==================== block 1
block_1/clocks.png
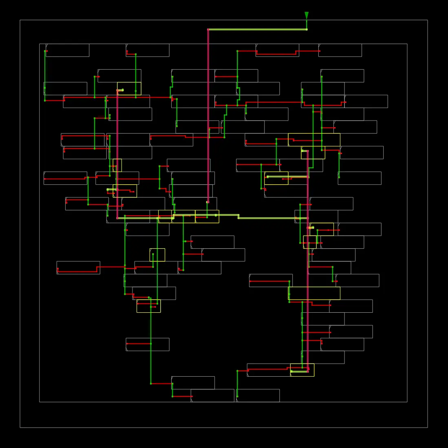

`src/rtl/xadc_pkg.sv`:
```
// Shared constants and types for the XADC DRP read sequencer.
// Channel order matches the joystick pipeline: VAUX3, VAUX10, VAUX2, VAUX11.
package xadc_pkg;

  localparam int unsigned NUM_CH   = 4;
  localparam int unsigned SAMPLE_W = 12;
  localparam int unsigned ADDR_W   = 7;
  localparam int unsigned DRP_W    = 16;

  // Packed so ADDR[i] yields the DRP status-register address of channel i.
  localparam logic [NUM_CH-1:0][ADDR_W-1:0] ADDR = {7'h1B, 7'h12, 7'h1A, 7'h13};

  typedef enum logic [1:0] {
    IDLE,
    REQ,
    WAIT
  } state_e;

  typedef logic [$clog2(NUM_CH)-1:0] ch_idx_t;

  // XADC results are left-justified in the 16-bit status register.
  function automatic logic [SAMPLE_W-1:0] drp_sample(input logic [DRP_W-1:0] d);
    return d[DRP_W-1 -: SAMPLE_W];
  endfunction

endpackage

```
`src/rtl/xadc_drp_sequencer.sv`:
```
// Reads the four joystick XADC channels over DRP once per end-of-conversion,
// with a per-read drdy timeout so a hung DRP cannot stall the frame forever.
module xadc_drp_sequencer
  import xadc_pkg::*;
#(
  parameter int unsigned TIMEOUT = 64
) (
  input  logic                clk,
  input  logic                reset,
  input  logic                eoc,
  input  logic                drdy,
  input  logic [DRP_W-1:0]    do_drp,
  output logic                den,
  output logic                dwe,
  output logic [DRP_W-1:0]    di,
  output logic [ADDR_W-1:0]   daddr,
  output logic [SAMPLE_W-1:0] adc0_out,
  output logic [SAMPLE_W-1:0] adc1_out,
  output logic [SAMPLE_W-1:0] adc2_out,
  output logic [SAMPLE_W-1:0] adc3_out,
  output logic [NUM_CH-1:0]   sample_valid,
  output logic                frame_done,
  output logic                timeout_err,
  output logic                busy
);

  localparam int unsigned TW = $clog2(TIMEOUT);
  localparam logic [TW-1:0] TIMER_LAST = TW'(TIMEOUT - 1);
  localparam ch_idx_t LAST_CH = ch_idx_t'(NUM_CH - 1);

  state_e                           state_q, state_d;
  ch_idx_t                          idx_q, idx_d;
  logic [TW-1:0]                    timer_q, timer_d;
  logic                             pending_q, pending_d;
  logic                             busy_q, busy_d;
  logic                             den_q, den_d;
  logic [ADDR_W-1:0]                daddr_q, daddr_d;
  logic [NUM_CH-1:0][SAMPLE_W-1:0]  adc_q, adc_d;
  logic [NUM_CH-1:0]                valid_q, valid_d;
  logic                             frame_done_q, frame_done_d;
  logic                             timeout_q, timeout_d;

  // Status bits in the low nibble carry nothing the joystick path needs.
  logic unused_drp_status;
  assign unused_drp_status = ^do_drp[3:0];

  // Timer is zeroed during the den cycle, so expiry lands TIMEOUT cycles after den.
  logic timer_expired;
  assign timer_expired = (timer_q == TIMER_LAST);

  always_comb begin
    // NOTE: every signal written here gets a default first, otherwise paths
    // that skip an assignment would infer a latch.
    state_d      = state_q;
    idx_d        = idx_q;
    timer_d      = timer_q;
    pending_d    = pending_q;
    busy_d       = busy_q;
    den_d        = 1'b0;
    daddr_d      = daddr_q;
    adc_d        = adc_q;
    valid_d      = '0;
    frame_done_d = 1'b0;
    timeout_d    = 1'b0;

    unique case (state_q)
      IDLE: begin
        if (eoc || pending_q) begin
          state_d   = REQ;
          idx_d     = '0;
          den_d     = 1'b1;
          daddr_d   = ADDR[0];
          timer_d   = '0;
          busy_d    = 1'b1;
          pending_d = 1'b0;
        end
      end

      REQ: begin
        state_d = WAIT;
        timer_d = timer_q + TW'(1);
        if (eoc) pending_d = 1'b1;
      end

      WAIT: begin
        timer_d = timer_q + TW'(1);
        if (eoc) pending_d = 1'b1;

        // drdy takes priority over a coincident timer expiry.
        if (drdy) begin
          adc_d[idx_q]   = drp_sample(do_drp);
          valid_d[idx_q] = 1'b1;
        end else if (timer_expired) begin
          timeout_d = 1'b1;
        end

        if (drdy || timer_expired) begin
          if (idx_q == LAST_CH) begin
            state_d      = IDLE;
            frame_done_d = 1'b1;
            busy_d       = 1'b0;
          end else begin
            state_d = REQ;
            idx_d   = idx_q + ch_idx_t'(1);
            den_d   = 1'b1;
            daddr_d = ADDR[idx_q + ch_idx_t'(1)];
            timer_d = '0;
          end
        end
      end

      default: state_d = IDLE;
    endcase
  end

  // NOTE: sequential state uses non-blocking assignments so every register
  // samples pre-edge values regardless of statement order.
  always_ff @(posedge clk or posedge reset) begin
    if (reset) begin
      state_q      <= IDLE;
      idx_q        <= '0;
      timer_q      <= '0;
      pending_q    <= 1'b0;
      busy_q       <= 1'b0;
      den_q        <= 1'b0;
      daddr_q      <= '0;
      // NOTE: the sample registers are reset too; downstream scaling must see
      // zero rather than stale data after a reset.
      adc_q        <= '0;
      valid_q      <= '0;
      frame_done_q <= 1'b0;
      timeout_q    <= 1'b0;
    end else begin
      state_q      <= state_d;
      idx_q        <= idx_d;
      timer_q      <= timer_d;
      pending_q    <= pending_d;
      busy_q       <= busy_d;
      den_q        <= den_d;
      daddr_q      <= daddr_d;
      adc_q        <= adc_d;
      valid_q      <= valid_d;
      frame_done_q <= frame_done_d;
      timeout_q    <= timeout_d;
    end
  end

  assign den          = den_q;
  assign dwe          = 1'b0;
  assign di           = '0;
  assign daddr        = daddr_q;
  assign adc0_out     = adc_q[0];
  assign adc1_out     = adc_q[1];
  assign adc2_out     = adc_q[2];
  assign adc3_out     = adc_q[3];
  assign sample_valid = valid_q;
  assign frame_done   = frame_done_q;
  assign timeout_err  = timeout_q;
  assign busy         = busy_q;

endmodule

```
`config.mk`:
```
export PLATFORM = sky130hd
export DESIGN_NAME = xadc_drp_sequencer
export DESIGN_NICKNAME = d
export VERILOG_FILES = /design/src/rtl/xadc_pkg.sv /design/src/rtl/xadc_drp_sequencer.sv
export SDC_FILE = /design/constraint.sdc
export NUM_CORES = 1
export LEC_CHECK = 0
export ABC_AREA = 1
export CAP_MARGIN = 10
export CORE_MARGIN = 4
export CORE_UTILIZATION = 49
export CTS_CLUSTER_SIZE = 8
export DETAILED_ROUTE_END_ITERATION = 6
export GPL_TIMING_DRIVEN = 0
export PLACE_DENSITY = 0.85
export SLEW_MARGIN = 25
export SYNTH_ARGS = -nofsm -noshare
export SYNTH_HDL_FRONTEND = slang
export SYNTH_SLANG_ARGS = --single-unit
```
`constraint.sdc`:
```
create_clock -name clk -period 6.1 [get_ports clk]
set_input_delay 1.22 -clock clk [delete_from_list [all_inputs] [get_ports clk]]
set_output_delay 1.22 -clock clk [all_outputs]
set_load 0.005 [all_outputs]
```
==================== block 2
## src/rtl/testpoint_monitor_if.sv

```systemverilog
// Control/result bundle for testpoint_monitor.
// The master side (board control) drives the measurement set-up and start/abort.
// The slave side (the monitor) returns status and the result.
interface testpoint_monitor_if #(
  parameter int SEL_W = 3,
  parameter int CNT_W = 16,
  parameter int WIN_W = 16
);
  logic [SEL_W-1:0] sel;
  logic [1:0]       mode;
  logic [WIN_W-1:0] win_len;
  logic             start;
  logic             abort;
  logic             busy;
  logic             done;
  logic [CNT_W-1:0] count;
  logic             ovf;
  logic             tp_level;

  modport master (
    output sel, mode, win_len, start, abort,
    input  busy, done, count, ovf, tp_level
  );

  modport slave (
    input  sel, mode, win_len, start, abort,
    output busy, done, count, ovf, tp_level
  );
endinterface

```

## src/rtl/testpoint_monitor.sv

```systemverilog
// Test-point monitor: synchronises N_CH asynchronous probe signals, selects one,
// and measures it over a programmable window.
// Measurements are rising, falling or both-edge counts, or high-cycle counts.
// The counter saturates, and the ovf flag records that an event was lost.
module testpoint_monitor #(
  parameter int N_CH        = 8,
  parameter int SEL_W       = $clog2(N_CH),
  parameter int CNT_W       = 16,
  parameter int WIN_W       = 16,
  parameter int SYNC_STAGES = 2
) (
  input  logic                clk,
  input  logic                rst_n,
  input  logic [N_CH-1:0]     tp_in,
  testpoint_monitor_if.slave  bus
);

  typedef enum logic [1:0] {S_IDLE, S_COUNT, S_DONE} state_t;
  typedef enum logic [1:0] {M_RISE, M_FALL, M_BOTH, M_HIGH} mode_t;

  logic [N_CH-1:0]  r_sync [SYNC_STAGES];
  state_t           r_state;
  logic [SEL_W-1:0] r_sel_q;
  mode_t            r_mode_q;
  logic             r_prev;
  logic [WIN_W-1:0] r_remaining;
  logic [CNT_W-1:0] r_count;
  logic             r_ovf;
  logic             r_busy;
  logic             r_done;

  logic [N_CH-1:0]  w_s;
  logic [SEL_W-1:0] w_live_sel;
  logic             w_cur;
  logic             w_event;

  // Out-of-range selects fall back to channel 0.
  function automatic logic [SEL_W-1:0] clamp_sel(input logic [SEL_W-1:0] s);
    if ({1'b0, s} >= (SEL_W+1)'(N_CH)) return '0;
    return s;
  endfunction

  // Synchroniser chain per channel.
  // NOTE: every stage is reset so that tp_level and the prev preload are 0 from reset, not X.
  always_ff @(posedge clk or negedge rst_n) begin
    if (!rst_n) begin
      r_sync <= '{default: '0};
    end else begin
      r_sync[0] <= tp_in;
      for (int i = 1; i < SYNC_STAGES; i++) r_sync[i] <= r_sync[i-1];
    end
  end

  assign w_s          = r_sync[SYNC_STAGES-1];
  assign w_live_sel   = clamp_sel(bus.sel);
  assign w_cur        = w_s[r_sel_q];
  assign bus.tp_level = w_s[w_live_sel];

  // Event detect for the latched mode on the latched channel.
  // NOTE: the default assignment first keeps this block purely combinational (no latch).
  always_comb begin
    w_event = 1'b0;
    case (r_mode_q)
      M_RISE:  w_event = w_cur & ~r_prev;
      M_FALL:  w_event = ~w_cur & r_prev;
      M_BOTH:  w_event = w_cur ^ r_prev;
      M_HIGH:  w_event = w_cur;
      default: w_event = 1'b0;
    endcase
  end

  // Measurement FSM with registered busy/done/count/ovf.
  // NOTE: all state here updates with non-blocking assignments, so every read sees the pre-edge value.
  always_ff @(posedge clk or negedge rst_n) begin
    if (!rst_n) begin
      r_state     <= S_IDLE;
      r_sel_q     <= '0;
      r_mode_q    <= M_RISE;
      r_prev      <= 1'b0;
      r_remaining <= '0;
      r_count     <= '0;
      r_ovf       <= 1'b0;
      r_busy      <= 1'b0;
      r_done      <= 1'b0;
    end else begin
      r_done <= 1'b0;
      case (r_state)
        S_IDLE: begin
          // A start together with an abort is ignored.
          if (bus.start && !bus.abort) begin
            r_sel_q  <= w_live_sel;
            r_mode_q <= mode_t'(bus.mode);
            r_count  <= '0;
            r_ovf    <= 1'b0;
            // Preload from the new channel so the window opens without a false edge.
            r_prev   <= w_s[w_live_sel];
            if (bus.win_len == '0) begin
              r_state <= S_DONE;
              r_done  <= 1'b1;
            end else begin
              r_remaining <= bus.win_len;
              r_state     <= S_COUNT;
              r_busy      <= 1'b1;
            end
          end
        end
        S_COUNT: begin
          if (bus.abort) begin
            r_state <= S_IDLE;
            r_busy  <= 1'b0;
            r_count <= '0;
            r_ovf   <= 1'b0;
          end else begin
            if (w_event) begin
              if (&r_count) r_ovf   <= 1'b1;
              else          r_count <= r_count + 1'b1;
            end
            r_prev      <= w_cur;
            r_remaining <= r_remaining - 1'b1;
            if (r_remaining == WIN_W'(1)) begin
              r_state <= S_DONE;
              r_busy  <= 1'b0;
              r_done  <= 1'b1;
            end
          end
        end
        S_DONE:  r_state <= S_IDLE;
        default: r_state <= S_IDLE;
      endcase
    end
  end

  assign bus.busy  = r_busy;
  assign bus.done  = r_done;
  assign bus.count = r_count;
  assign bus.ovf   = r_ovf;

endmodule

```

## src/flat_wrapper.sv

```systemverilog
// flat-port wrapper written by rule: the top's interface ports become plain ports
module testpoint_monitor_flat 
#(
  parameter int N_CH        = 8,
  parameter int SEL_W       = $clog2(N_CH),
  parameter int CNT_W       = 16,
  parameter int WIN_W       = 16,
  parameter int SYNC_STAGES = 2
)
  (clk, rst_n, tp_in, bus_sel, bus_mode, bus_win_len, bus_start, bus_abort, bus_busy, bus_done, bus_count, bus_ovf, bus_tp_level);
  testpoint_monitor_if #(.SEL_W(SEL_W), .CNT_W(CNT_W), .WIN_W(WIN_W)) bus_i ();
  input  logic clk;
  input  logic rst_n;
  input  logic [N_CH-1:0] tp_in;
  input wire logic [$bits(bus_i.sel)-1:0] bus_sel;
  input wire logic [$bits(bus_i.mode)-1:0] bus_mode;
  input wire logic [$bits(bus_i.win_len)-1:0] bus_win_len;
  input wire logic [$bits(bus_i.start)-1:0] bus_start;
  input wire logic [$bits(bus_i.abort)-1:0] bus_abort;
  output wire logic [$bits(bus_i.busy)-1:0] bus_busy;
  output wire logic [$bits(bus_i.done)-1:0] bus_done;
  output wire logic [$bits(bus_i.count)-1:0] bus_count;
  output wire logic [$bits(bus_i.ovf)-1:0] bus_ovf;
  output wire logic [$bits(bus_i.tp_level)-1:0] bus_tp_level;
  assign bus_i.sel = bus_sel;
  assign bus_i.mode = bus_mode;
  assign bus_i.win_len = bus_win_len;
  assign bus_i.start = bus_start;
  assign bus_i.abort = bus_abort;
  assign bus_busy = bus_i.busy;
  assign bus_done = bus_i.done;
  assign bus_count = bus_i.count;
  assign bus_ovf = bus_i.ovf;
  assign bus_tp_level = bus_i.tp_level;
  testpoint_monitor #(.N_CH(N_CH), .SEL_W(SEL_W), .CNT_W(CNT_W), .WIN_W(WIN_W), .SYNC_STAGES(SYNC_STAGES)) u_core (.clk(clk), .rst_n(rst_n), .tp_in(tp_in), .bus(bus_i));
endmodule
```

## config.mk

```make
export PLATFORM = sky130hd
export DESIGN_NAME = testpoint_monitor_flat
export DESIGN_NICKNAME = d
export VERILOG_FILES = /design/src/rtl/testpoint_monitor_if.sv /design/src/rtl/testpoint_monitor.sv /design/src/flat_wrapper.sv
export SDC_FILE = /design/constraint.sdc
export NUM_CORES = 1
export LEC_CHECK = 0
export ABC_AREA = 1
export CAP_MARGIN = 10
export CORE_MARGIN = 4
export CORE_UTILIZATION = 40
export CTS_CLUSTER_SIZE = 12
export DETAILED_ROUTE_END_ITERATION = 7
export GPL_TIMING_DRIVEN = 0
export PLACE_DENSITY = 0.65
export SYNTH_ARGS = -nofsm -noshare
export SYNTH_HDL_FRONTEND = slang
export SYNTH_SLANG_ARGS = --single-unit
```

## constraint.sdc

```tcl
create_clock -name clk -period 2.36 [get_ports clk]
set_input_delay 0.354 -clock clk [delete_from_list [all_inputs] [get_ports clk]]
set_output_delay 0.354 -clock clk [all_outputs]
set_load 0.01 [all_outputs]
```

==================== block 3
--- src/rtl/muldiv_iter_if.sv ---
// Issue/writeback bundle between the issuing logic, muldiv_iter and the register file write port.
// The issuer uses the master view; the unit uses the slave view.
interface muldiv_iter_if #(
    parameter int unsigned XLEN = 32
);
    logic            start_i;
    logic [1:0]      op_i;
    logic [XLEN-1:0] rs1_data_i;
    logic [XLEN-1:0] rs2_data_i;
    logic [4:0]      rd_i;
    logic            busy_o;
    logic            we_o;
    logic [4:0]      rd_o;
    logic [XLEN-1:0] datord_o;

    modport master (
        output start_i, op_i, rs1_data_i, rs2_data_i, rd_i,
        input  busy_o, we_o, rd_o, datord_o
    );

    modport slave (
        input  start_i, op_i, rs1_data_i, rs2_data_i, rd_i,
        output busy_o, we_o, rd_o, datord_o
    );
endinterface

--- src/rtl/muldiv_iter.sv ---
// Iterative unsigned MUL/MULHU/DIVU/REMU: one operation in flight, XLEN steps, then a
// single-cycle register-file write strobe.
module muldiv_iter #(
    parameter int unsigned XLEN = 32
) (
    input  logic         clk_i,
    input  logic         rst_ni,
    muldiv_iter_if.slave bus
);
    typedef enum logic [1:0] {IDLE, CALC, DONE} state_t;
    typedef enum logic [1:0] {OP_MUL, OP_MULHU, OP_DIVU, OP_REMU} op_t;

    localparam logic [5:0] LAST_STEP = 6'(XLEN - 1);

    state_t          state_q, state_d;
    op_t             op_q, op_d;
    logic [5:0]      cnt_q, cnt_d;
    logic [4:0]      rd_q, rd_d;
    logic [XLEN-1:0] a_q, a_d;
    logic [XLEN-1:0] b_q, b_d;
    logic [XLEN-1:0] acc_q, acc_d;
    logic [XLEN-1:0] lo_q, lo_d;
    logic            busy_q, busy_d;
    logic            we_q, we_d;
    logic [4:0]      rdo_q, rdo_d;
    logic [XLEN-1:0] res_q, res_d;

    logic            accept;
    logic            is_div;
    logic            div_zero;
    logic [XLEN:0]   mul_sum;
    logic [XLEN:0]   div_sh;
    logic [XLEN:0]   div_tr;
    logic [XLEN-1:0] step_acc;
    logic [XLEN-1:0] step_lo;
    logic [XLEN-1:0] final_res;

    always_ff @(posedge clk_i or negedge rst_ni) begin
        if (!rst_ni) begin
            state_q <= IDLE;
            op_q    <= OP_MUL;
            cnt_q   <= '0;
            rd_q    <= '0;
            a_q     <= '0;
            b_q     <= '0;
            acc_q   <= '0;
            lo_q    <= '0;
            busy_q  <= 1'b0;
            we_q    <= 1'b0;
            rdo_q   <= '0;
            res_q   <= '0;
        end else begin
            state_q <= state_d;
            op_q    <= op_d;
            cnt_q   <= cnt_d;
            rd_q    <= rd_d;
            a_q     <= a_d;
            b_q     <= b_d;
            acc_q   <= acc_d;
            lo_q    <= lo_d;
            busy_q  <= busy_d;
            we_q    <= we_d;
            rdo_q   <= rdo_d;
            res_q   <= res_d;
        end
    end

    // {acc, lo} is the 2*XLEN product for multiply, and {remainder, shifting dividend/quotient}
    // for divide; the XLEN+1-bit trial remainder only exists combinationally, since a
    // restored remainder is always below the divisor and fits in XLEN bits.
    always_comb begin
        is_div   = (op_q == OP_DIVU) || (op_q == OP_REMU);
        div_zero = (b_q == '0);
        mul_sum  = {1'b0, acc_q} + (lo_q[0] ? {1'b0, a_q} : '0);
        div_sh   = {acc_q, lo_q[XLEN-1]};
        div_tr   = div_sh - {1'b0, b_q};

        if (is_div) begin
            step_acc = div_tr[XLEN] ? div_sh[XLEN-1:0] : div_tr[XLEN-1:0];
            step_lo  = {lo_q[XLEN-2:0], ~div_tr[XLEN]};
        end else begin
            step_acc = mul_sum[XLEN:1];
            step_lo  = {mul_sum[0], lo_q[XLEN-1:1]};
        end

        unique case (op_q)
            OP_MUL:   final_res = step_lo;
            OP_MULHU: final_res = step_acc;
            OP_DIVU:  final_res = div_zero ? '1 : step_lo;
            OP_REMU:  final_res = div_zero ? a_q : step_acc;
            default:  final_res = '0;
        endcase
    end

    always_comb begin
        state_d = state_q;
        op_d    = op_q;
        cnt_d   = cnt_q;
        rd_d    = rd_q;
        a_d     = a_q;
        b_d     = b_q;
        acc_d   = acc_q;
        lo_d    = lo_q;
        we_d    = 1'b0;
        rdo_d   = '0;
        res_d   = '0;

        // DONE also accepts, so a held start_i issues every 33 cycles with no idle bubble.
        accept = bus.start_i && (state_q != CALC);

        unique case (state_q)
            IDLE: state_d = IDLE;
            CALC: begin
                acc_d = step_acc;
                lo_d  = step_lo;
                cnt_d = cnt_q + 6'd1;
                if (cnt_q == LAST_STEP) begin
                    state_d = DONE;
                    we_d    = (rd_q != '0);
                    rdo_d   = (rd_q != '0) ? rd_q : '0;
                    res_d   = (rd_q != '0) ? final_res : '0;
                end
            end
            DONE:    state_d = IDLE;
            default: state_d = IDLE;
        endcase

        if (accept) begin
            state_d = CALC;
            op_d    = op_t'(bus.op_i);
            cnt_d   = '0;
            rd_d    = bus.rd_i;
            a_d     = bus.rs1_data_i;
            b_d     = bus.rs2_data_i;
            acc_d   = '0;
            lo_d    = bus.op_i[1] ? bus.rs1_data_i : bus.rs2_data_i;
        end

        busy_d = (state_d != IDLE);
    end

    assign bus.busy_o   = busy_q;
    assign bus.we_o     = we_q;
    assign bus.rd_o     = rdo_q;
    assign bus.datord_o = res_q;
endmodule
--- src/flat_wrapper.sv ---
// flat-port wrapper written by rule: the top's interface ports become plain ports
module muldiv_iter_flat 
#(
    parameter int unsigned XLEN = 32
)
  (clk_i, rst_ni, bus_start_i, bus_op_i, bus_rs1_data_i, bus_rs2_data_i, bus_rd_i, bus_busy_o, bus_we_o, bus_rd_o, bus_datord_o);
  muldiv_iter_if #(.XLEN(XLEN)) bus_i ();
  input  logic clk_i;
  input  logic rst_ni;
  input wire logic [$bits(bus_i.start_i)-1:0] bus_start_i;
  input wire logic [$bits(bus_i.op_i)-1:0] bus_op_i;
  input wire logic [$bits(bus_i.rs1_data_i)-1:0] bus_rs1_data_i;
  input wire logic [$bits(bus_i.rs2_data_i)-1:0] bus_rs2_data_i;
  input wire logic [$bits(bus_i.rd_i)-1:0] bus_rd_i;
  output wire logic [$bits(bus_i.busy_o)-1:0] bus_busy_o;
  output wire logic [$bits(bus_i.we_o)-1:0] bus_we_o;
  output wire logic [$bits(bus_i.rd_o)-1:0] bus_rd_o;
  output wire logic [$bits(bus_i.datord_o)-1:0] bus_datord_o;
  assign bus_i.start_i = bus_start_i;
  assign bus_i.op_i = bus_op_i;
  assign bus_i.rs1_data_i = bus_rs1_data_i;
  assign bus_i.rs2_data_i = bus_rs2_data_i;
  assign bus_i.rd_i = bus_rd_i;
  assign bus_busy_o = bus_i.busy_o;
  assign bus_we_o = bus_i.we_o;
  assign bus_rd_o = bus_i.rd_o;
  assign bus_datord_o = bus_i.datord_o;
  muldiv_iter #(.XLEN(XLEN)) u_core (.clk_i(clk_i), .rst_ni(rst_ni), .bus(bus_i));
endmodule
--- config.mk ---
export PLATFORM = sky130hd
export DESIGN_NAME = muldiv_iter_flat
export DESIGN_NICKNAME = d
export VERILOG_FILES = /design/src/rtl/muldiv_iter_if.sv /design/src/rtl/muldiv_iter.sv /design/src/flat_wrapper.sv
export SDC_FILE = /design/constraint.sdc
export NUM_CORES = 1
export LEC_CHECK = 0
export ABC_CLOCK_PERIOD_IN_PS = 9900
export CAP_MARGIN = 40
export CORE_ASPECT_RATIO = 2
export CORE_MARGIN = 2
export CORE_UTILIZATION = 35
export DETAILED_ROUTE_END_ITERATION = 10
export PLACE_DENSITY_LB_ADDON = 0.1
export SETUP_SLACK_MARGIN = 0.1
export SLEW_MARGIN = 20
export SYNTH_ARGS = -nofsm -noshare
export SYNTH_HDL_FRONTEND = slang
export SYNTH_SLANG_ARGS = --single-unit
--- constraint.sdc ---
create_clock -name clk_i -period 9.9 [get_ports clk_i]
set_clock_uncertainty 0.2 [all_clocks]
set_input_delay 0.99 -clock clk_i [delete_from_list [all_inputs] [get_ports clk_i]]
set_output_delay 0.99 -clock clk_i [all_outputs]
set_load 0.05 [all_outputs]
block_2/layer_met3.png
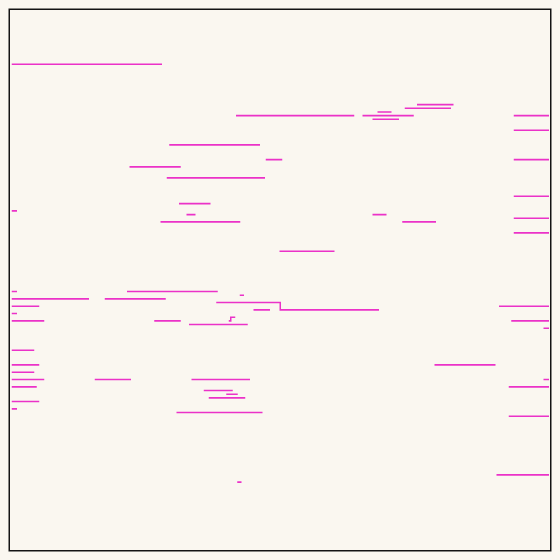
The wires run mostly horizontal. The layer holds 5.2% of the routed length. The longest straight run is 27.6 um. 54 nets have wire on it. The layer carries 435 um of wire.

==> run notes, block 2 <==
The implementation run finished. The run finished with clean final reports. Post-detailed-route DRC marker count landed at 0. After Yosys synthesis, full adders, half adders and majority gates account for 1.84% of the synthesized area.

Entering global routing, the biggest net connects 34 pins. The critical path in this run is classified as flip-flop to flip-flop. According to the timing report, the critical path is launched from u_core.r_sel_q[0]$_DFFE_PN0P_. In this run the top signal layer used is met4. STA classifies the critical path endpoint as a flip-flop. The netlist uses 40 different library cells. Achievable frequency landed at 0.483 GHz. Max-slew check failures listed in the final report amount to 0. Global-route congestion overflow total landed at 0.

Met2 usage landed at 28.1%. Non-clock buffer instance count of the final layout landed at 63. By count the netlist is led by sky130_fd_sc_hd__nand2_1 (141), sky130_fd_sc_hd__nor2_1 (64), sky130_fd_sc_hd__dfrtp_1 (59), sky130_fd_sc_hd__inv_1 (48), sky130_fd_sc_hd__nand3_1 (40).

In this run the static leakage power is 2.01 nW. The first routing iteration left 160 violations. sky130_fd_sc_hd__dfrtp_1 takes more of the synthesized area than any other cell.

Number of global-route vias before repair landed at 2977. Final-stage net count landed at 572. Number of cells traversed by the worst register-to-register path landed at 11. Portion of the layout cell area used by non-clock buffers landed at 14.0%. The number of nets in the synthesized netlist is 507. The clock reaches the later pin of the worst-skew pair after 0.34 ns.
## block 2: worst min path at each step
stage | end | slack (ns)
2_1_floorplan | u_core.bus.busy$_DFFE_PN0P_ | 0.06
3_3_place_gp | u_core.w_s[5]$_DFF_PN0_ | 0.34
3_5_place_dp | u_core.w_s[2]$_DFF_PN0_ | 0.34
4_1_cts | u_core.w_s[6]$_DFF_PN0_ | 0.04
5_1_grt | u_core.w_s[6]$_DFF_PN0_ | 0.07
6_report | u_core.w_s[6]$_DFF_PN0_ | 0.02
## block 2: where the power goes
part / internal [W] / switching, W / total (W)
Combinational: 0.000357 / 0.000566 / 0.000923
Clock: 0.000601 / 0.000445 / 0.00105
Sequential: 0.00117 / 0.000148 / 0.00131
## block 2: per-stage QoR
| stage | setup WS [ns] | total power (W) | instances |
|---|---|---|---|
| 2_1_floorplan | 0.440 | 0.00195 | 469 |
| 3_3_place_gp | -1.01 | 0.00223 | 626 |
| 3_5_place_dp | -0.0146 | 0.00225 | 627 |
| 4_1_cts | 0.000616 | 0.00331 | 643 |
| 5_1_grt | 0.0813 | 0.00352 | 644 |
| 6_report | 0.291 | 0.00328 | 644 |
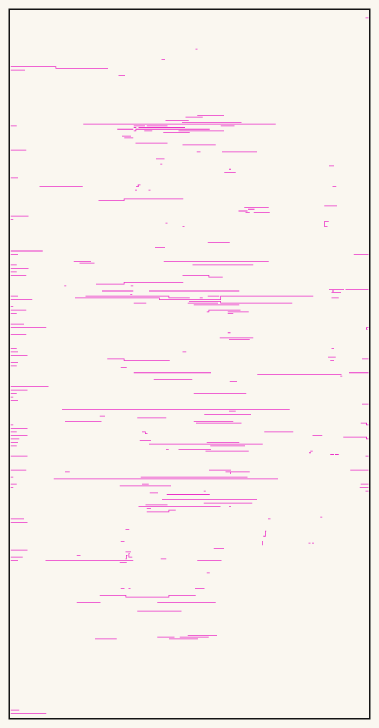
block_3/layer_met3.png
The longest straight run is 88.8 um. The wires run mostly horizontal. 159 nets have wire on it. The layer holds 4.6% of the routed length. The layer carries 2070 um of wire.
Total Routed Length: 44.9 mm
vias post-DR: 11400
met3 track demand over resource in global routing: 3.56%

==> run notes, block 3 <==
The implementation run finished. Per the detail_route log, the uppermost layer with routed signals is met4. Looking at the power breakdown, sequential logic takes 25.5% of the total. Worst supply voltage drop on vdd landed at 0.208 mV. Last weighted congestion value of the routability-driven placer landed at 0.964. The report lists the power per cell area as 397 nW/um^2.

The timing report gives the worst reg2reg path a setup slack of 5.56 ns. Detailed placement ended at an HPWL of 33.8 mm. Global routing consumed, on the met2 layer, 36.7% of the routing resources.

The worst setup path is captured at a flip-flop. After clock tree synthesis, the clock-pin slew on the worst setup and hold paths is 0.08 ns. In this run the standard cell core region covers 36900 um^2. Initial core utilization landed at 35.3%. Per the OpenROAD floorplan log, the area of the die is 38900 um^2. Layout overhead on the synthesized area landed at 16.6%. Summed area of non-filler cells in the final layout landed at 15200 um^2. Number of gates on the worst path with buffers counted landed at 13. The flow ran to the end, and the final reports show no timing, DRC or antenna violations.

Global-route congestion overflow total landed at 0. The critical path is of the flip-flop to flip-flop type. The critical path goes through inv_1 > ha_1 > fa_1 > nor2b_2 > o31ai_2 > a21oi_2 > a21boi_1 > o21ai_2 > mux2_4 > nand2_8 > mux2_2 > mux2i_1 > a221oi_1. Number of buffers added on ports landed at 112. Power in combinational cells landed at 0.00379 W. Area fraction in compound gates after synthesis landed at 23.0%. Area share of xor/xnor cells in the synthesized design landed at 3.50%. OpenSTA lists the critical path endpoint as u_core.bus.datord_o[26]$_DFF_PN0_.

met2 is the most crowded layer.
[block 3: metrics by stage]
stage | power [W] | utilization [%] | setup WS [ns] | std cells | hold slack, ns
finish | 0.00602 | 41.1 | 5.56 | 1973 | 0.298
global route | 0.00649 | 41.1 | 5.37 | 1973 | 0.339
CTS | 0.00602 | 41.1 | 5.52 | 1973 | 0.303
detailed placement | 0.00529 | 39.5 | 5.53 | 1941 | 0.283
global placement | 0.00524 | 39.2 | 5.56 | 1936 | 0.281
floorplan | 0.00424 | - | 6.57 | 1437 | 0.262
[block 3: sequential cells by signal, summed over array words and instances (netlist names)]
name and flops:
u_core.bus.rd_o 5, u_core.cnt_q 6, u_core.a_q 32, u_core.bus.busy_o 1
u_core.op_q 2, u_core.lo_q 32, u_core.bus.we_o 1, u_core.b_q 32
u_core.rd_q 5, u_core.acc_q 32, u_core.bus.datord_o 32, u_core.state_q 2
[block 3: area by class of cell]
cell class	instances	share of cell area [%]
Multi-Input combinational cell	1106	52.0
Sequential cell	182	30.0
Timing Repair Buffer	132	8.81
Tap cell	459	3.78
Clock buffer	17	2.80
Inverter	62	1.53
Clock inverter	15	1.08
block_1/power_grid.png
Bar = 20 um. Pins as bars on the die edge.
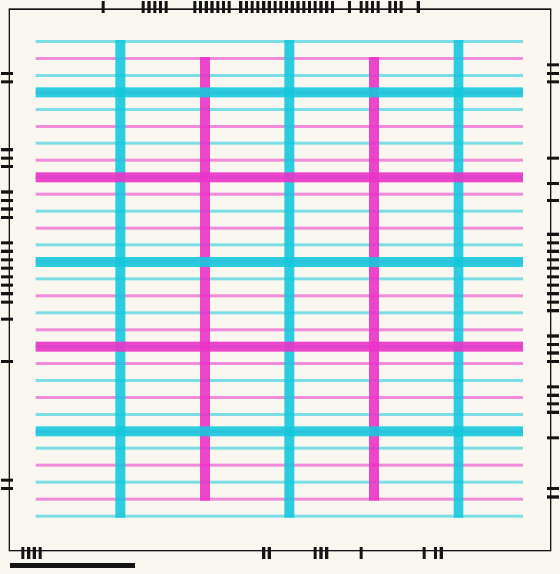
Magenta stands for VDD. Cyan stands for VSS.
5 straps on met4. 5 straps on met5.

Notes on block_1/clocks.png above:
number of clock buffers inserted by TritonCTS: 9
clock insertion delay at the later pin of the skew report: 0.35 ns
# clock sinks: 69
number of clock-tree buffers in the layout: 9
Flops: 69

==> run notes, block 1 <==
The implementation run finished. The flow ran to the end, and the final reports show no timing, DRC or antenna violations. The critical path starts at idx_q[0]$_DFFE_PP0P_. Post-synthesis instance area landed at 3030 um^2. TritonCTS built the clock tree. The synthesized design spends more area on one cell type than any other, namely sky130_fd_sc_hd__dfrtp_1. Count of tool warnings landed at 36. In this run the maximum-capacitance check reported violations numbering 0. The post-synth register bit count is 69. At the worst endpoint, the required time is 4.88 ns.

The count of nets left with antenna violations once routing finished came out at 0. The switching component of the power was reported as 0.000584 W. Looking at the VDD voltage map, the peak drop is 0.281 mV. Post-detailed-routing wire length landed at 7.15 mm. In this run, the synthesized area fraction spent on AND-OR/OR-AND gates is recorded as 11.8%. After detailed routing, the number of remaining DRC violations is 0. For this run, the leading register cell type out of synthesis is sky130_fd_sc_hd__dfrtp_1.

Non-clock buffering takes up 23.6% of total cell area after layout. Clock skew on the completed layout was measured at 0.0172 ns. Total cell area reported by yosys after synthesis landed at 3030 um^2. Between the synthesized netlist and the finished layout, the area growth was recorded as 38.2%.
[block 1: metal layers]
layer | part of all wire (%) | up-vias | track usage [%]
li1 | - | 1164 | -
met1 | 41 | 1136 | 25.9
met2 | 50 | 85 | 33.7
met3 | 5.9 | 16 | 3.52
met4 | 2.8 | 0 | 10.3
met5 | 0 | - | 0
[block 1: worst max-delay path by stage]
stage	to	slack (ns)	cells after the start
6_report	daddr[3]	3.46	2
5_1_grt	daddr[3]	3.37	2
4_1_cts	daddr[3]	3.44	2
3_5_place_dp	adc3_out[3]$_DFFE_PP0P_	3.54	7
3_3_place_gp	adc1_out[9]$_DFFE_PP0P_	2.10	2
2_1_floorplan	adc0_out[0]$_DFFE_PP0P_	3.14	1
[block 1: through the flow]
stage	util [%]	area, um^2	std cells	power, W
detailed placement	66.8	3980	485	0.00139
global route	70.4	4190	500	0.00190
finish	70.4	4190	500	0.00178
global placement	66.3	3950	484	0.00135
CTS	70.4	4190	500	0.00180
floorplan	-	3100	334	0.00102
[block 1: worst max-delay path, cell delays in order, from the launching register on]
cell                              delay [ns]
sky130_fd_sc_hd__dfrtp_1                0.45
sky130_fd_sc_hd__buf_4                  0.15
sky130_fd_sc_hd__clkdlybuf4s50_1        0.49

==================== block 4
block_4/wires.png
Bar = 20 um. Two of the layers only.
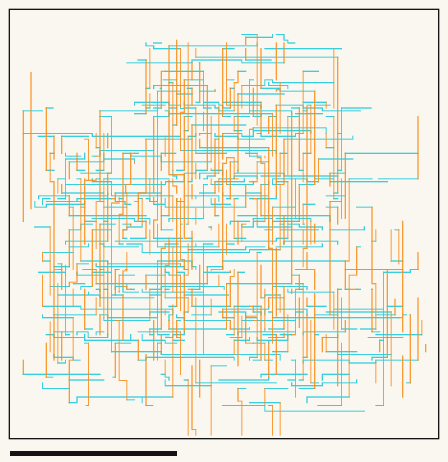

## config.mk

```make
export PLATFORM = sky130hd
export DESIGN_NAME = led_event_blinker
export DESIGN_NICKNAME = d
export VERILOG_FILES = /design/src/rtl/led_event_blinker.sv
export SDC_FILE = /design/constraint.sdc
export NUM_CORES = 1
export LEC_CHECK = 0
export CAP_MARGIN = 20
export CORE_MARGIN = 1
export CORE_UTILIZATION = 55
export CTS_CLUSTER_SIZE = 16
export DETAILED_ROUTE_END_ITERATION = 12
export HOLD_SLACK_MARGIN = 0.12
export PLACE_DENSITY = 0.85
export SLEW_MARGIN = 20
export SYNTH_ARGS = -nofsm -noshare
export SYNTH_HDL_FRONTEND = slang
export SYNTH_SLANG_ARGS = --single-unit
export TNS_END_PERCENT = 1
```

## constraint.sdc

```tcl
create_clock -name clk -period 3.5 [get_ports clk]
set_input_delay 0.7 -clock clk [delete_from_list [all_inputs] [get_ports clk]]
set_output_delay 0.7 -clock clk [all_outputs]
set_load 0.005 [all_outputs]
```

## src/rtl/led_event_blinker.sv

```systemverilog
// Turns single-cycle event pulses into LED blinks (ON_CYCLES high, OFF_CYCLES low).
// Events that arrive mid-blink are queued and replayed back-to-back.
//
// state | meaning
// ------+-------------------------------------------------------------
// IDLE  | no blink in progress, pending is always 0
// ON    | led high, counter times ON_CYCLES
// OFF   | led low, counter times OFF_CYCLES, then replay or go idle
module led_event_blinker #(
    parameter int ON_CYCLES  = 2048,
    parameter int OFF_CYCLES = 2048,
    parameter int PEND_W     = 4
) (
    input  logic              clk,
    input  logic              reset,
    input  logic              event_pulse,
    input  logic              clear_overflow,
    output logic              led,
    output logic              busy,
    output logic [PEND_W-1:0] pending,
    output logic              overflow
);

    localparam int MAX_CYC = (ON_CYCLES > OFF_CYCLES) ? ON_CYCLES : OFF_CYCLES;
    localparam int CNT_W   = $clog2(MAX_CYC + 1);
    localparam logic [CNT_W-1:0]  ON_LOAD  = CNT_W'(ON_CYCLES - 1);
    localparam logic [CNT_W-1:0]  OFF_LOAD = CNT_W'(OFF_CYCLES - 1);
    localparam logic [PEND_W-1:0] PEND_MAX = '1;

    typedef enum logic [1:0] {
        S_IDLE = 2'd0,
        S_ON   = 2'd1,
        S_OFF  = 2'd2
    } state_t;

    state_t            state, state_nxt;
    logic [CNT_W-1:0]  cnt, cnt_nxt;
    logic [PEND_W-1:0] pending_nxt;
    logic              led_nxt, busy_nxt, overflow_nxt;
    logic              tc;
    logic              restart;
    logic              drop;

    always_ff @(posedge clk) begin
        if (reset) begin
            state    <= S_IDLE;
            cnt      <= '0;
            pending  <= '0;
            overflow <= 1'b0;
            led      <= 1'b0;
            busy     <= 1'b0;
        end else begin
            state    <= state_nxt;
            cnt      <= cnt_nxt;
            pending  <= pending_nxt;
            overflow <= overflow_nxt;
            led      <= led_nxt;
            busy     <= busy_nxt;
        end
    end

    assign tc      = (cnt == '0);
    assign restart = (state == S_OFF) && tc && ((pending != '0) || event_pulse);

    always_comb begin
        state_nxt = state;
        cnt_nxt   = cnt;
        case (state)
            S_IDLE: begin
                if (event_pulse) begin
                    state_nxt = S_ON;
                    cnt_nxt   = ON_LOAD;
                end
            end
            S_ON: begin
                if (tc) begin
                    state_nxt = S_OFF;
                    cnt_nxt   = OFF_LOAD;
                end else begin
                    cnt_nxt = cnt - CNT_W'(1);
                end
            end
            S_OFF: begin
                if (tc) begin
                    if (restart) begin
                        state_nxt = S_ON;
                        cnt_nxt   = ON_LOAD;
                    end else begin
                        state_nxt = S_IDLE;
                        cnt_nxt   = '0;
                    end
                end else begin
                    cnt_nxt = cnt - CNT_W'(1);
                end
            end
            default: begin
                state_nxt = S_IDLE;
                cnt_nxt   = '0;
            end
        endcase
    end

    always_comb begin
        led_nxt     = (state_nxt == S_ON);
        busy_nxt    = (state_nxt != S_IDLE);
        pending_nxt = pending;
        drop        = 1'b0;
        // On a replay, a same-cycle event takes the consumed slot, so pending is unchanged.
        if (restart) begin
            if ((pending != '0) && !event_pulse) begin
                pending_nxt = pending - PEND_W'(1);
            end
        end else if ((state != S_IDLE) && event_pulse) begin
            if (pending == PEND_MAX) begin
                drop = 1'b1;
            end else begin
                pending_nxt = pending + PEND_W'(1);
            end
        end
        overflow_nxt = drop | (overflow & ~clear_overflow);
    end

endmodule

```

==================== block 5
--- src/rtl/riscv_ctrl_pkg.sv ---
`default_nettype none
// +----------------------------------------------------------------------+
// | riscv_ctrl_pkg                                                        |
// | State encodings, RV32I opcode/ALUOp constants, opcode classifier.     |
// | Rev 1.0                                                               |
// +----------------------------------------------------------------------+
package riscv_ctrl_pkg;

    localparam logic [2:0] ST_IDLE   = 3'd0;
    localparam logic [2:0] ST_FETCH  = 3'd1;
    localparam logic [2:0] ST_DECODE = 3'd2;
    localparam logic [2:0] ST_EXEC   = 3'd3;
    localparam logic [2:0] ST_MEM    = 3'd4;
    localparam logic [2:0] ST_WB     = 3'd5;
    localparam logic [2:0] ST_FAULT  = 3'd6;

    localparam logic [6:0] OP_R  = 7'b0110011;
    localparam logic [6:0] OP_I  = 7'b0010011;
    localparam logic [6:0] OP_LD = 7'b0000011;
    localparam logic [6:0] OP_ST = 7'b0100011;
    localparam logic [6:0] OP_BR = 7'b1100011;

    localparam logic [2:0] ALU_ADD = 3'b000;
    localparam logic [2:0] ALU_BR  = 3'b001;
    localparam logic [2:0] ALU_R   = 3'b010;
    localparam logic [2:0] ALU_I   = 3'b011;

    typedef enum logic [2:0] {
        CLS_R,
        CLS_I,
        CLS_LD,
        CLS_ST,
        CLS_BR,
        CLS_ILL
    } op_class_e;

    function automatic op_class_e classify(input logic [6:0] op);
        case (op)
            OP_R:    classify = CLS_R;
            OP_I:    classify = CLS_I;
            OP_LD:   classify = CLS_LD;
            OP_ST:   classify = CLS_ST;
            OP_BR:   classify = CLS_BR;
            default: classify = CLS_ILL;
        endcase
    endfunction

endpackage
`default_nettype wire

--- src/rtl/multicycle_controller_if.sv ---
`default_nettype none
// +----------------------------------------------------------------------+
// | multicycle_controller_if                                              |
// | Shared instruction/data memory port with req/ready handshake.         |
// | Rev 1.0                                                               |
// +----------------------------------------------------------------------+
interface multicycle_controller_if;
    logic mem_req;
    logic mem_we;
    logic mem_addr_sel;
    logic mem_ready;

    modport master (output mem_req, output mem_we, output mem_addr_sel, input mem_ready);
    modport slave  (input mem_req, input mem_we, input mem_addr_sel, output mem_ready);
endinterface
`default_nettype wire

--- src/rtl/mem_wait_timer.sv ---
`default_nettype none
// +----------------------------------------------------------------------+
// | mem_wait_timer                                                        |
// | Counts memory wait cycles; flags the cycle that would hit WAIT_LIMIT. |
// | Rev 1.0                                                               |
// +----------------------------------------------------------------------+
module mem_wait_timer #(
    parameter int WAIT_LIMIT = 15
) (
    input  wire logic clk,
    input  wire logic reset,
    input  wire logic clear,
    input  wire logic count,
    output logic      expired
);
    logic [7:0] r_count;

    always_ff @(posedge clk or negedge reset) begin
        if (!reset) begin
            r_count <= 8'd0;
        end else if (clear) begin
            r_count <= 8'd0;
        end else if (count) begin
            r_count <= r_count + 8'd1;
        end
    end

    // High during the waiting cycle that brings the count up to WAIT_LIMIT.
    assign expired = (r_count == 8'(WAIT_LIMIT - 1));
endmodule
`default_nettype wire

--- src/rtl/multicycle_controller.sv ---
`default_nettype none
// +----------------------------------------------------------------------+
// | multicycle_controller                                                 |
// | RV32I multi-cycle sequencer: FSM, datapath strobes, retire counter.   |
// | Rev 1.0                                                               |
// +----------------------------------------------------------------------+
module multicycle_controller
    import riscv_ctrl_pkg::*;
#(
    parameter int WAIT_LIMIT = 15,
    parameter int RETIRE_W   = 32
) (
    input  wire logic                  clk,
    input  wire logic                  reset,
    input  wire logic                  run,
    input  wire logic [6:0]            opcode,
    input  wire logic                  zero,
    multicycle_controller_if.master    mem,
    output logic                       ir_write,
    output logic                       mdr_write,
    output logic                       alu_out_write,
    output logic                       pc_write,
    output logic                       pc_src,
    output logic                       Branch,
    output logic                       ALUSrc,
    output logic                       MemtoReg,
    output logic                       RegWrite,
    output logic [2:0]                 ALUOp,
    output logic [2:0]                 state,
    output logic                       fault,
    output logic [RETIRE_W-1:0]        instret
);
    logic [2:0]          r_state;
    logic [2:0]          w_next;
    logic [RETIRE_W-1:0] r_instret;
    logic                w_retire;
    logic                w_mem_req;
    logic                w_mem_we;
    logic                w_mem_addr_sel;
    logic                w_expired;
    op_class_e           w_cls;

    assign w_cls = classify(opcode);

    // Clearing on every non-waiting cycle guarantees a zero count on entry to FETCH/MEM.
    mem_wait_timer #(
        .WAIT_LIMIT (WAIT_LIMIT)
    ) u_timer (
        .clk     (clk),
        .reset   (reset),
        .clear   (~w_mem_req | mem.mem_ready),
        .count   (w_mem_req & ~mem.mem_ready),
        .expired (w_expired)
    );

    always_comb begin
        w_next         = r_state;
        w_retire       = 1'b0;
        w_mem_req      = 1'b0;
        w_mem_we       = 1'b0;
        w_mem_addr_sel = 1'b0;
        ir_write       = 1'b0;
        mdr_write      = 1'b0;
        alu_out_write  = 1'b0;
        pc_write       = 1'b0;
        pc_src         = 1'b0;
        Branch         = 1'b0;
        ALUSrc         = 1'b0;
        MemtoReg       = 1'b0;
        RegWrite       = 1'b0;
        ALUOp          = ALU_ADD;
        case (r_state)
            ST_IDLE: if (run) w_next = ST_FETCH;
            ST_FETCH: begin
                w_mem_req = 1'b1;
                if (mem.mem_ready) begin
                    ir_write = 1'b1;
                    w_next   = ST_DECODE;
                end else if (w_expired) begin
                    w_next = ST_FAULT;
                end
            end
            ST_DECODE: w_next = (w_cls == CLS_ILL) ? ST_FAULT : ST_EXEC;
            ST_EXEC: begin
                alu_out_write = 1'b1;
                case (w_cls)
                    CLS_R:  begin ALUOp = ALU_R; w_next = ST_WB; end
                    CLS_I:  begin ALUOp = ALU_I; ALUSrc = 1'b1; w_next = ST_WB; end
                    CLS_LD, CLS_ST: begin ALUOp = ALU_ADD; ALUSrc = 1'b1; w_next = ST_MEM; end
                    CLS_BR: begin
                        ALUOp    = ALU_BR;
                        Branch   = 1'b1;
                        pc_write = 1'b1;
                        pc_src   = zero;
                        w_retire = 1'b1;
                    end
                    default: w_next = ST_FAULT;
                endcase
            end
            ST_MEM: begin
                w_mem_req      = 1'b1;
                w_mem_addr_sel = 1'b1;
                w_mem_we       = (w_cls == CLS_ST);
                if (mem.mem_ready) begin
                    if (w_cls == CLS_ST) begin
                        pc_write = 1'b1;
                        w_retire = 1'b1;
                    end else begin
                        mdr_write = 1'b1;
                        w_next    = ST_WB;
                    end
                end else if (w_expired) begin
                    w_next = ST_FAULT;
                end
            end
            ST_WB: begin
                RegWrite = 1'b1;
                MemtoReg = (w_cls == CLS_LD);
                pc_write = 1'b1;
                w_retire = 1'b1;
            end
            default: w_next = ST_FAULT;
        endcase
        // run is only honoured at an instruction boundary.
        if (w_retire) w_next = run ? ST_FETCH : ST_IDLE;
    end

    always_ff @(posedge clk or negedge reset) begin
        if (!reset) begin
            r_state   <= ST_IDLE;
            r_instret <= '0;
        end else begin
            r_state <= w_next;
            if (w_retire) r_instret <= r_instret + {{(RETIRE_W-1){1'b0}}, 1'b1};
        end
    end

    assign mem.mem_req      = w_mem_req;
    assign mem.mem_we       = w_mem_we;
    assign mem.mem_addr_sel = w_mem_addr_sel;
    assign state            = r_state;
    assign fault            = (r_state == ST_FAULT);
    assign instret          = r_instret;
endmodule
`default_nettype wire
--- src/flat_wrapper.sv ---
// flat-port wrapper written by rule: the top's interface ports become plain ports
module multicycle_controller_flat import riscv_ctrl_pkg::*;
#(
    parameter int WAIT_LIMIT = 15,
    parameter int RETIRE_W   = 32
)
  (clk, reset, run, opcode, zero, ir_write, mdr_write, alu_out_write, pc_write, pc_src, Branch, ALUSrc, MemtoReg, RegWrite, ALUOp, state, fault, instret, mem_mem_req, mem_mem_we, mem_mem_addr_sel, mem_mem_ready);
  multicycle_controller_if mem_i ();
  input  wire logic clk;
  input  wire logic reset;
  input  wire logic run;
  input  wire logic [6:0] opcode;
  input  wire logic zero;
  output logic ir_write;
  output logic mdr_write;
  output logic alu_out_write;
  output logic pc_write;
  output logic pc_src;
  output logic Branch;
  output logic ALUSrc;
  output logic MemtoReg;
  output logic RegWrite;
  output logic [2:0] ALUOp;
  output logic [2:0] state;
  output logic fault;
  output logic [RETIRE_W-1:0] instret;
  output wire logic [$bits(mem_i.mem_req)-1:0] mem_mem_req;
  output wire logic [$bits(mem_i.mem_we)-1:0] mem_mem_we;
  output wire logic [$bits(mem_i.mem_addr_sel)-1:0] mem_mem_addr_sel;
  input wire logic [$bits(mem_i.mem_ready)-1:0] mem_mem_ready;
  assign mem_mem_req = mem_i.mem_req;
  assign mem_mem_we = mem_i.mem_we;
  assign mem_mem_addr_sel = mem_i.mem_addr_sel;
  assign mem_i.mem_ready = mem_mem_ready;
  multicycle_controller #(.WAIT_LIMIT(WAIT_LIMIT), .RETIRE_W(RETIRE_W)) u_core (.clk(clk), .reset(reset), .run(run), .opcode(opcode), .zero(zero), .mem(mem_i), .ir_write(ir_write), .mdr_write(mdr_write), .alu_out_write(alu_out_write), .pc_write(pc_write), .pc_src(pc_src), .Branch(Branch), .ALUSrc(ALUSrc), .MemtoReg(MemtoReg), .RegWrite(RegWrite), .ALUOp(ALUOp), .state(state), .fault(fault), .instret(instret));
endmodule
--- config.mk ---
export PLATFORM = sky130hd
export DESIGN_NAME = multicycle_controller_flat
export DESIGN_NICKNAME = d
export VERILOG_FILES = /design/src/rtl/riscv_ctrl_pkg.sv /design/src/rtl/multicycle_controller_if.sv /design/src/rtl/mem_wait_timer.sv /design/src/rtl/multicycle_controller.sv /design/src/flat_wrapper.sv
export SDC_FILE = /design/constraint.sdc
export NUM_CORES = 1
export LEC_CHECK = 0
export CORE_UTILIZATION = 25
export DETAILED_ROUTE_END_ITERATION = 6
export HOLD_SLACK_MARGIN = 0.06
export PLACE_DENSITY = 0.46
export SYNTH_ARGS = -nofsm -noshare
export SYNTH_HDL_FRONTEND = slang
export SYNTH_SLANG_ARGS = --single-unit
export TNS_END_PERCENT = 10
--- constraint.sdc ---
create_clock -name clk -period 3.2 [get_ports clk]
set_input_delay 0.48 -clock clk [delete_from_list [all_inputs] [get_ports clk]]
set_output_delay 0.48 -clock clk [all_outputs]
set_load 0.005 [all_outputs]
==================== block 6
--- src/rtl/tb_pkg.sv ---
// Shared definitions for the I2C register-transaction master.
//   i2c_txn_state_t : master FSM state encoding
//   i2c_byte_kind_t : which byte of the transaction is on the wire
//   I2C_RW_WRITE / I2C_RW_READ : values of the rw command input
package tb_pkg;

    typedef enum logic [3:0] {
        ST_IDLE   = 4'd0,
        ST_START  = 4'd1,
        ST_TX_BIT = 4'd2,
        ST_TX_ACK = 4'd3,
        ST_RSTART = 4'd4,
        ST_RX_BIT = 4'd5,
        ST_RX_ACK = 4'd6,
        ST_STOP   = 4'd7,
        ST_DONE   = 4'd8
    } i2c_txn_state_t;

    typedef enum logic [1:0] {
        BK_ADDR_W = 2'd0,
        BK_REG    = 2'd1,
        BK_DATA   = 2'd2,
        BK_ADDR_R = 2'd3
    } i2c_byte_kind_t;

    localparam logic I2C_RW_WRITE = 1'b0;
    localparam logic I2C_RW_READ  = 1'b1;

endpackage

--- src/rtl/i2c_phase_timer.sv ---
// SCL quarter-phase generator.
//   clk, rst_n  : clock, synchronous active-low reset
//   i_en        : count while high; held at quarter 0 / count 0 while low
//   o_quarter   : current quarter of the bit period (0..3)
//   o_tick      : high on the last clk cycle of each quarter
module i2c_phase_timer #(
    parameter int CLK_DIV = 25
) (
    input  logic       clk,
    input  logic       rst_n,
    input  logic       i_en,
    output logic [1:0] o_quarter,
    output logic       o_tick
);

    localparam int CW = $clog2(CLK_DIV);

    logic [CW-1:0] r_cnt;
    logic [1:0]    r_quarter;
    logic          w_last;

    assign w_last    = (r_cnt == CW'(CLK_DIV - 1));
    assign o_tick    = i_en && w_last;
    assign o_quarter = r_quarter;

    always_ff @(posedge clk) begin
        if (!rst_n || !i_en) begin
            r_cnt     <= '0;
            r_quarter <= 2'd0;
        end else if (w_last) begin
            r_cnt     <= '0;
            r_quarter <= r_quarter + 2'd1;
        end else begin
            r_cnt     <= r_cnt + CW'(1);
        end
    end

endmodule

--- src/rtl/i2c_txn_master.sv ---
// I2C master executing one register write or register read per start strobe.
//   clk, rst_n        : clock, synchronous active-low reset
//   start             : command strobe, accepted only when idle
//   slave_addr, rw, reg_addr, wdata, num_bytes : command, latched on start
//   busy, done, ack   : status; ack is valid with the done pulse
//   rdata             : read bytes, byte n at [8n+7:8n]
//   scl_oe, sda_oe    : open-drain pull-down enables
//   sda_i             : resolved SDA line
module i2c_txn_master
    import tb_pkg::*;
#(
    parameter int CLK_DIV   = 25,
    parameter int MAX_BYTES = 8
) (
    input  logic                   clk,
    input  logic                   rst_n,
    input  logic                   start,
    input  logic [6:0]             slave_addr,
    input  logic                   rw,
    input  logic [7:0]             reg_addr,
    input  logic [8*MAX_BYTES-1:0] wdata,
    input  logic [3:0]             num_bytes,
    output logic                   busy,
    output logic                   done,
    output logic                   ack,
    output logic [8*MAX_BYTES-1:0] rdata,
    output logic                   scl_oe,
    output logic                   sda_oe,
    input  logic                   sda_i
);

    localparam int BCW = $clog2(MAX_BYTES + 1);
    localparam int IW  = (MAX_BYTES > 1) ? $clog2(MAX_BYTES) : 1;

    i2c_txn_state_t               r_state;
    i2c_byte_kind_t               r_kind;
    logic [7:0]                   r_shift;
    logic [2:0]                   r_bit_cnt;
    logic [BCW-1:0]               r_byte_cnt;
    logic [BCW-1:0]               r_n;
    logic                         r_rw;
    logic [6:0]                   r_addr;
    logic [7:0]                   r_reg;
    logic [MAX_BYTES-1:0][7:0]    r_wdata;
    logic [MAX_BYTES-1:0][7:0]    r_rdata;
    logic                         r_ack;
    logic                         r_nack;

    logic [1:0]     w_q;
    logic           w_tick;
    logic           w_busy;
    logic           w_sample;
    logic           w_bit_end;
    logic [BCW-1:0] w_next_cnt;
    logic           w_last;
    logic [BCW-1:0] w_n_clamp;
    logic           w_scl_oe;
    logic           w_sda_oe;

    assign w_busy     = (r_state != ST_IDLE);
    assign w_sample   = w_tick && (w_q == 2'd2);
    assign w_bit_end  = w_tick && (w_q == 2'd3);
    assign w_next_cnt = r_byte_cnt + BCW'(1);
    assign w_last     = (w_next_cnt == r_n);

    i2c_phase_timer #(.CLK_DIV(CLK_DIV)) u_timer (
        .clk       (clk),
        .rst_n     (rst_n),
        .i_en      (w_busy),
        .o_quarter (w_q),
        .o_tick    (w_tick)
    );

    // Byte count clamp; a read always transfers at least one byte.
    always_comb begin
        w_n_clamp = BCW'(num_bytes);
        if (32'(num_bytes) > MAX_BYTES)
            w_n_clamp = BCW'(MAX_BYTES);
        if (rw == I2C_RW_READ && w_n_clamp == '0)
            w_n_clamp = BCW'(1);
    end

    always_ff @(posedge clk) begin
        if (!rst_n) begin
            r_state    <= ST_IDLE;
            r_kind     <= BK_ADDR_W;
            r_shift    <= '0;
            r_bit_cnt  <= '0;
            r_byte_cnt <= '0;
            r_n        <= '0;
            r_rw       <= I2C_RW_WRITE;
            r_addr     <= '0;
            r_reg      <= '0;
            r_wdata    <= '0;
            r_rdata    <= '0;
            r_ack      <= 1'b0;
            r_nack     <= 1'b0;
        end else begin
            case (r_state)
                ST_IDLE: if (start) begin
                    r_state    <= ST_START;
                    r_rw       <= rw;
                    r_addr     <= slave_addr;
                    r_reg      <= reg_addr;
                    r_wdata    <= wdata;
                    r_n        <= w_n_clamp;
                    r_shift    <= {slave_addr, 1'b0};
                    r_kind     <= BK_ADDR_W;
                    r_bit_cnt  <= '0;
                    r_byte_cnt <= '0;
                    r_ack      <= 1'b1;
                end
                ST_START: if (w_bit_end) r_state <= ST_TX_BIT;
                ST_TX_BIT: if (w_bit_end) begin
                    r_shift   <= {r_shift[6:0], 1'b0};
                    r_bit_cnt <= r_bit_cnt + 3'd1;
                    if (r_bit_cnt == 3'd7) r_state <= ST_TX_ACK;
                end
                ST_TX_ACK: begin
                    if (w_sample) r_nack <= sda_i;
                    if (w_bit_end) begin
                        if (r_nack) begin
                            r_ack   <= 1'b0;
                            r_state <= ST_STOP;
                        end else begin
                            case (r_kind)
                                BK_ADDR_W: begin
                                    r_shift <= r_reg;
                                    r_kind  <= BK_REG;
                                    r_state <= ST_TX_BIT;
                                end
                                BK_REG: begin
                                    if (r_rw == I2C_RW_READ) begin
                                        r_state <= ST_RSTART;
                                    end else if (r_n == '0) begin
                                        r_state <= ST_STOP;
                                    end else begin
                                        r_shift    <= r_wdata[0];
                                        r_kind     <= BK_DATA;
                                        r_byte_cnt <= '0;
                                        r_state    <= ST_TX_BIT;
                                    end
                                end
                                BK_DATA: begin
                                    if (w_last) begin
                                        r_state <= ST_STOP;
                                    end else begin
                                        r_byte_cnt <= w_next_cnt;
                                        r_shift    <= r_wdata[IW'(w_next_cnt)];
                                        r_state    <= ST_TX_BIT;
                                    end
                                end
                                default: begin
                                    r_byte_cnt <= '0;
                                    r_state    <= ST_RX_BIT;
                                end
                            endcase
                        end
                    end
                end
                // Extra SCL pulse with SDA released, then START drops SDA
                // under a high SCL to form the repeated start.
                ST_RSTART: if (w_bit_end) begin
                    r_shift <= {r_addr, 1'b1};
                    r_kind  <= BK_ADDR_R;
                    r_state <= ST_START;
                end
                ST_RX_BIT: begin
                    if (w_sample) r_shift <= {r_shift[6:0], sda_i};
                    if (w_bit_end) begin
                        r_bit_cnt <= r_bit_cnt + 3'd1;
                        if (r_bit_cnt == 3'd7) begin
                            r_rdata[IW'(r_byte_cnt)] <= r_shift;
                            r_state                  <= ST_RX_ACK;
                        end
                    end
                end
                ST_RX_ACK: if (w_bit_end) begin
                    if (w_last) begin
                        r_state <= ST_STOP;
                    end else begin
                        r_byte_cnt <= w_next_cnt;
                        r_state    <= ST_RX_BIT;
                    end
                end
                ST_STOP: if (w_bit_end) r_state <= ST_DONE;
                default: r_state <= ST_IDLE;
            endcase
        end
    end

    // Line drive per quarter. SCL is low in quarters 0-1 of a bit; STOP
    // releases SCL after quarter 0 and SDA from quarter 2, leaving two
    // idle quarters before DONE.
    always_comb begin
        w_scl_oe = 1'b0;
        w_sda_oe = 1'b0;
        case (r_state)
            ST_START:  w_sda_oe = w_q[1];
            ST_TX_BIT: begin
                w_scl_oe = ~w_q[1];
                w_sda_oe = ~r_shift[7];
            end
            ST_TX_ACK, ST_RSTART, ST_RX_BIT: w_scl_oe = ~w_q[1];
            ST_RX_ACK: begin
                w_scl_oe = ~w_q[1];
                w_sda_oe = ~w_last;
            end
            ST_STOP: begin
                w_scl_oe = (w_q == 2'd0);
                w_sda_oe = ~w_q[1];
            end
            default: ;
        endcase
    end

    assign scl_oe = w_scl_oe;
    assign sda_oe = w_sda_oe;
    assign busy   = w_busy;
    assign done   = (r_state == ST_DONE);
    assign ack    = r_ack;
    assign rdata  = r_rdata;

endmodule

--- config.mk ---
export PLATFORM = sky130hd
export DESIGN_NAME = i2c_txn_master
export DESIGN_NICKNAME = d
export VERILOG_FILES = /design/src/rtl/tb_pkg.sv /design/src/rtl/i2c_phase_timer.sv /design/src/rtl/i2c_txn_master.sv
export SDC_FILE = /design/constraint.sdc
export NUM_CORES = 1
export LEC_CHECK = 0
export ABC_AREA = 1
export CORE_ASPECT_RATIO = 1.5
export CORE_UTILIZATION = 52
export DETAILED_ROUTE_END_ITERATION = 10
export GPL_TIMING_DRIVEN = 0
export HOLD_SLACK_MARGIN = 0.1
export PLACE_DENSITY_LB_ADDON = 0.12
export SYNTH_ARGS = -nofsm -noshare
export SYNTH_HDL_FRONTEND = slang
export SYNTH_HIERARCHICAL = 1
export SYNTH_SLANG_ARGS = --single-unit
--- constraint.sdc ---
create_clock -name clk -period 2.2 [get_ports clk]
set_input_delay 0.55 -clock clk [delete_from_list [all_inputs] [get_ports clk]]
set_output_delay 0.55 -clock clk [all_outputs]
set_load 0.005 [all_outputs]
block_5/power_grid.png
Bar = 20 um. Pins as bars on the die edge.
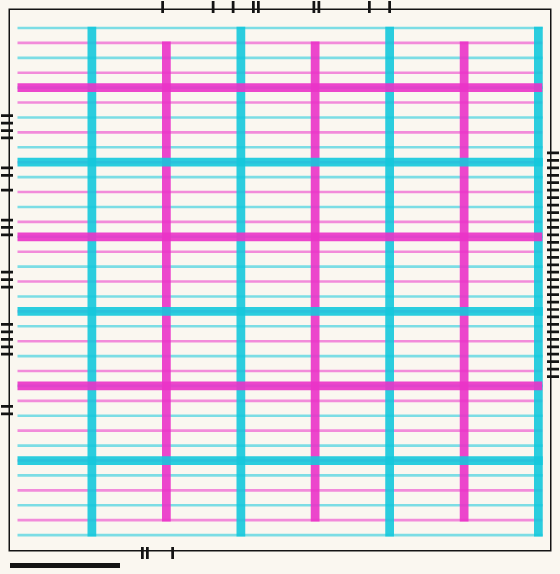
Cyan stands for VSS. Magenta stands for VDD.
6 straps on met5. 63 signal pins sit on the boundary.
width of the die: 98.5 um
worst supply voltage drop on vdd: 0.217 mV

block_5/layer_met3.png
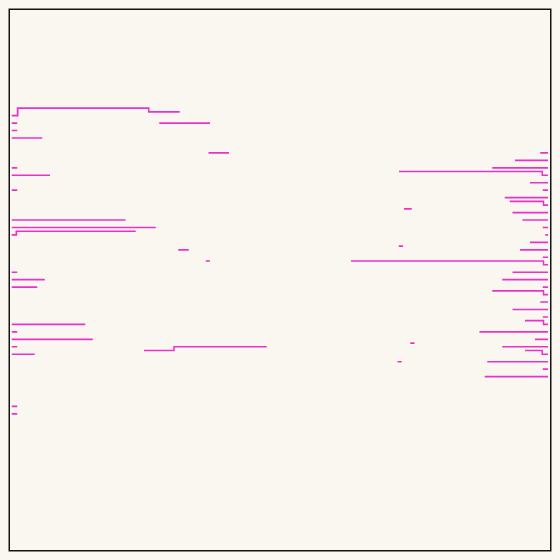
The wires run mostly horizontal. The layer carries 408 um of wire. The layer holds 7.4% of the routed length. 54 nets have wire on it. The longest straight run is 35.0 um.
Total Routed Length: 5.47 mm
vias post-DR: 1807
met3 track demand over resource in global routing: 3.33%

==> run notes, block 5 <==
The implementation run finished. Yosys mapped the design onto 46 distinct sky130hd cell types. Power in combinational cells landed at 0.000338 W. Number of global-route vias before repair landed at 1815.

Number of inserted filler cells in the final layout landed at 906. Number of cells traversed by the worst register-to-register path landed at 6. The report lists the cells along the critical path as clkdlybuf4s50_1 > nand4bb_4 > o31ai_1 > or2_1 > clkdlybuf4s50_1.

Post-detailed-route DRC marker count landed at 6. The kind of cell with the highest combined delay along the critical path is buffers and inverters. The final reports fail on design-rule violations. Of the total power, the clock network draws 29.8%.

The library cell used most frequently in the layout, excluding fill and tap cells, is sky130_fd_sc_hd__clkdlybuf4s50_1. Grouping non-sequential cells by family puts the most area in simple AND/OR/NAND/NOR gates. According to the finish report, the design has a final net count of 297.

Floorplan die area landed at 9700 um^2. The repair_antennas step left the layout with diodes totalling 0. Residual antenna-violating net count after detailed routing landed at 0. Minimum clock period landed at 2.83 ns.

Mean instance size in the synthesized netlist landed at 10.6 um^2. The flow ran to the end, but the final reports show violations. Count of tool warnings landed at 27.

During tapcell insertion the tool placed 108 well taps. Layout overhead on the synthesized area landed at 35.0%. Per the skew report, the later register of the worst-skew pair sees a clock latency of 0.30 ns. Sequential elements use 46.2% of the synthesized area. Pin placement for this block handled 63 I/O pins. Number of register bits inferred by synthesis landed at 43. Number of DRC violations after detailed-routing iteration 0 landed at 76. The mapped netlist covers 2330 um^2.
==> block 5: Yosys cell counts (all sizes together) <==
| master | count |
|---|---|
| dfrtp | 43 |
| xnor2 | 27 |
| nand3 | 16 |
| nand2 | 15 |
| nor2 | 15 |
| nand4 | 11 |
| and3 | 10 |
| xor2 | 9 |
| inv | 8 |
| a21oi | 6 |
| buf | 6 |
| nor3 | 6 |
| and2 | 4 |
| and4 | 3 |
| clkbuf | 3 |
| ha | 3 |
| nand3b | 3 |
| nor4b | 3 |
| o21ai | 3 |
| or3 | 3 |
| a211oi | 2 |
| nand2b | 2 |
| nand4bb | 2 |
| nor4 | 2 |
| a21o | 1 |
| a22o | 1 |
| a31o | 1 |
| and2b | 1 |
| conb | 1 |
| mux2 | 1 |
| nor2b | 1 |
| o2111ai | 1 |
| o211a | 1 |
| o21ba | 1 |
| o22ai | 1 |
| o31ai | 1 |
| or2 | 1 |
| or2b | 1 |
| or4 | 1 |
==> block 5: routing by layer <==
metal / global-route usage [%] / part of all wire (%) / vias up
met5: 0 / 0 / -
met3: 3.33 / 7.4 / 10
met2: 16.9 / 41 / 60
met4: 4.36 / 2.0 / 0
met1: 16.1 / 49 / 852
li1: - / - / 885
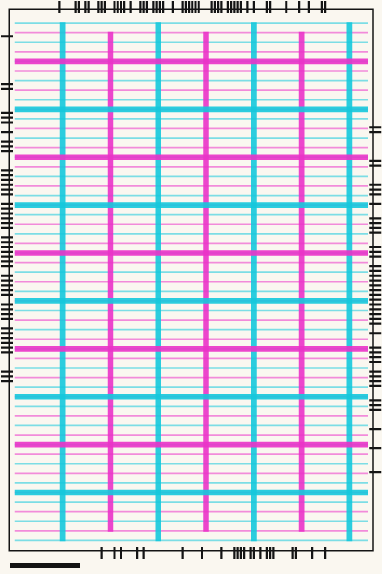
block_6/power_grid.png
Bar = 20 um. Pins as bars on the die edge.
Cyan stands for VSS. Magenta stands for VDD.
55 met1 rails follow the rows. 7 straps on met4. 10 straps on met5. The core has 54 rows.

==> run notes, block 6 <==
The implementation run finished. In the final report, the number of hold violations comes to 0. The worst setup path is captured at an output pin. The largest cell class by area is logic gates. The flow measured a signed area growth from synthesis to layout of 40.0%.

On the final layout, the worst clock skew is 0.0129 ns. The end-of-flow timing check tallies setup violations at 1. For this run, the leading register cell type out of synthesis is sky130_fd_sc_hd__dfxtp_1. Summing all flip-flop and latch instances after layout gives 3590 um^2.

The final reports fail on negative setup slack. Post-route worst setup slack landed at -0.353 ns. The power report lists cell-internal power as 0.00698 W.

The flow ran to the end, but the final reports show violations. The sequential power reported by the tool is 0.00406 W. Ranked by total cell area, the synthesized netlist is headed by sky130_fd_sc_hd__dfxtp_1 (45%), sky130_fd_sc_hd__a21oi_1 (11%), sky130_fd_sc_hd__o21ai_0 (9.6%). Area fraction in compound gates after synthesis landed at 22.2%.
-- block 6: metal layers --
layer	vias to the layer above	part of all wire, %
li1	4047	-
met1	3853	39
met2	362	48
met3	103	7.1
met4	0	5.5
met5	-	0
-- block 6: cell families after synthesis --
| family | after synthesis |
|---|---|
| AND-OR/OR-AND | 343 |
| buffers and inverters | 196 |
| XOR/XNOR | 2 |
| adder cells (fa/ha/maj) | 9 |
| flip-flops | 178 |
| AND/OR/NAND/NOR | 362 |
-- block 6: timing repair --
action / in CTS / in global routing
endpoints found under the setup margin: 86 / 85
pin swaps: 21 / 41
endpoints found under the hold margin: 0 / 0
setup buffers: 27 / 14
resized: 58 / 103
gates cloned: 2 / 3
-- block 6: stage by stage --
stage	cell area, um^2	total power [W]	setup WS (ns)	hold WS (ns)
3_5_place_dp	9740	0.00813	-0.733	0.445
2_1_floorplan	7940	0.00681	0.170	0.424
4_1_cts	10700	0.0115	-0.323	0.456
3_3_place_gp	9740	0.00805	-0.723	0.440
6_report	11100	0.0119	-0.353	0.455
5_1_grt	11100	0.0126	-0.409	0.477
block_4/power_grid.png
Bar = 20 um. Pins as bars on the die edge.
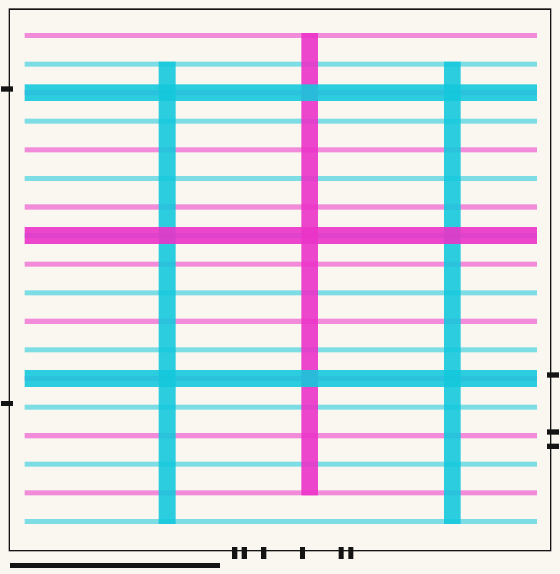
Magenta stands for VDD. Cyan stands for VSS.
3 straps on met5. 3 straps on met4. The core has 17 rows. 11 signal pins sit on the boundary.
width of the die: 51.4 um
die extent in y: 51.4 um
Core Box Area: 2250 um^2
worst supply voltage drop on vdd: 0.246 mV

block_4/layer_met3.png
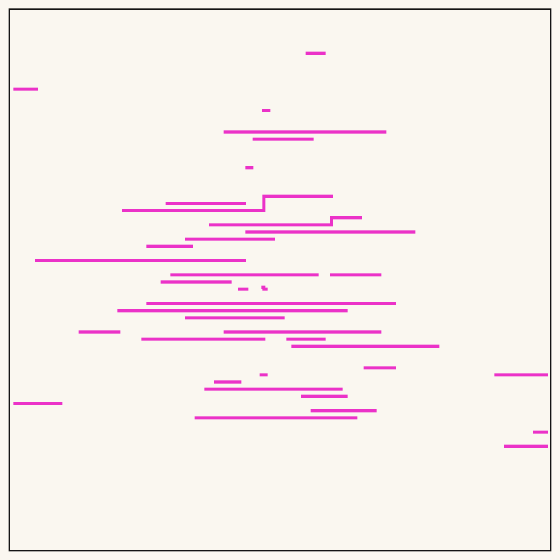
The layer holds 9.1% of the routed length. 27 nets have wire on it. The longest straight run is 23.5 um. The wires run mostly horizontal. The layer carries 301 um of wire.

## Picture notes: block_4/wires.png
Cyan stands for metal 1, wire length 1400 um. Orange stands for metal 2, wire length 1550 um.

==> run notes, block 4 <==
The implementation run finished. Largest stage delay on the critical path landed at 0.44 ns. Buffer and inverter count on the worst path landed at 1. The worst path in the final design needs a cycle of 3.18 ns, including I/O delays and setup. Setup repair after global routing left no endpoint under its margin. Summed area of non-filler cells in the final layout landed at 1500 um^2. In this run, the number of DRC markers left after iteration 0 of detailed routing was 81. The flow ran to the end, and the final reports show no timing, DRC or antenna violations. The final route contains 1345 vias. After detailed placement, the design holds a cell count of 202. Pin count of the biggest net entering global routing landed at 26. Count of endpoints failing setup in the final report landed at 0. In this run the worst path has a maximum fanout of 3. Last weighted congestion value of the routability-driven placer landed at 0.874. Summing all placed instances gives a cell area of 1470 um^2. CTS H-tree depth landed at 1.

STA classifies the critical path endpoint as a flip-flop. Post-synthesis instance area landed at 1340 um^2. Setup slack after placement landed at 0.0232 ns. Initial antenna violation count landed at 0.

Number of sinks driven by the clock tree landed at 21. Post-synthesis, Yosys gives the total cell area as 1340 um^2. At the worst endpoint, the arrival time is 3.42 ns. In the layout the commonest cells are sky130_fd_sc_hd__dfxtp_1 (21), sky130_fd_sc_hd__nand2_1 (17), sky130_fd_sc_hd__a21oi_1 (17). Core occupancy in the finished layout landed at 66.5%. Number of standard cells after synthesis landed at 168. The launch point of the critical path was reported as event_pulse. The timing report gives the worst reg2reg path a setup slack of 0.55 ns. Post-CTS resize count landed at 0. The synthesis run shows the most used standard cells to be sky130_fd_sc_hd__dfxtp_1 (21), sky130_fd_sc_hd__a21oi_1 (17), sky130_fd_sc_hd__nand2_1 (17), sky130_fd_sc_hd__nor2_1 (16), sky130_fd_sc_hd__o21ai_0 (8).
-- block 4: kinds of logic after synthesis --
| family | Yosys count | synth area share (%) |
|---|---|---|
| simple gates | 65 | 27.4 |
| fa+ha+maj | 5 | 5.22 |
| xor+xnor | 1 | 0.653 |
| compound gates | 58 | 28.3 |
| flops | 21 | 31.3 |
| mux | 4 | 3.17 |
| buf+inv | 14 | 3.92 |
-- block 4: layout make-up --
type / instances / area (um^2)
multi-input combinational: 133 / 868
fill: 209 / 756
sequential: 21 / 420
timing repair buffer: 13 / 123
tap: 28 / 35.0
clock buffer: 4 / 26.3
inverter: 7 / 26.3
-- block 4: registers in the layout, summed over array words and instances (netlist names) --
name and count:
state 2, led 1, cnt 12, busy 1, overflow 1, pending 4
-- block 4: power breakdown --
group	leakage, nW	total [W]	switching, W	internal, W
sequential	0.174	0.000292	0.0000317	0.000260
clock	0.0150	0.000123	0.0000787	0.0000446
combinational	0.394	0.000155	0.0000900	0.0000648
-- block 4: worst paths after layout --
check | to | cells after the start
max reg2reg | pending[3]$_SDFFE_PP0P_ | 11
min reg2reg | overflow$_SDFF_PP0_ | 2
max | pending[3]$_SDFFE_PP0P_ | 10
min | overflow$_SDFF_PP0_ | 2

==> screenshots <==
Metal 2.
Bar = 20 um.
panel A
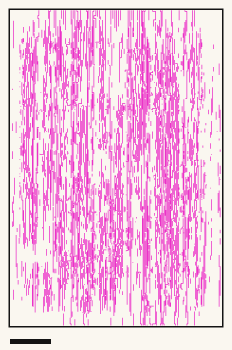
panel B
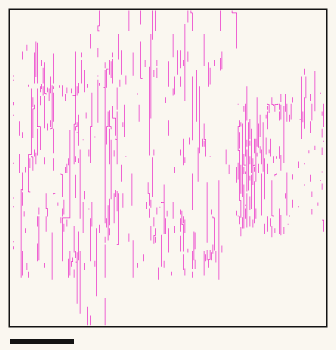
panel C
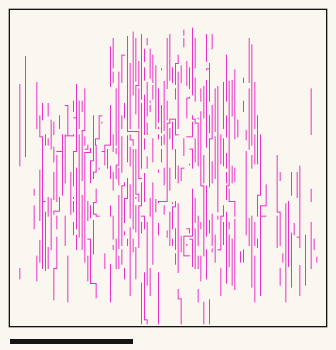
Panel C is block 4.
Panel B is block 5.
Panel A is block 6.


==================== block 7
block_7/wires.png
Bar = 20 um. Two of the layers only.
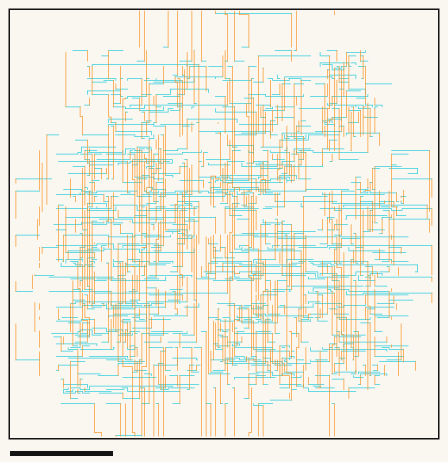

File: src/rtl/catch_control.sv
`default_nettype none
// ============================================================================
// Module   : catch_control
// Purpose  : Catch / hold / deposit / cooldown control with saturating score
// Revision : 1.0
// ============================================================================
module catch_control #(
    parameter logic [9:0] PLAYER_WIDTH    = 10'd40,
    parameter logic [9:0] PLAYER_HEIGHT   = 10'd40,
    parameter logic [9:0] DROP_X_MAX      = 10'd60,
    parameter logic [7:0] DEPOSIT_CYCLES  = 8'd10,
    parameter logic [7:0] COOLDOWN_CYCLES = 8'd15,
    parameter logic [7:0] SCORE_MAX       = 8'd99
) (
    input  logic       clk,
    input  logic       rst,
    input  logic       game_en,
    input  logic [9:0] player_x_pos,
    input  logic [9:0] player_y_pos,
    input  logic [9:0] box_x_pos,
    input  logic [9:0] box_y_pos,
    input  logic [9:0] box_width,
    input  logic [9:0] box_height,
    input  logic       active,
    output logic       box_caught,
    output logic       player_is_holding_box,
    output logic       deposit_pulse,
    output logic [7:0] score
);

    typedef enum logic [1:0] {
        S_IDLE     = 2'd0,
        S_HOLDING  = 2'd1,
        S_DEPOSIT  = 2'd2,
        S_COOLDOWN = 2'd3
    } state_t;

    state_t     r_state, w_state_n;
    logic [7:0] r_cnt, w_cnt_n;
    logic [7:0] r_score, w_score_n;
    logic       r_caught, w_caught_n;
    logic       r_pulse, w_pulse_n;
    logic       r_holding, w_holding_n;

    // Edge sums carry an extra bit so objects near the right/bottom edge never wrap
    logic [10:0] w_px_end, w_py_end, w_bx_end, w_by_end;
    logic        w_overlap;

    assign w_px_end  = {1'b0, player_x_pos} + {1'b0, PLAYER_WIDTH};
    assign w_py_end  = {1'b0, player_y_pos} + {1'b0, PLAYER_HEIGHT};
    assign w_bx_end  = {1'b0, box_x_pos} + {1'b0, box_width};
    assign w_by_end  = {1'b0, box_y_pos} + {1'b0, box_height};
    assign w_overlap = ({1'b0, player_x_pos} < w_bx_end) && ({1'b0, box_x_pos} < w_px_end) &&
                       ({1'b0, player_y_pos} < w_by_end) && ({1'b0, box_y_pos} < w_py_end);

    always_comb begin
        w_state_n  = r_state;
        w_cnt_n    = r_cnt;
        w_score_n  = r_score;
        w_caught_n = 1'b0;
        w_pulse_n  = 1'b0;
        case (r_state)
            S_IDLE: begin
                if (game_en && active && w_overlap) begin
                    w_state_n  = S_HOLDING;
                    w_caught_n = 1'b1;
                end
            end
            S_HOLDING: begin
                if (game_en && (player_x_pos <= DROP_X_MAX)) begin
                    w_state_n = S_DEPOSIT;
                    w_cnt_n   = 8'd0;
                end
            end
            S_DEPOSIT: begin
                if (game_en) begin
                    if (r_cnt == DEPOSIT_CYCLES - 8'd1) begin
                        w_state_n = S_COOLDOWN;
                        w_cnt_n   = 8'd0;
                        w_pulse_n = 1'b1;
                        if (r_score < SCORE_MAX) begin
                            w_score_n = r_score + 8'd1;
                        end
                    end else begin
                        w_cnt_n = r_cnt + 8'd1;
                    end
                end
            end
            S_COOLDOWN: begin
                if (game_en) begin
                    if (r_cnt == COOLDOWN_CYCLES - 8'd1) begin
                        w_state_n = S_IDLE;
                        w_cnt_n   = 8'd0;
                    end else begin
                        w_cnt_n = r_cnt + 8'd1;
                    end
                end
            end
            default: begin
                w_state_n = S_IDLE;
                w_cnt_n   = 8'd0;
            end
        endcase
        w_holding_n = game_en ? ((w_state_n == S_HOLDING) || (w_state_n == S_DEPOSIT))
                              : r_holding;
    end

    always_ff @(posedge clk) begin
        if (rst) begin
            r_state   <= S_IDLE;
            r_cnt     <= 8'd0;
            r_score   <= 8'd0;
            r_caught  <= 1'b0;
            r_pulse   <= 1'b0;
            r_holding <= 1'b0;
        end else begin
            r_state   <= w_state_n;
            r_cnt     <= w_cnt_n;
            r_score   <= w_score_n;
            r_caught  <= w_caught_n;
            r_pulse   <= w_pulse_n;
            r_holding <= w_holding_n;
        end
    end

    assign box_caught            = r_caught;
    assign deposit_pulse         = r_pulse;
    assign player_is_holding_box = r_holding;
    assign score                 = r_score;

endmodule
`default_nettype wire
File: config.mk
export PLATFORM = sky130hd
export DESIGN_NAME = catch_control
export DESIGN_NICKNAME = d
export VERILOG_FILES = /design/src/rtl/catch_control.sv
export SDC_FILE = /design/constraint.sdc
export NUM_CORES = 1
export LEC_CHECK = 0
export CAP_MARGIN = 40
export CORE_MARGIN = 4
export CORE_UTILIZATION = 50
export CTS_CLUSTER_DIAMETER = 80
export CTS_CLUSTER_SIZE = 25
export DETAILED_ROUTE_END_ITERATION = 8
export PLACE_DENSITY = 0.8
export SLEW_MARGIN = 20
export SYNTH_ARGS = -nofsm -noshare
export SYNTH_HDL_FRONTEND = slang
export SYNTH_SLANG_ARGS = --single-unit
File: constraint.sdc
create_clock -name clk -period 5.2 [get_ports clk]
set_input_delay 1.3 -clock clk [delete_from_list [all_inputs] [get_ports clk]]
set_output_delay 1.3 -clock clk [all_outputs]
set_load 0.05 [all_outputs]
==================== block 8
**src/rtl/poly_tone_mixer_if.sv**
```systemverilog
// Signal bundle between the piano front end (note LUT, key conditioners) and
// the polyphonic tone mixer.
interface poly_tone_mixer_if #(
    parameter int NUM_VOICES = 8,
    parameter int DIV_WIDTH  = 17,
    parameter int CW         = $clog2(NUM_VOICES + 1)
);
    logic [NUM_VOICES-1:0]           i_key;
    logic [NUM_VOICES*DIV_WIDTH-1:0] i_half_period;
    logic                            i_mono;
    logic [NUM_VOICES-1:0]           o_voice_out;
    logic [NUM_VOICES-1:0]           o_voice_active;
    logic [CW-1:0]                   o_active_count;
    logic                            o_pwm_out;

    // No valid/ready pair: inputs are levels sampled on every rising clk edge and
    // every output is a register that holds its value until the next edge.
    modport master (
        output i_key,
        output i_half_period,
        output i_mono,
        input  o_voice_out,
        input  o_voice_active,
        input  o_active_count,
        input  o_pwm_out
    );

    modport slave (
        input  i_key,
        input  i_half_period,
        input  i_mono,
        output o_voice_out,
        output o_voice_active,
        output o_active_count,
        output o_pwm_out
    );
endinterface

```
**src/rtl/poly_tone_mixer.sv**
```systemverilog
// Polyphonic square-wave tone generator: one divider per voice, optional
// highest-key-wins mono mode, and a frame-based PWM mixer onto one speaker pin.
module poly_tone_mixer #(
    parameter int NUM_VOICES = 8,
    parameter int DIV_WIDTH  = 17
) (
    input  logic             clk,
    input  logic             reset,
    poly_tone_mixer_if.slave bus
);
    localparam int CW = $clog2(NUM_VOICES + 1);

    logic [NUM_VOICES-1:0] w_gate;
    logic [DIV_WIDTH-1:0]  w_hp      [NUM_VOICES];
    logic [DIV_WIDTH-1:0]  w_hp_last [NUM_VOICES];
    logic [NUM_VOICES-1:0] w_hp_bad;
    logic [NUM_VOICES-1:0] w_mix;
    logic [CW-1:0]         w_duty_now;

    logic [NUM_VOICES-1:0] r_voice_active;
    logic [NUM_VOICES-1:0] r_voice_out;
    logic [CW-1:0]         r_active_count;
    logic [DIV_WIDTH-1:0]  r_count [NUM_VOICES];
    logic [CW-1:0]         r_sum;
    logic [CW-1:0]         r_duty;
    logic [CW-1:0]         r_fc;
    logic                  r_pwm;

    function automatic logic [CW-1:0] popcount(input logic [NUM_VOICES-1:0] v);
        logic [CW-1:0] s;
        s = '0;
        for (int i = 0; i < NUM_VOICES; i++) begin
            s = s + CW'(v[i]);
        end
        return s;
    endfunction

    // Mono mode keeps only the highest pressed key: later loop iterations overwrite.
    always_comb begin
        w_gate = '0;
        if (!bus.i_mono) begin
            w_gate = bus.i_key;
        end else begin
            for (int i = 0; i < NUM_VOICES; i++) begin
                if (bus.i_key[i]) begin
                    w_gate    = '0;
                    w_gate[i] = 1'b1;
                end
            end
        end
    end

    always_comb begin
        for (int i = 0; i < NUM_VOICES; i++) begin
            w_hp[i]      = bus.i_half_period[i*DIV_WIDTH +: DIV_WIDTH];
            w_hp_last[i] = w_hp[i] - DIV_WIDTH'(1);
            w_hp_bad[i]  = (w_hp[i] < DIV_WIDTH'(2));
        end
    end

    // A silent voice parks at counter 0 / output 0, so key-on always starts from
    // phase 0 and the first rising edge lands HP cycles after voice_active rises.
    // The >= compare makes a shortened live HP wrap on the next edge.
    always_ff @(posedge clk) begin
        if (reset) begin
            r_voice_active <= '0;
            r_active_count <= '0;
            r_voice_out    <= '0;
            for (int i = 0; i < NUM_VOICES; i++) begin
                r_count[i] <= '0;
            end
        end else begin
            r_voice_active <= w_gate;
            r_active_count <= popcount(w_gate);
            for (int i = 0; i < NUM_VOICES; i++) begin
                if (!r_voice_active[i] || w_hp_bad[i]) begin
                    r_count[i]     <= '0;
                    r_voice_out[i] <= 1'b0;
                end else if (r_count[i] >= w_hp_last[i]) begin
                    r_count[i]     <= '0;
                    r_voice_out[i] <= ~r_voice_out[i];
                end else begin
                    r_count[i] <= r_count[i] + DIV_WIDTH'(1);
                end
            end
        end
    end

    assign w_mix = r_voice_out & r_voice_active;

    // The frame's first slot already compares against the freshly latched sum.
    assign w_duty_now = (r_fc == '0) ? r_sum : r_duty;

    always_ff @(posedge clk) begin
        if (reset) begin
            r_sum  <= '0;
            r_duty <= '0;
            r_fc   <= '0;
            r_pwm  <= 1'b0;
        end else begin
            r_sum <= popcount(w_mix);
            if (r_fc == CW'(NUM_VOICES - 1)) begin
                r_fc <= '0;
            end else begin
                r_fc <= r_fc + CW'(1);
            end
            if (r_fc == '0) begin
                r_duty <= r_sum;
            end
            r_pwm <= (r_fc < w_duty_now);
        end
    end

    assign bus.o_voice_out    = r_voice_out;
    assign bus.o_voice_active = r_voice_active;
    assign bus.o_active_count = r_active_count;
    assign bus.o_pwm_out      = r_pwm;
endmodule
```
**src/flat_wrapper.sv**
```systemverilog
// flat-port wrapper written by rule: the top's interface ports become plain ports
module poly_tone_mixer_flat 
#(
    parameter int NUM_VOICES = 8,
    parameter int DIV_WIDTH  = 17
)
  (clk, reset, bus_i_key, bus_i_half_period, bus_i_mono, bus_o_voice_out, bus_o_voice_active, bus_o_active_count, bus_o_pwm_out);
  poly_tone_mixer_if #(.NUM_VOICES(NUM_VOICES), .DIV_WIDTH(DIV_WIDTH)) bus_i ();
  input  logic clk;
  input  logic reset;
  input wire logic [$bits(bus_i.i_key)-1:0] bus_i_key;
  input wire logic [$bits(bus_i.i_half_period)-1:0] bus_i_half_period;
  input wire logic [$bits(bus_i.i_mono)-1:0] bus_i_mono;
  output wire logic [$bits(bus_i.o_voice_out)-1:0] bus_o_voice_out;
  output wire logic [$bits(bus_i.o_voice_active)-1:0] bus_o_voice_active;
  output wire logic [$bits(bus_i.o_active_count)-1:0] bus_o_active_count;
  output wire logic [$bits(bus_i.o_pwm_out)-1:0] bus_o_pwm_out;
  assign bus_i.i_key = bus_i_key;
  assign bus_i.i_half_period = bus_i_half_period;
  assign bus_i.i_mono = bus_i_mono;
  assign bus_o_voice_out = bus_i.o_voice_out;
  assign bus_o_voice_active = bus_i.o_voice_active;
  assign bus_o_active_count = bus_i.o_active_count;
  assign bus_o_pwm_out = bus_i.o_pwm_out;
  poly_tone_mixer #(.NUM_VOICES(NUM_VOICES), .DIV_WIDTH(DIV_WIDTH)) u_core (.clk(clk), .reset(reset), .bus(bus_i));
endmodule
```
**config.mk**
```make
export PLATFORM = sky130hd
export DESIGN_NAME = poly_tone_mixer_flat
export DESIGN_NICKNAME = d
export VERILOG_FILES = /design/src/rtl/poly_tone_mixer_if.sv /design/src/rtl/poly_tone_mixer.sv /design/src/flat_wrapper.sv
export SDC_FILE = /design/constraint.sdc
export NUM_CORES = 1
export LEC_CHECK = 0
export ABC_AREA = 1
export CAP_MARGIN = 20
export CORE_MARGIN = 1
export CORE_UTILIZATION = 58
export DETAILED_ROUTE_END_ITERATION = 8
export PLACE_DENSITY = 0.93
export SYNTH_ARGS = -nofsm -noshare
export SYNTH_HDL_FRONTEND = slang
export SYNTH_SLANG_ARGS = --single-unit
export TNS_END_PERCENT = 10
```
**constraint.sdc**
```tcl
create_clock -name clk -period 4.57 [get_ports clk]
set_input_delay 0.6855 -clock clk [delete_from_list [all_inputs] [get_ports clk]]
set_output_delay 0.6855 -clock clk [all_outputs]
set_load 0.02 [all_outputs]
```
==================== block 9
--- src/rtl/moore_fsm_pkg.sv ---
// ---------------------------------------------------------------------------
// moore_fsm_pkg
// Shared definitions for the 1-0-1 serial pattern detector:
//   - state_t   : 2-bit state enumeration S0..S3
//   - ENC_S*    : raw encoding constants for the four states
//   - is_detect : decode of the detect state
// ---------------------------------------------------------------------------
package moore_fsm_pkg;

   localparam logic [1:0] ENC_S0 = 2'd0;   // idle
   localparam logic [1:0] ENC_S1 = 2'd1;   // seen "1"
   localparam logic [1:0] ENC_S2 = 2'd2;   // seen "10"
   localparam logic [1:0] ENC_S3 = 2'd3;   // seen "101"

   typedef enum logic [1:0] {
      S0 = ENC_S0,
      S1 = ENC_S1,
      S2 = ENC_S2,
      S3 = ENC_S3
   } state_t;

   // True when the given state is the pattern-complete state.
   function automatic logic is_detect(input state_t s);
      return (s == S3) ? 1'b1 : 1'b0;
   endfunction

endpackage : moore_fsm_pkg

--- src/rtl/moore_fsm_counter.sv ---
// ---------------------------------------------------------------------------
// moore_fsm_counter
// Saturating up-counter of pattern detections.
// Ports:
//   clk   - clock, rising edge
//   rst   - asynchronous active-low reset, clears count
//   inc   - increment request for this edge
//   count - current count, holds at all-ones once reached
// ---------------------------------------------------------------------------
module moore_fsm_counter #(
   parameter int CNT_W = 16
) (
   input  logic             clk,
   input  logic             rst,
   input  logic             inc,
   output logic [CNT_W-1:0] count
);

   localparam logic [CNT_W-1:0] CNT_MAX = {CNT_W{1'b1}};
   localparam logic [CNT_W-1:0] CNT_ONE = {{(CNT_W-1){1'b0}}, 1'b1};

   // Count register: increments on request, sticks at CNT_MAX instead of wrapping.
   always_ff @(posedge clk or negedge rst) begin
      if (!rst) begin
         count <= {CNT_W{1'b0}};
      end else if (inc && (count != CNT_MAX)) begin
         count <= count + CNT_ONE;
      end else begin
         count <= count;
      end
   end

endmodule : moore_fsm_counter

--- src/rtl/moore_fsm.sv ---
// ---------------------------------------------------------------------------
// moore_fsm
// Moore FSM detecting the serial pattern 1-0-1 on 'in'.
// Parameters:
//   OVERLAP - 1: the final 1 of a match may start the next match
//             0: a new match must use only bits after the previous match
//   CNT_W   - width of the detection counter
// Ports:
//   clk         - clock, rising edge
//   rst         - asynchronous active-low reset
//   in          - serial data bit
//   out         - detect flag, high while in S3 (registered, no path from in)
//   state_o     - current state encoding (debug)
//   match_count - saturating number of detections since reset
// ---------------------------------------------------------------------------
module moore_fsm
   import moore_fsm_pkg::*;
#(
   parameter bit OVERLAP = 1'b1,
   parameter int CNT_W   = 16
) (
   input  logic             clk,
   input  logic             rst,
   input  logic             in,
   output logic             out,
   output logic [1:0]       state_o,
   output logic [CNT_W-1:0] match_count
);

   state_t state;
   state_t next_state;
   logic   enter_detect;

   // Next-state logic for the 1-0-1 detector.
   always_comb begin
      next_state = S0;
      case (state)
         S0: begin
            if (in) next_state = S1;
            else    next_state = S0;
         end
         S1: begin
            if (in) next_state = S1;
            else    next_state = S2;
         end
         S2: begin
            if (in) next_state = S3;
            else    next_state = S0;
         end
         S3: begin
            // With overlap the trailing 1 already counts as "1", so a 0 means "10".
            if (in)           next_state = S1;
            else if (OVERLAP) next_state = S2;
            else              next_state = S0;
         end
         default: begin
            next_state = S0;
         end
      endcase
   end

   // State register with the detect flag registered alongside it, so out always
   // equals (state == S3) without any combinational path from in.
   always_ff @(posedge clk or negedge rst) begin
      if (!rst) begin
         state <= S0;
         out   <= 1'b0;
      end else begin
         state <= next_state;
         out   <= is_detect(next_state);
      end
   end

   // S3 never loops to itself, so every edge whose next state is S3 is an entry.
   assign enter_detect = is_detect(next_state);
   assign state_o      = state;

   moore_fsm_counter #(
      .CNT_W (CNT_W)
   ) u_counter (
      .clk   (clk),
      .rst   (rst),
      .inc   (enter_detect),
      .count (match_count)
   );

endmodule : moore_fsm

--- config.mk ---
export PLATFORM = sky130hd
export DESIGN_NAME = moore_fsm
export DESIGN_NICKNAME = d
export VERILOG_FILES = /design/src/rtl/moore_fsm_pkg.sv /design/src/rtl/moore_fsm_counter.sv /design/src/rtl/moore_fsm.sv
export SDC_FILE = /design/constraint.sdc
export NUM_CORES = 1
export LEC_CHECK = 0
export CAP_MARGIN = 30
export CORE_UTILIZATION = 30
export CTS_BUF_LIST = sky130_fd_sc_hd__clkbuf_8
export DETAILED_ROUTE_END_ITERATION = 7
export SYNTH_ARGS = -nofsm -noshare
export SYNTH_HDL_FRONTEND = slang
export SYNTH_SLANG_ARGS = --single-unit
--- constraint.sdc ---
create_clock -name clk -period 1.6 [get_ports clk]
set_clock_uncertainty 0.2 [all_clocks]
set_input_delay 0.48 -clock clk [delete_from_list [all_inputs] [get_ports clk]]
set_output_delay 0.48 -clock clk [all_outputs]
set_load 0.03 [all_outputs]
==================== block 10
`src/rtl/autoconfig_master.sv`:
```
// Zorro III AutoConfig initiator: probes the 0x00E80000 config window and reads each board's
// nibble ROM, then assigns a base address (Z3) or shuts the board up (anything else).
module autoconfig_master #(
  parameter logic [7:0]  BASE_Z3    = 8'h40,
  parameter logic [7:0]  BASE_STEP  = 8'h08,
  parameter int unsigned MAX_BOARDS = 4,
  parameter int unsigned ACC_CYCLES = 4
) (
  input  logic        CLK,
  input  logic        RESET,
  input  logic        START,
  output logic [31:0] A,
  output logic        AS20,
  output logic        DS20,
  output logic        RW20,
  input  logic [3:0]  DIN,
  output logic [3:0]  DOUT,
  output logic        DOE,
  output logic        BUSY,
  output logic        DONE,
  output logic [2:0]  NBOARDS,
  output logic [7:0]  ER_TYPE,
  output logic [7:0]  PRODUCT,
  output logic [15:0] MFR,
  output logic [7:0]  LAST_BASE
);

  localparam logic [31:0] CfgWindow = 32'h00E80000;
  localparam int unsigned DsCycles  = (ACC_CYCLES > 1) ? ACC_CYCLES - 1 : 1;
  localparam logic [7:0]  DsLast    = 8'(DsCycles - 1);
  localparam logic [3:0]  MaxCount  = 4'(MAX_BOARDS);

  typedef enum logic [2:0] {BIdle, BAddr, BAs, BDs, BLatch, BNeg, BRec} bus_state_e;
  typedef enum logic [2:0] {SIdle, SRd, SDec, SCfg, SShut, SNext, SFin} scan_state_e;

  bus_state_e  bus_q, bus_d;
  scan_state_e scan_q, scan_d;

  logic        req, req_rw, bus_end;
  logic [5:0]  req_zaddr;
  logic [3:0]  req_data;

  logic [31:0] a_q;
  logic        rw_q;
  logic [3:0]  dout_q;
  logic [7:0]  wait_q;
  logic [2:0]  idx_q;
  logic [3:0]  raw_q [8];
  logic [7:0]  base_q;
  logic [2:0]  nboards_q, shut_q;
  logic [7:0]  er_type_q, product_q, last_base_q;
  logic [15:0] mfr_q;

  assign bus_end = (bus_q == BRec);

  // Bus cycle engine
  always_ff @(posedge CLK) begin
    if (RESET) bus_q <= BIdle;
    else       bus_q <= bus_d;
  end

  always_comb begin
    bus_d = bus_q;
    unique case (bus_q)
      BIdle:   if (req) bus_d = BAddr;
      BAddr:   bus_d = BAs;
      BAs:     bus_d = BDs;
      BDs:     if (wait_q == DsLast) bus_d = BLatch;
      BLatch:  bus_d = BNeg;
      BNeg:    bus_d = BRec;
      BRec:    bus_d = BIdle;
      default: bus_d = BIdle;
    endcase
  end

  always_comb begin
    AS20 = !(bus_q inside {BAs, BDs, BLatch});
    DS20 = !(bus_q inside {BDs, BLatch});
    RW20 = (bus_q == BIdle) ? 1'b1 : rw_q;
    DOE  = !rw_q && (bus_q inside {BAddr, BAs, BDs, BLatch, BNeg});
    A    = a_q;
    DOUT = dout_q;
  end

  // Scan sequencer
  always_ff @(posedge CLK) begin
    if (RESET) scan_q <= SIdle;
    else       scan_q <= scan_d;
  end

  always_comb begin
    scan_d = scan_q;
    unique case (scan_q)
      SIdle: if (START) scan_d = SRd;
      SRd: begin
        if (bus_end) begin
          if (idx_q == 3'd0 && raw_q[0] == 4'hf) scan_d = SFin;
          else if (idx_q == 3'd7)                scan_d = SDec;
        end
      end
      SDec:    scan_d = (raw_q[0][3:2] == 2'b10) ? SCfg : SShut;
      SCfg:    if (bus_end) scan_d = SNext;
      SShut:   if (bus_end) scan_d = SNext;
      SNext:   scan_d = (({1'b0, nboards_q} + {1'b0, shut_q}) >= MaxCount) ? SFin : SRd;
      SFin:    scan_d = SIdle;
      default: scan_d = SIdle;
    endcase
  end

  always_comb begin
    req       = 1'b0;
    req_rw    = 1'b1;
    // Read order 0x00..0x03 then 0x08..0x0B
    req_zaddr = {2'b00, idx_q[2], 1'b0, idx_q[1:0]};
    req_data  = 4'h0;
    unique case (scan_q)
      SRd:  req = (bus_q == BIdle);
      SCfg: begin
        req       = (bus_q == BIdle);
        req_rw    = 1'b0;
        req_zaddr = 6'h22;
        req_data  = base_q[7:4];
      end
      SShut: begin
        req       = (bus_q == BIdle);
        req_rw    = 1'b0;
        req_zaddr = 6'h26;
      end
      default: ;
    endcase
    BUSY = !(scan_q inside {SIdle, SFin});
    DONE = (scan_q == SFin);
  end

  // Datapath
  always_ff @(posedge CLK) begin
    if (RESET) begin
      a_q         <= '0;
      rw_q        <= 1'b1;
      dout_q      <= '0;
      wait_q      <= '0;
      idx_q       <= '0;
      base_q      <= '0;
      nboards_q   <= '0;
      shut_q      <= '0;
      er_type_q   <= '0;
      product_q   <= '0;
      mfr_q       <= '0;
      last_base_q <= '0;
      for (int i = 0; i < 8; i++) raw_q[i] <= '0;
    end else begin
      if (scan_q == SIdle && START) begin
        nboards_q <= '0;
        shut_q    <= '0;
        base_q    <= BASE_Z3;
        idx_q     <= '0;
      end
      if (bus_q == BIdle && req) begin
        a_q    <= CfgWindow | {25'd0, req_zaddr, 1'b0};
        rw_q   <= req_rw;
        dout_q <= req_data;
      end
      if (bus_q == BAs) wait_q <= '0;
      if (bus_q == BDs) wait_q <= wait_q + 8'd1;
      if (bus_q == BLatch && rw_q) raw_q[idx_q] <= DIN;
      if (bus_end) begin
        unique case (scan_q)
          SRd:  idx_q <= idx_q + 3'd1;
          SCfg: begin
            last_base_q <= base_q;
            base_q      <= base_q + BASE_STEP;
            nboards_q   <= nboards_q + 3'd1;
          end
          SShut:   shut_q <= shut_q + 3'd1;
          default: ;
        endcase
      end
      if (scan_q == SNext) idx_q <= '0;
      // er_type nibbles are read true; product and manufacturer nibbles are stored inverted
      if (scan_q == SDec) begin
        er_type_q <= {raw_q[0], raw_q[1]};
        product_q <= ~{raw_q[2], raw_q[3]};
        mfr_q     <= ~{raw_q[4], raw_q[5], raw_q[6], raw_q[7]};
      end
    end
  end

  assign NBOARDS   = nboards_q;
  assign ER_TYPE   = er_type_q;
  assign PRODUCT   = product_q;
  assign MFR       = mfr_q;
  assign LAST_BASE = last_base_q;

endmodule

```
`config.mk`:
```
export PLATFORM = sky130hd
export DESIGN_NAME = autoconfig_master
export DESIGN_NICKNAME = d
export VERILOG_FILES = /design/src/rtl/autoconfig_master.sv
export SDC_FILE = /design/constraint.sdc
export NUM_CORES = 1
export LEC_CHECK = 0
export ABC_CLOCK_PERIOD_IN_PS = 2300
export CORE_ASPECT_RATIO = 0.75
export CORE_MARGIN = 5
export CORE_UTILIZATION = 52
export DETAILED_ROUTE_END_ITERATION = 8
export PLACE_DENSITY = 0.82
export SYNTH_ARGS = -nofsm -noshare
export SYNTH_HDL_FRONTEND = slang
export SYNTH_SLANG_ARGS = --single-unit
```
`constraint.sdc`:
```
create_clock -name CLK -period 2.3 [get_ports CLK]
set_input_delay 0.46 -clock CLK [delete_from_list [all_inputs] [get_ports CLK]]
set_output_delay 0.46 -clock CLK [all_outputs]
set_load 0.02 [all_outputs]
```
==================== block 11
<file path="src/rtl/mmio_mem_responder.sv">
// Memory-side responder for the SLC-3 three-cycle fixed-wait-state protocol.
// Decodes MAR into BRAM or MMIO registers and presents aligned read data in the third cycle.
module mmio_mem_responder #(
  parameter int unsigned BRAM_AW  = 14,
  parameter logic [15:0] ADDR_HEX = 16'hFFFF,
  parameter logic [15:0] ADDR_LED = 16'hFFFE
) (
  input  logic               clk,
  input  logic               reset_n,
  input  logic               mem_mem_ena,
  input  logic               mem_wr_ena,
  input  logic [15:0]        addr,
  input  logic [15:0]        wdata,
  output logic [15:0]        rdata,
  output logic               done,
  output logic [BRAM_AW-1:0] bram_addr,
  output logic               bram_en,
  output logic               bram_we,
  output logic [15:0]        bram_wdata,
  input  logic [15:0]        bram_rdata,
  input  logic [15:0]        sw_i,
  output logic [15:0]        hex_o,
  output logic [15:0]        led_o,
  output logic               err_o
);

  typedef enum logic [1:0] {IDLE, ACC1, ACC2, ACC3} state_t;
  typedef enum logic [1:0] {RGN_RAM, RGN_HEX, RGN_LED, RGN_UNMAP} region_t;

  state_t      state, state_nxt;
  region_t     addr_rgn, reg_tag, tag_d;
  logic        c1;
  logic [15:0] sw_meta, sw_sync, sw_cap, led_cap;

  always_comb begin
    addr_rgn = RGN_UNMAP;
    if ((addr >> BRAM_AW) == 16'h0000) addr_rgn = RGN_RAM;
    else if (addr == ADDR_HEX)         addr_rgn = RGN_HEX;
    else if (addr == ADDR_LED)         addr_rgn = RGN_LED;
  end

  // C1 is the first enabled cycle from IDLE, or the ACC3 tail restarting; gated by
  // reset so no BRAM strobe leaks out while reset is held.
  assign c1 = reset_n & mem_mem_ena & ((state == IDLE) | (state == ACC3));

  assign bram_addr  = addr[BRAM_AW-1:0];
  assign bram_wdata = wdata;
  assign bram_en    = c1 & (addr_rgn == RGN_RAM);
  assign bram_we    = bram_en & mem_wr_ena;

  // NOTE: every output of this always_comb gets a default first, so no path can
  // leave a variable unassigned and infer a latch.
  always_comb begin
    state_nxt = state;
    done      = 1'b0;
    rdata     = 16'h0000;
    case (state)
      IDLE: if (mem_mem_ena) state_nxt = ACC1;
      ACC1: state_nxt = mem_mem_ena ? ACC2 : IDLE;
      ACC2: begin
        if (mem_mem_ena) begin
          state_nxt = ACC3;
          done      = 1'b1;
          case (tag_d)
            RGN_RAM:   rdata = bram_rdata;
            RGN_HEX:   rdata = sw_cap;
            RGN_LED:   rdata = led_cap;
            default:   rdata = 16'h0000;
          endcase
        end else begin
          state_nxt = IDLE;
        end
      end
      ACC3:    state_nxt = mem_mem_ena ? ACC1 : IDLE;
      default: state_nxt = IDLE;
    endcase
  end

  // NOTE: sequential state uses non-blocking assignments so every flop samples
  // the pre-edge value of its neighbours, independent of statement order.
  always_ff @(posedge clk or negedge reset_n) begin
    if (!reset_n) begin
      state   <= IDLE;
      reg_tag <= RGN_UNMAP;
      tag_d   <= RGN_UNMAP;
      sw_meta <= '0;
      sw_sync <= '0;
      sw_cap  <= '0;
      led_cap <= '0;
      hex_o   <= '0;
      led_o   <= '0;
      err_o   <= 1'b0;
    end else begin
      state   <= state_nxt;
      sw_meta <= sw_i;
      sw_sync <= sw_meta;
      // The tag is delayed once more so it lines up with the BRAM output register.
      tag_d   <= reg_tag;
      if (c1) begin
        reg_tag <= addr_rgn;
        sw_cap  <= sw_sync;
        led_cap <= led_o;
        if (mem_wr_ena && addr_rgn == RGN_HEX) hex_o <= wdata;
        if (mem_wr_ena && addr_rgn == RGN_LED) led_o <= wdata;
        if (addr_rgn == RGN_UNMAP)             err_o <= 1'b1;
      end
    end
  end

endmodule

</file>
<file path="config.mk">
export PLATFORM = sky130hd
export DESIGN_NAME = mmio_mem_responder
export DESIGN_NICKNAME = d
export VERILOG_FILES = /design/src/rtl/mmio_mem_responder.sv
export SDC_FILE = /design/constraint.sdc
export NUM_CORES = 1
export LEC_CHECK = 0
export ABC_AREA = 1
export CORE_ASPECT_RATIO = 2
export CORE_MARGIN = 10
export CORE_UTILIZATION = 41
export DETAILED_ROUTE_END_ITERATION = 6
export GPL_ROUTABILITY_DRIVEN = 0
export PLACE_DENSITY = 0.76
export RECOVER_POWER = 100
export SLEW_MARGIN = 10
export SYNTH_ARGS = -nofsm -noshare
export SYNTH_HDL_FRONTEND = slang
export SYNTH_SLANG_ARGS = --single-unit
</file>
<file path="constraint.sdc">
create_clock -name clk -period 1.72 [get_ports clk]
set_clock_uncertainty 0.15 [all_clocks]
set_input_delay 0.344 -clock clk [delete_from_list [all_inputs] [get_ports clk]]
set_output_delay 0.344 -clock clk [all_outputs]
set_load 0.05 [all_outputs]
</file>

==> layout pictures side by side <==
Clock wiring as the flow saved it.
(a)
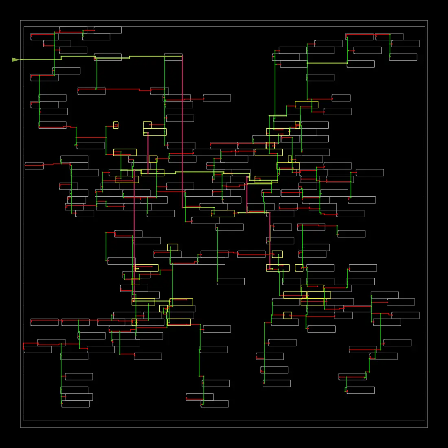
(b)
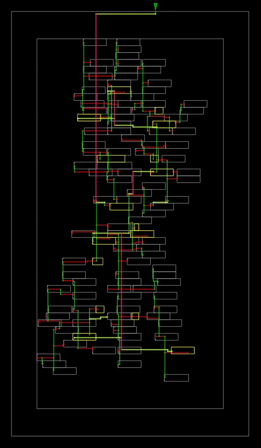
(c)
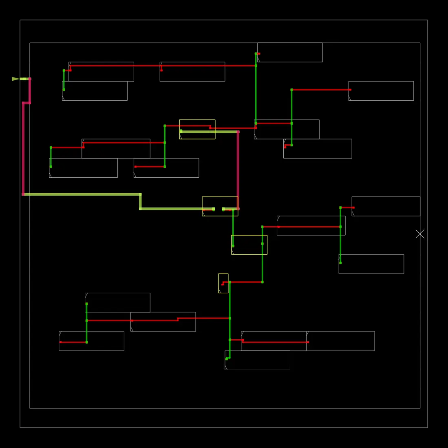
(d)
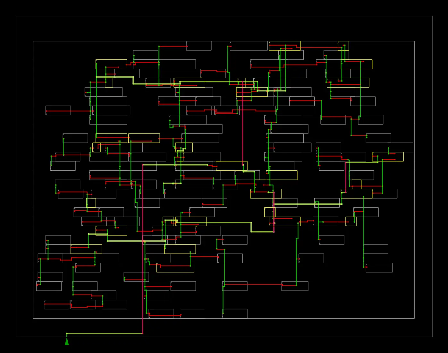
(e)
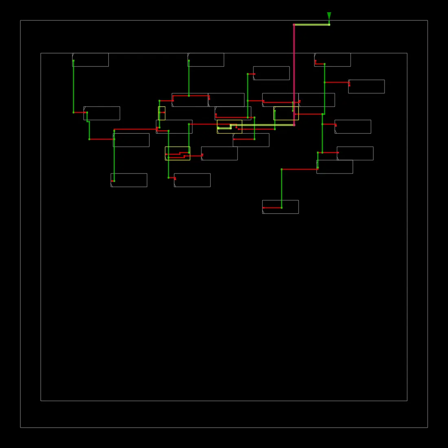
(b): block 11
(a): block 8
(c): block 9
(e): block 7
(d): block 10
The one with the most sequential cells is (a).

block_8/layer_met3.png
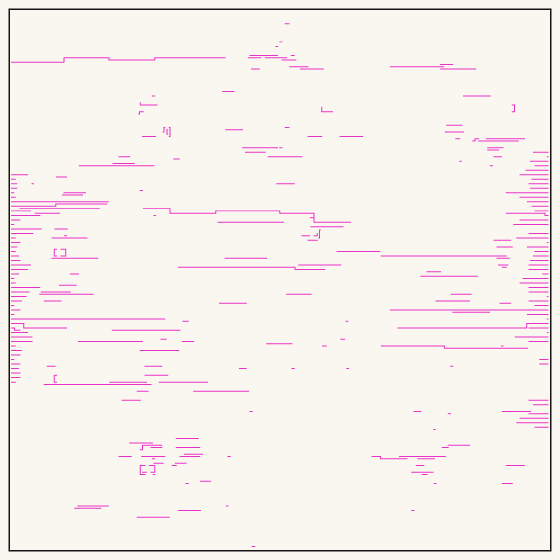
The layer holds 5.1% of the routed length. The layer carries 1760 um of wire.

==> run notes, block 8 <==
The implementation run finished. Fraction of synthesis flops using an asynchronous set or reset pin landed at 0%. The run finished with clean final reports. The largest cell class by area is logic gates. Leaving out fill and tap cells, the most frequent cells in the layout are sky130_fd_sc_hd__nor2_1 (420), sky130_fd_sc_hd__nand2_1 (364), sky130_fd_sc_hd__inv_1 (265). For reference, compound AND-OR and OR-AND cells occupy 3.62% of the area reported after synthesis. Final-stage net count landed at 2603. Number of vias per cell after detailed routing landed at 5.16. Looking at the reg2reg group, the worst path ends at u_core.r_sum[1]$_SDFF_PP0_. Part of the power in the clock network landed at 35.8%.

At the later pin of the worst-skew pair, clock insertion delay measures 0.43 ns. The worst register-to-register path begins at u_core.bus.o_voice_active[0]$_SDFF_PP0_. Initial core utilization landed at 59.3%.

Count of pins over their slew limit landed at 0. The synthesized design devotes to its leading area cell type 27.2% of total area. The tree is rooted in a sky130_fd_sc_hd__clkbuf_16. Entering global routing, the biggest net connects 24 pins. The commonest register cell is sky130_fd_sc_hd__edfxtp_1.

Achievable frequency landed at 0.259 GHz. Routed length per placed instance landed at 13.2 um. The chip occupies 26600 um^2. Placeable core area landed at 25300 um^2. In this run, flip-flops and latches consume 44.6% of the power. Global-route congestion overflow total landed at 0. Number of cells traversed by the worst register-to-register path landed at 11. Number of I/O pins landed at 168.

Cells with a size suffix above 1 make up 3.74% of the layout. Yosys mapped a number of flops with a built-in enable equal to 136. Cts-stage hold buffer count landed at 0. CTS H-tree depth landed at 4.

The critical path in this run is classified as input pin to flip-flop.
==> block 8: routing by layer <==
| layer | vias to the layer above | share of wire (%) | global-route usage [%] |
|---|---|---|---|
| li1 | 6861 | - | - |
| met1 | 6262 | 43 | 31.6 |
| met2 | 371 | 50 | 48.4 |
| met3 | 70 | 5.1 | 3.82 |
| met4 | 4 | 2.2 | 9.18 |
| met5 | - | 0.072 | 0 |
==> block 8: state kept, by name, indices dropped and copies added, names as in the netlist <==
register                   count
u_core.bus.o_pwm_out           1
u_core.r_fc                    4
u_core.bus.o_voice_active      8
u_core.r_duty                  4
u_core.r_count               136
u_core.r_sum                   4
u_core.bus.o_active_count      4
u_core.bus.o_voice_out         8
==> block 8: through the flow <==
step,cell area (um^2),setup slack (ns),cells
6_report,18100,0.713,2629
5_1_grt,18100,0.426,2628
4_1_cts,18100,0.758,2628
3_5_place_dp,17600,0.301,2596
3_3_place_gp,17600,0.457,2596
2_1_floorplan,15500,1.13,2109
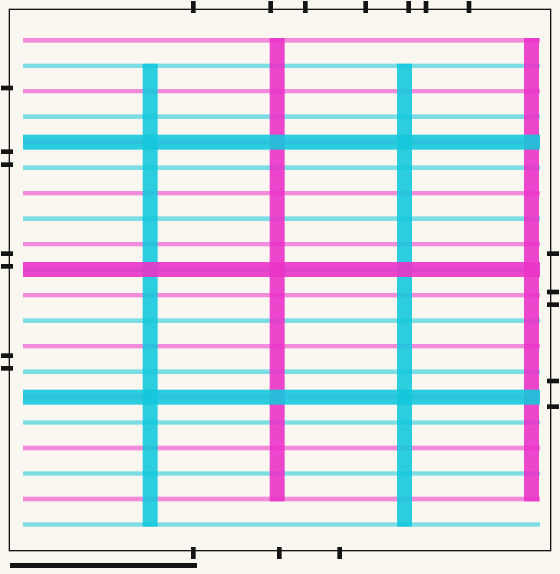
block_9/power_grid.png
Bar = 20 um. Pins as bars on the die edge.
Magenta stands for VDD. Cyan stands for VSS.
22 signal pins sit on the boundary. 20 met1 rails follow the rows. 3 straps on met5.
worst supply voltage drop on vdd: 0.785 mV
width of the die: 57.6 um
Core Box Area: 2850 um^2

==> run notes, block 9 <==
The implementation run finished. The run finished, with violations left. The checks that failed: design-rule violations, negative setup slack. Portion of the layout cell area used by non-clock buffers landed at 36.1%. By count the netlist is led by sky130_fd_sc_hd__dfrtp_1 (19), sky130_fd_sc_hd__xor2_1 (14), sky130_fd_sc_hd__nand2_1 (8), sky130_fd_sc_hd__nor3_1 (6).

Routed length per placed instance landed at 13.7 um. The arrival time of data at the worst endpoint is listed as 1.68 ns. Switching power landed at 0.000486 W. Cts-stage hold buffer count landed at 0.

Post-detailed-route DRC marker count landed at 1. Post-synthesis cell type count landed at 23. Sequential portion of the cell area landed at 28.0%. Number of I/O pins landed at 22.

Achievable frequency landed at 0.586 GHz. Routed length on met2 landed at 1.23 mm. Cell count listed in synth_stat.txt landed at 77.

Tightest slew margin relative to the limit landed at 78.4%. The final report lists the setup-violating endpoint count as 23. Once placement completed, the tool counted placed cells totaling 154. The critical path in the final layout is reported with a setup slack of -0.107 ns. The most critical hold endpoint after final layout shows a slack of 0.308 ns.
-- block 9: through the flow --
step	power [W]	cell area (um^2)	worst slack, ns
finish	0.00150	1720	-0.107
global route	0.00159	1720	-0.167
CTS	0.00150	1660	-0.112
detailed placement	0.00108	1410	-0.426
global placement	0.00106	1410	-0.390
floorplan	0.000838	1000	-0.208
-- block 9: worst max path at each step --
| stage | end | depth (start not counted) |
|---|---|---|
| detailed placement | u_counter.count[14]$_DFFE_PN0P_ | 6 |
| finish | u_counter.count[2]$_DFFE_PN0P_ | 6 |
| CTS | u_counter.count[2]$_DFFE_PN0P_ | 6 |
| global route | u_counter.count[7]$_DFFE_PN0P_ | 6 |
| global placement | u_counter.count[7]$_DFFE_PN0P_ | 5 |
| floorplan | u_counter.count[2]$_DFFE_PN0P_ | 6 |
-- block 9: sequential cells by signal (all words and copies together), names as in the netlist --
signal	flops
state_o	2
u_counter.count	16
out	1
-- block 9: layer usage --
layer,track usage (%),vias to the layer above
met5,0,-
met4,6.62,0
met3,3.57,4
met2,28.9,22
met1,18.9,411
li1,-,394
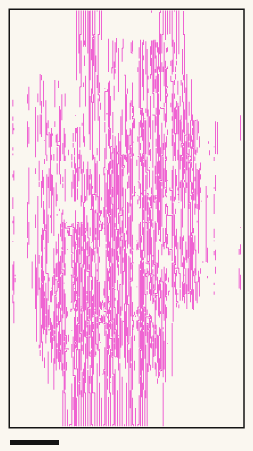
block_11/layer_met2.png
Bar = 20 um.
The layer holds 56% of the routed length. The longest straight run is 49.6 um. The wires run mostly vertical. 701 nets have wire on it.
met2 Resource Use GR: 38.9%
vias post-DR: 4445

==> run notes, block 11 <==
The implementation run finished. The average instance in the mapped netlist occupies 8.83 um^2. The pre-antenna-repair detailed-routing pass consisted of 5 iterations. Setup slack on the critical path of the routed design comes to -0.546 ns.

Routed signal wires occupy layers up through met4. Endpoint arrival time on the critical path landed at 1.77 ns. Total track usage landed at 21.5%. Area share of xor/xnor cells in the synthesized design landed at 0%. The run finished, with violations left. The final report lists the setup-violating endpoint count as 84.

The top cell type in the final layout, fill and taps aside, is sky130_fd_sc_hd__nand2_1. Core occupancy in the finished layout landed at 76.0%. TritonCTS built the clock tree.

Setup slack on the worst reg-to-reg path comes out at -0.52 ns. Final-stage net count landed at 762. Yosys reports the multiplexer fraction of the synthesized area as 0%.

Per the skew report, the later register of the worst-skew pair sees a clock latency of 0.35 ns. In this run, the synthesized area fraction spent on and/or/nand/nor cells is recorded as 30.9%. The checks that failed: negative setup slack. The library cells used most frequently in the layout, excluding fill and tap cells, are sky130_fd_sc_hd__nand2_1 (171), sky130_fd_sc_hd__dfrtp_1 (98), sky130_fd_sc_hd__buf_12 (96).
==> block 11: worst max-delay path, cell delays in order, from the launching register on <==
cell                         delay [ns]
sky130_fd_sc_hd__dfstp_2           0.55
sky130_fd_sc_hd__inv_2             0.05
sky130_fd_sc_hd__buf_6             0.11
sky130_fd_sc_hd__nor2_4            0.12
sky130_fd_sc_hd__buf_6             0.16
sky130_fd_sc_hd__nand2_2           0.06
sky130_fd_sc_hd__nand3_1           0.09
sky130_fd_sc_hd__nand2_2           0.06
sky130_fd_sc_hd__clkinvlp_4        0.08
sky130_fd_sc_hd__buf_12            0.13
==> block 11: power breakdown <==
group / switching, W / internal (W) / leakage [nW]
Clock: 0.000931 / 0.00115 / 0.148
Sequential: 0.000248 / 0.00275 / 1.32
Combinational: 0.00181 / 0.00167 / 2.59
==> block 11: layout make-up <==
class / instances / area [um^2]
Multi-Input combinational cell: 328 / 1890
Clock buffer: 9 / 225
Clock inverter: 7 / 80.1
Fill cell: 599 / 2610
Sequential cell: 103 / 2580
Timing Repair Buffer: 217 / 3130
Inverter: 32 / 183
Tap cell: 140 / 175
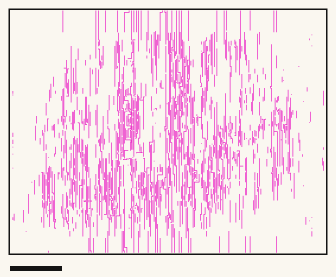
block_10/layer_met2.png
Bar = 20 um.
The longest straight run is 38.4 um. 528 nets have wire on it. The wires run mostly vertical. The layer holds 46% of the routed length.

==> run notes, block 10 <==
The implementation run finished. Fraction of power consumed by combinational cells landed at 24.7%. Post-route worst setup slack landed at 0.168 ns. Tightest slew margin relative to the limit landed at 51.7%. Between the synthesized netlist and the finished layout, the area growth was recorded as 26.2%. The startpoint identified for the worst register-to-register timing path is bus_q[2]$_SDFFE_PP0P_. Entering global routing, the biggest net connects 68 pins. The startpoint identified for the worst hold timing path is raw_q[7][2]$_SDFFCE_PN0P_. The flow ran to the end, and the final reports show no timing, DRC or antenna violations. Vertical die size landed at 94.4 um. The clock network burns 38.9% of the power. Leaving out the clock tree, the finished layout contains a buffer count of 87. Synthesis handed over a netlist of 517 instances. Combinational fraction of the cell area landed at 32.3%.

Cell count listed in synth_stat.txt landed at 517. The final power report lists total power as 0.00660 W.
block 10: synthesized netlist by cell type (5+ instances only):
cell type,n
sky130_fd_sc_hd__dfxtp_1,82
sky130_fd_sc_hd__nand2_1,57
sky130_fd_sc_hd__nor2_1,52
sky130_fd_sc_hd__a21oi_1,40
sky130_fd_sc_hd__edfxtp_1,32
sky130_fd_sc_hd__buf_4,29
sky130_fd_sc_hd__a211oi_1,26
sky130_fd_sc_hd__clkbuf_1,18
sky130_fd_sc_hd__and2_1,14
sky130_fd_sc_hd__nor4_1,13
sky130_fd_sc_hd__inv_1,12
sky130_fd_sc_hd__o21ai_0,12
sky130_fd_sc_hd__buf_2,11
sky130_fd_sc_hd__nor3_1,11
sky130_fd_sc_hd__ha_1,10
sky130_fd_sc_hd__nand3_1,10
sky130_fd_sc_hd__nand2b_1,7
sky130_fd_sc_hd__nand4_1,6
sky130_fd_sc_hd__nor2b_1,6
sky130_fd_sc_hd__xor2_1,5
block 10: flip-flops by register name, indices dropped and copies added, names as in the netlist, 4 cells and up:
signal / cells
A: 6
base_q: 8
wait_q: 8
PRODUCT: 8
ER_TYPE: 8
raw_q: 32
MFR: 16
LAST_BASE: 8
DOUT: 4
block_7/layer_met3.png
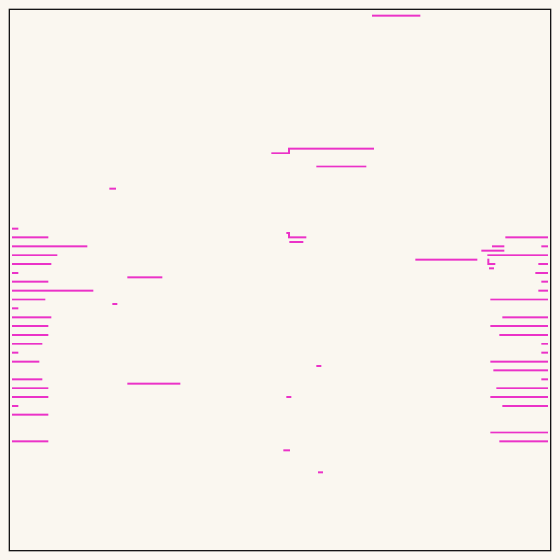
The wires run mostly horizontal. The longest straight run is 12.9 um. The layer carries 280 um of wire. 55 nets have wire on it. The layer holds 4.2% of the routed length.

About block_7/wires.png:
Cyan stands for metal 1, wire length 3010 um. Orange stands for metal 2, wire length 3280 um.

==> run notes, block 7 <==
The implementation run finished. The run finished with clean final reports. Counting buffers and inverters, the worst setup path is 19 cells deep. Total track usage landed at 19.4%. OpenROAD reports that the post-layout worst path occupies 94.7% of the period. Counting every net in the synthesized netlist gives 462. Layout overhead on the synthesized area landed at 31.2%. Looking at the max-slew report, the worst-margin pin has a slew of 0.519 ns.

Data on the critical path is required at its endpoint by 5.38 ns. Final setup skew landed at 0.00353 ns. Die boundary width landed at 82.8 um. Pin count of the biggest net entering global routing landed at 15. 75 I/O pins were placed. The worst register-to-register path has a setup slack of 3.14 ns. Fraction of synthesis flops using an asynchronous set or reset pin landed at 0%. After detailed routing, the wire length on met1 is 3.01 mm.

The first detailed-routing pass ran for 4 iterations. In this run the deepest clock path goes through 2 buffers. After synthesis, the largest family of logic cells by area is adder cells.
[block 7: flip-flops by register name, summed over array words and instances, names as in the netlist]
name / cells
box_caught: 1
player_is_holding_box: 1
r_cnt: 8
score: 8
deposit_pulse: 1
r_state: 2
[block 7: area by class of cell]
cell class | count | area (um^2) | area share (%)
Clock buffer | 4 | 45.0 | 1.23
Inverter | 19 | 71.3 | 1.94
Multi-Input combinational cell | 291 | 2300 | 62.6
Sequential cell | 21 | 420 | 11.4
Tap cell | 70 | 87.6 | 2.39
Timing Repair Buffer | 75 | 748 | 20.4
[block 7: metrics by stage]
step / instances / utilization (%) / hold WS, ns
4_1_cts: 480 / 69.6 / 0.479
3_5_place_dp: 476 / 68.7 / 0.468
6_report: 480 / 69.7 / 0.473
3_3_place_gp: 476 / 68.7 / 0.460
5_1_grt: 480 / 69.7 / 0.511
2_1_floorplan: 334 / - / 0.499
[block 7: power breakdown]
part | internal (W) | switching, W | leakage (nW) | total [W]
logic | 0.000148 | 0.000144 | 1.40 | 0.000292
registers | 0.000162 | 0.00000194 | 0.169 | 0.000164
clock network | 0.0000545 | 0.0000509 | 0.0228 | 0.000105


==> screenshots <==
Floorplan with the power grid.
shot_01.png
Bar = 20 um. Pins as bars on the die edge.
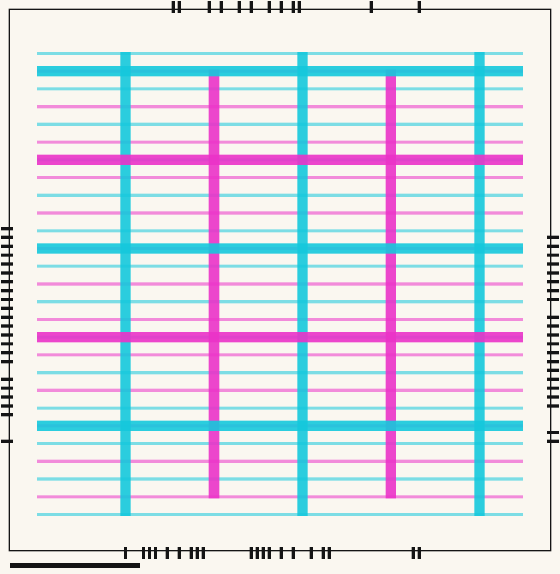
shot_02.png
Bar = 20 um. Pins as bars on the die edge.
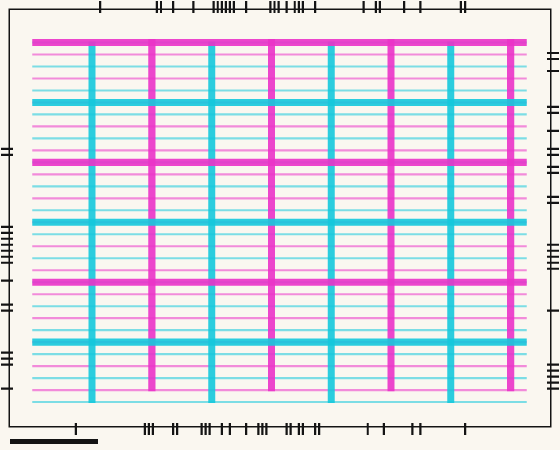
shot_03.png
Bar = 20 um. Pins as bars on the die edge.
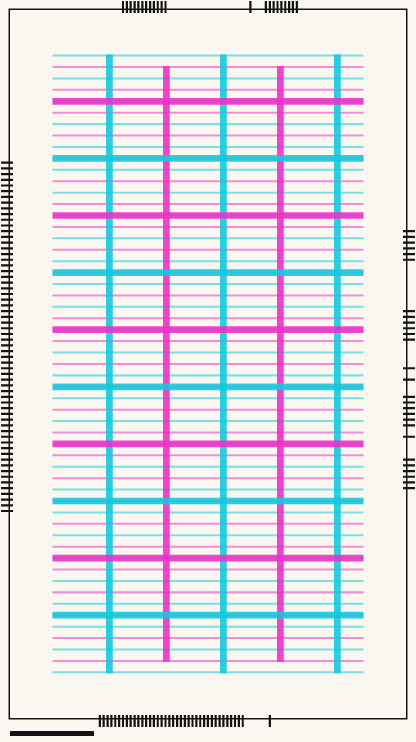
shot_04.png
Bar = 50 um. Pins as bars on the die edge.
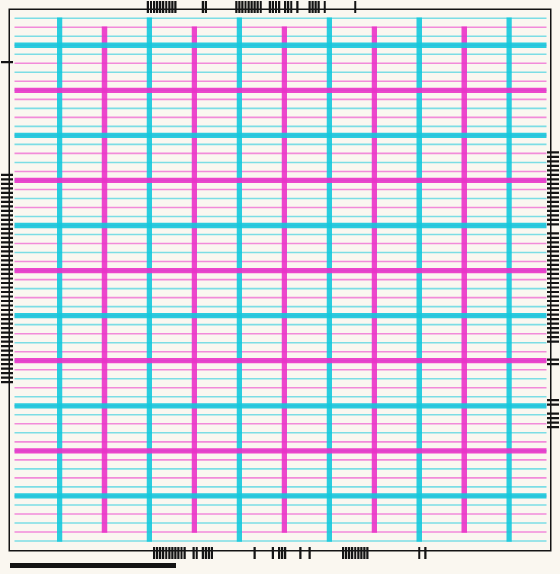
shot_05.png
Bar = 20 um. Pins as bars on the die edge.
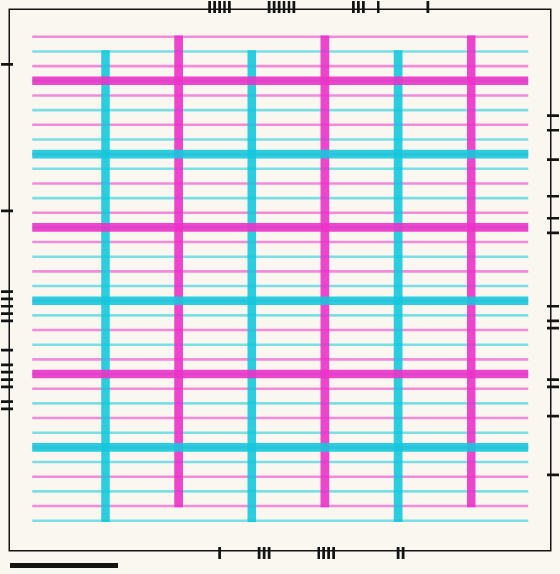
shot_06.png
Bar = 50 um. Pins as bars on the die edge.
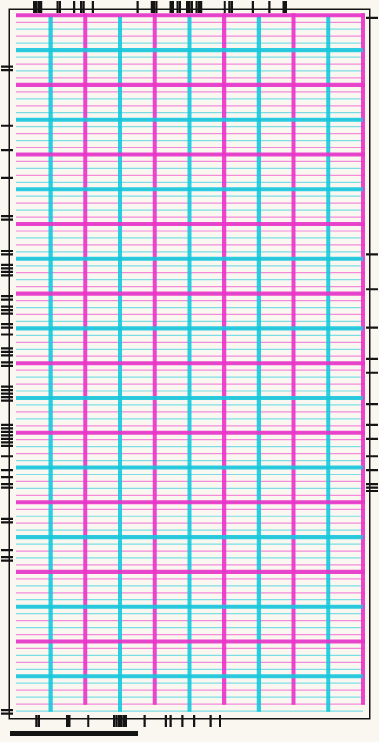
| from | picture |
|---|---|
| block 7 | shot_01.png |
| block 11 | shot_03.png |
| block 10 | shot_02.png |
| block 8 | shot_04.png |
| block 3 | shot_06.png |
| block 2 | shot_05.png |
- largest die: shot_06.png
- smallest die: shot_01.png

Key to shot_03.png:
Magenta stands for VDD. Cyan stands for VSS.
5 straps on met4. The core has 54 rows. 55 met1 rails follow the rows. 150 signal pins sit on the boundary. 10 straps on met5.


## Gallery

Metal layers overlaid.
picture 1
Bar = 20 um. Two of the layers only.
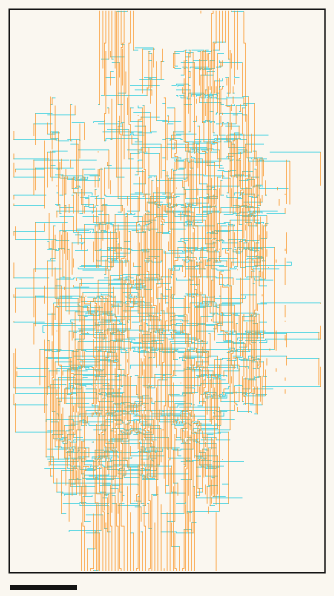
picture 2
Bar = 50 um. Two of the layers only.
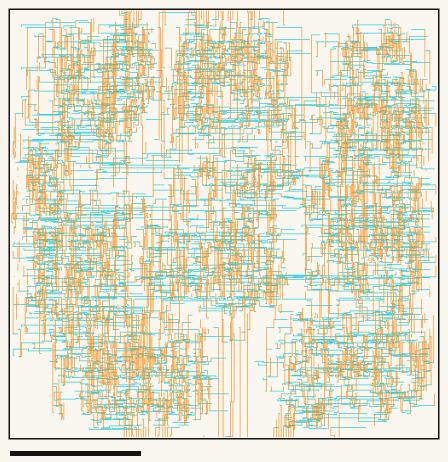
picture 3
Bar = 20 um. Two of the layers only.
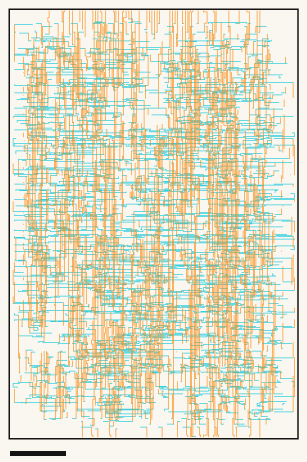
picture 4
Bar = 20 um. Two of the layers only.
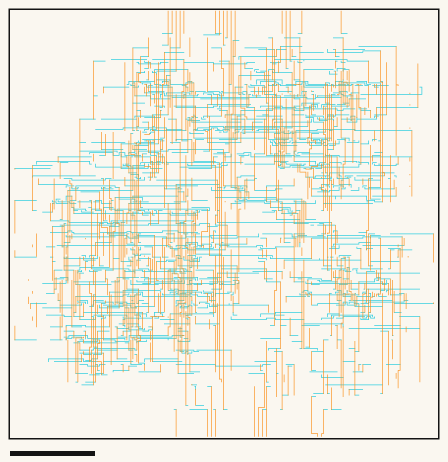
picture 5
Bar = 20 um. Two of the layers only.
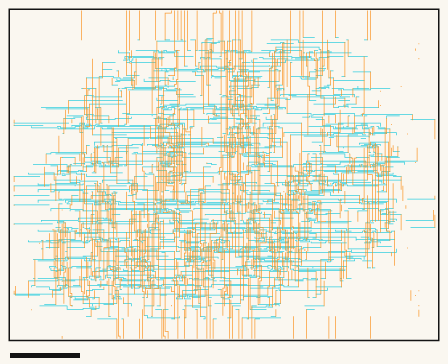
picture 6
Bar = 20 um. Two of the layers only.
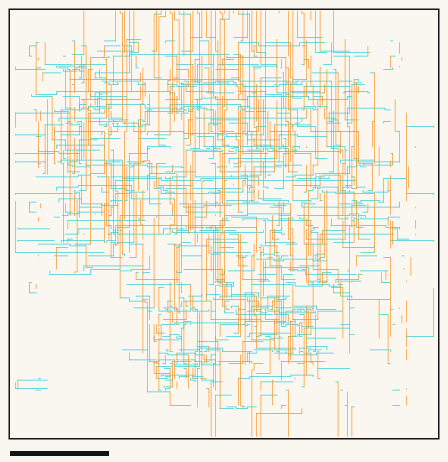
Block 6 is picture 3.
Block 11 is picture 1.
Block 2 is picture 4.
Block 8 is picture 2.
Block 1 is picture 6.
Block 10 is picture 5.

Key to picture 1:
Cyan stands for metal 1, wire length 5180 um. Orange stands for metal 2, wire length 9970 um.

No activity file was given, so power comes from the tool's default toggle rates.
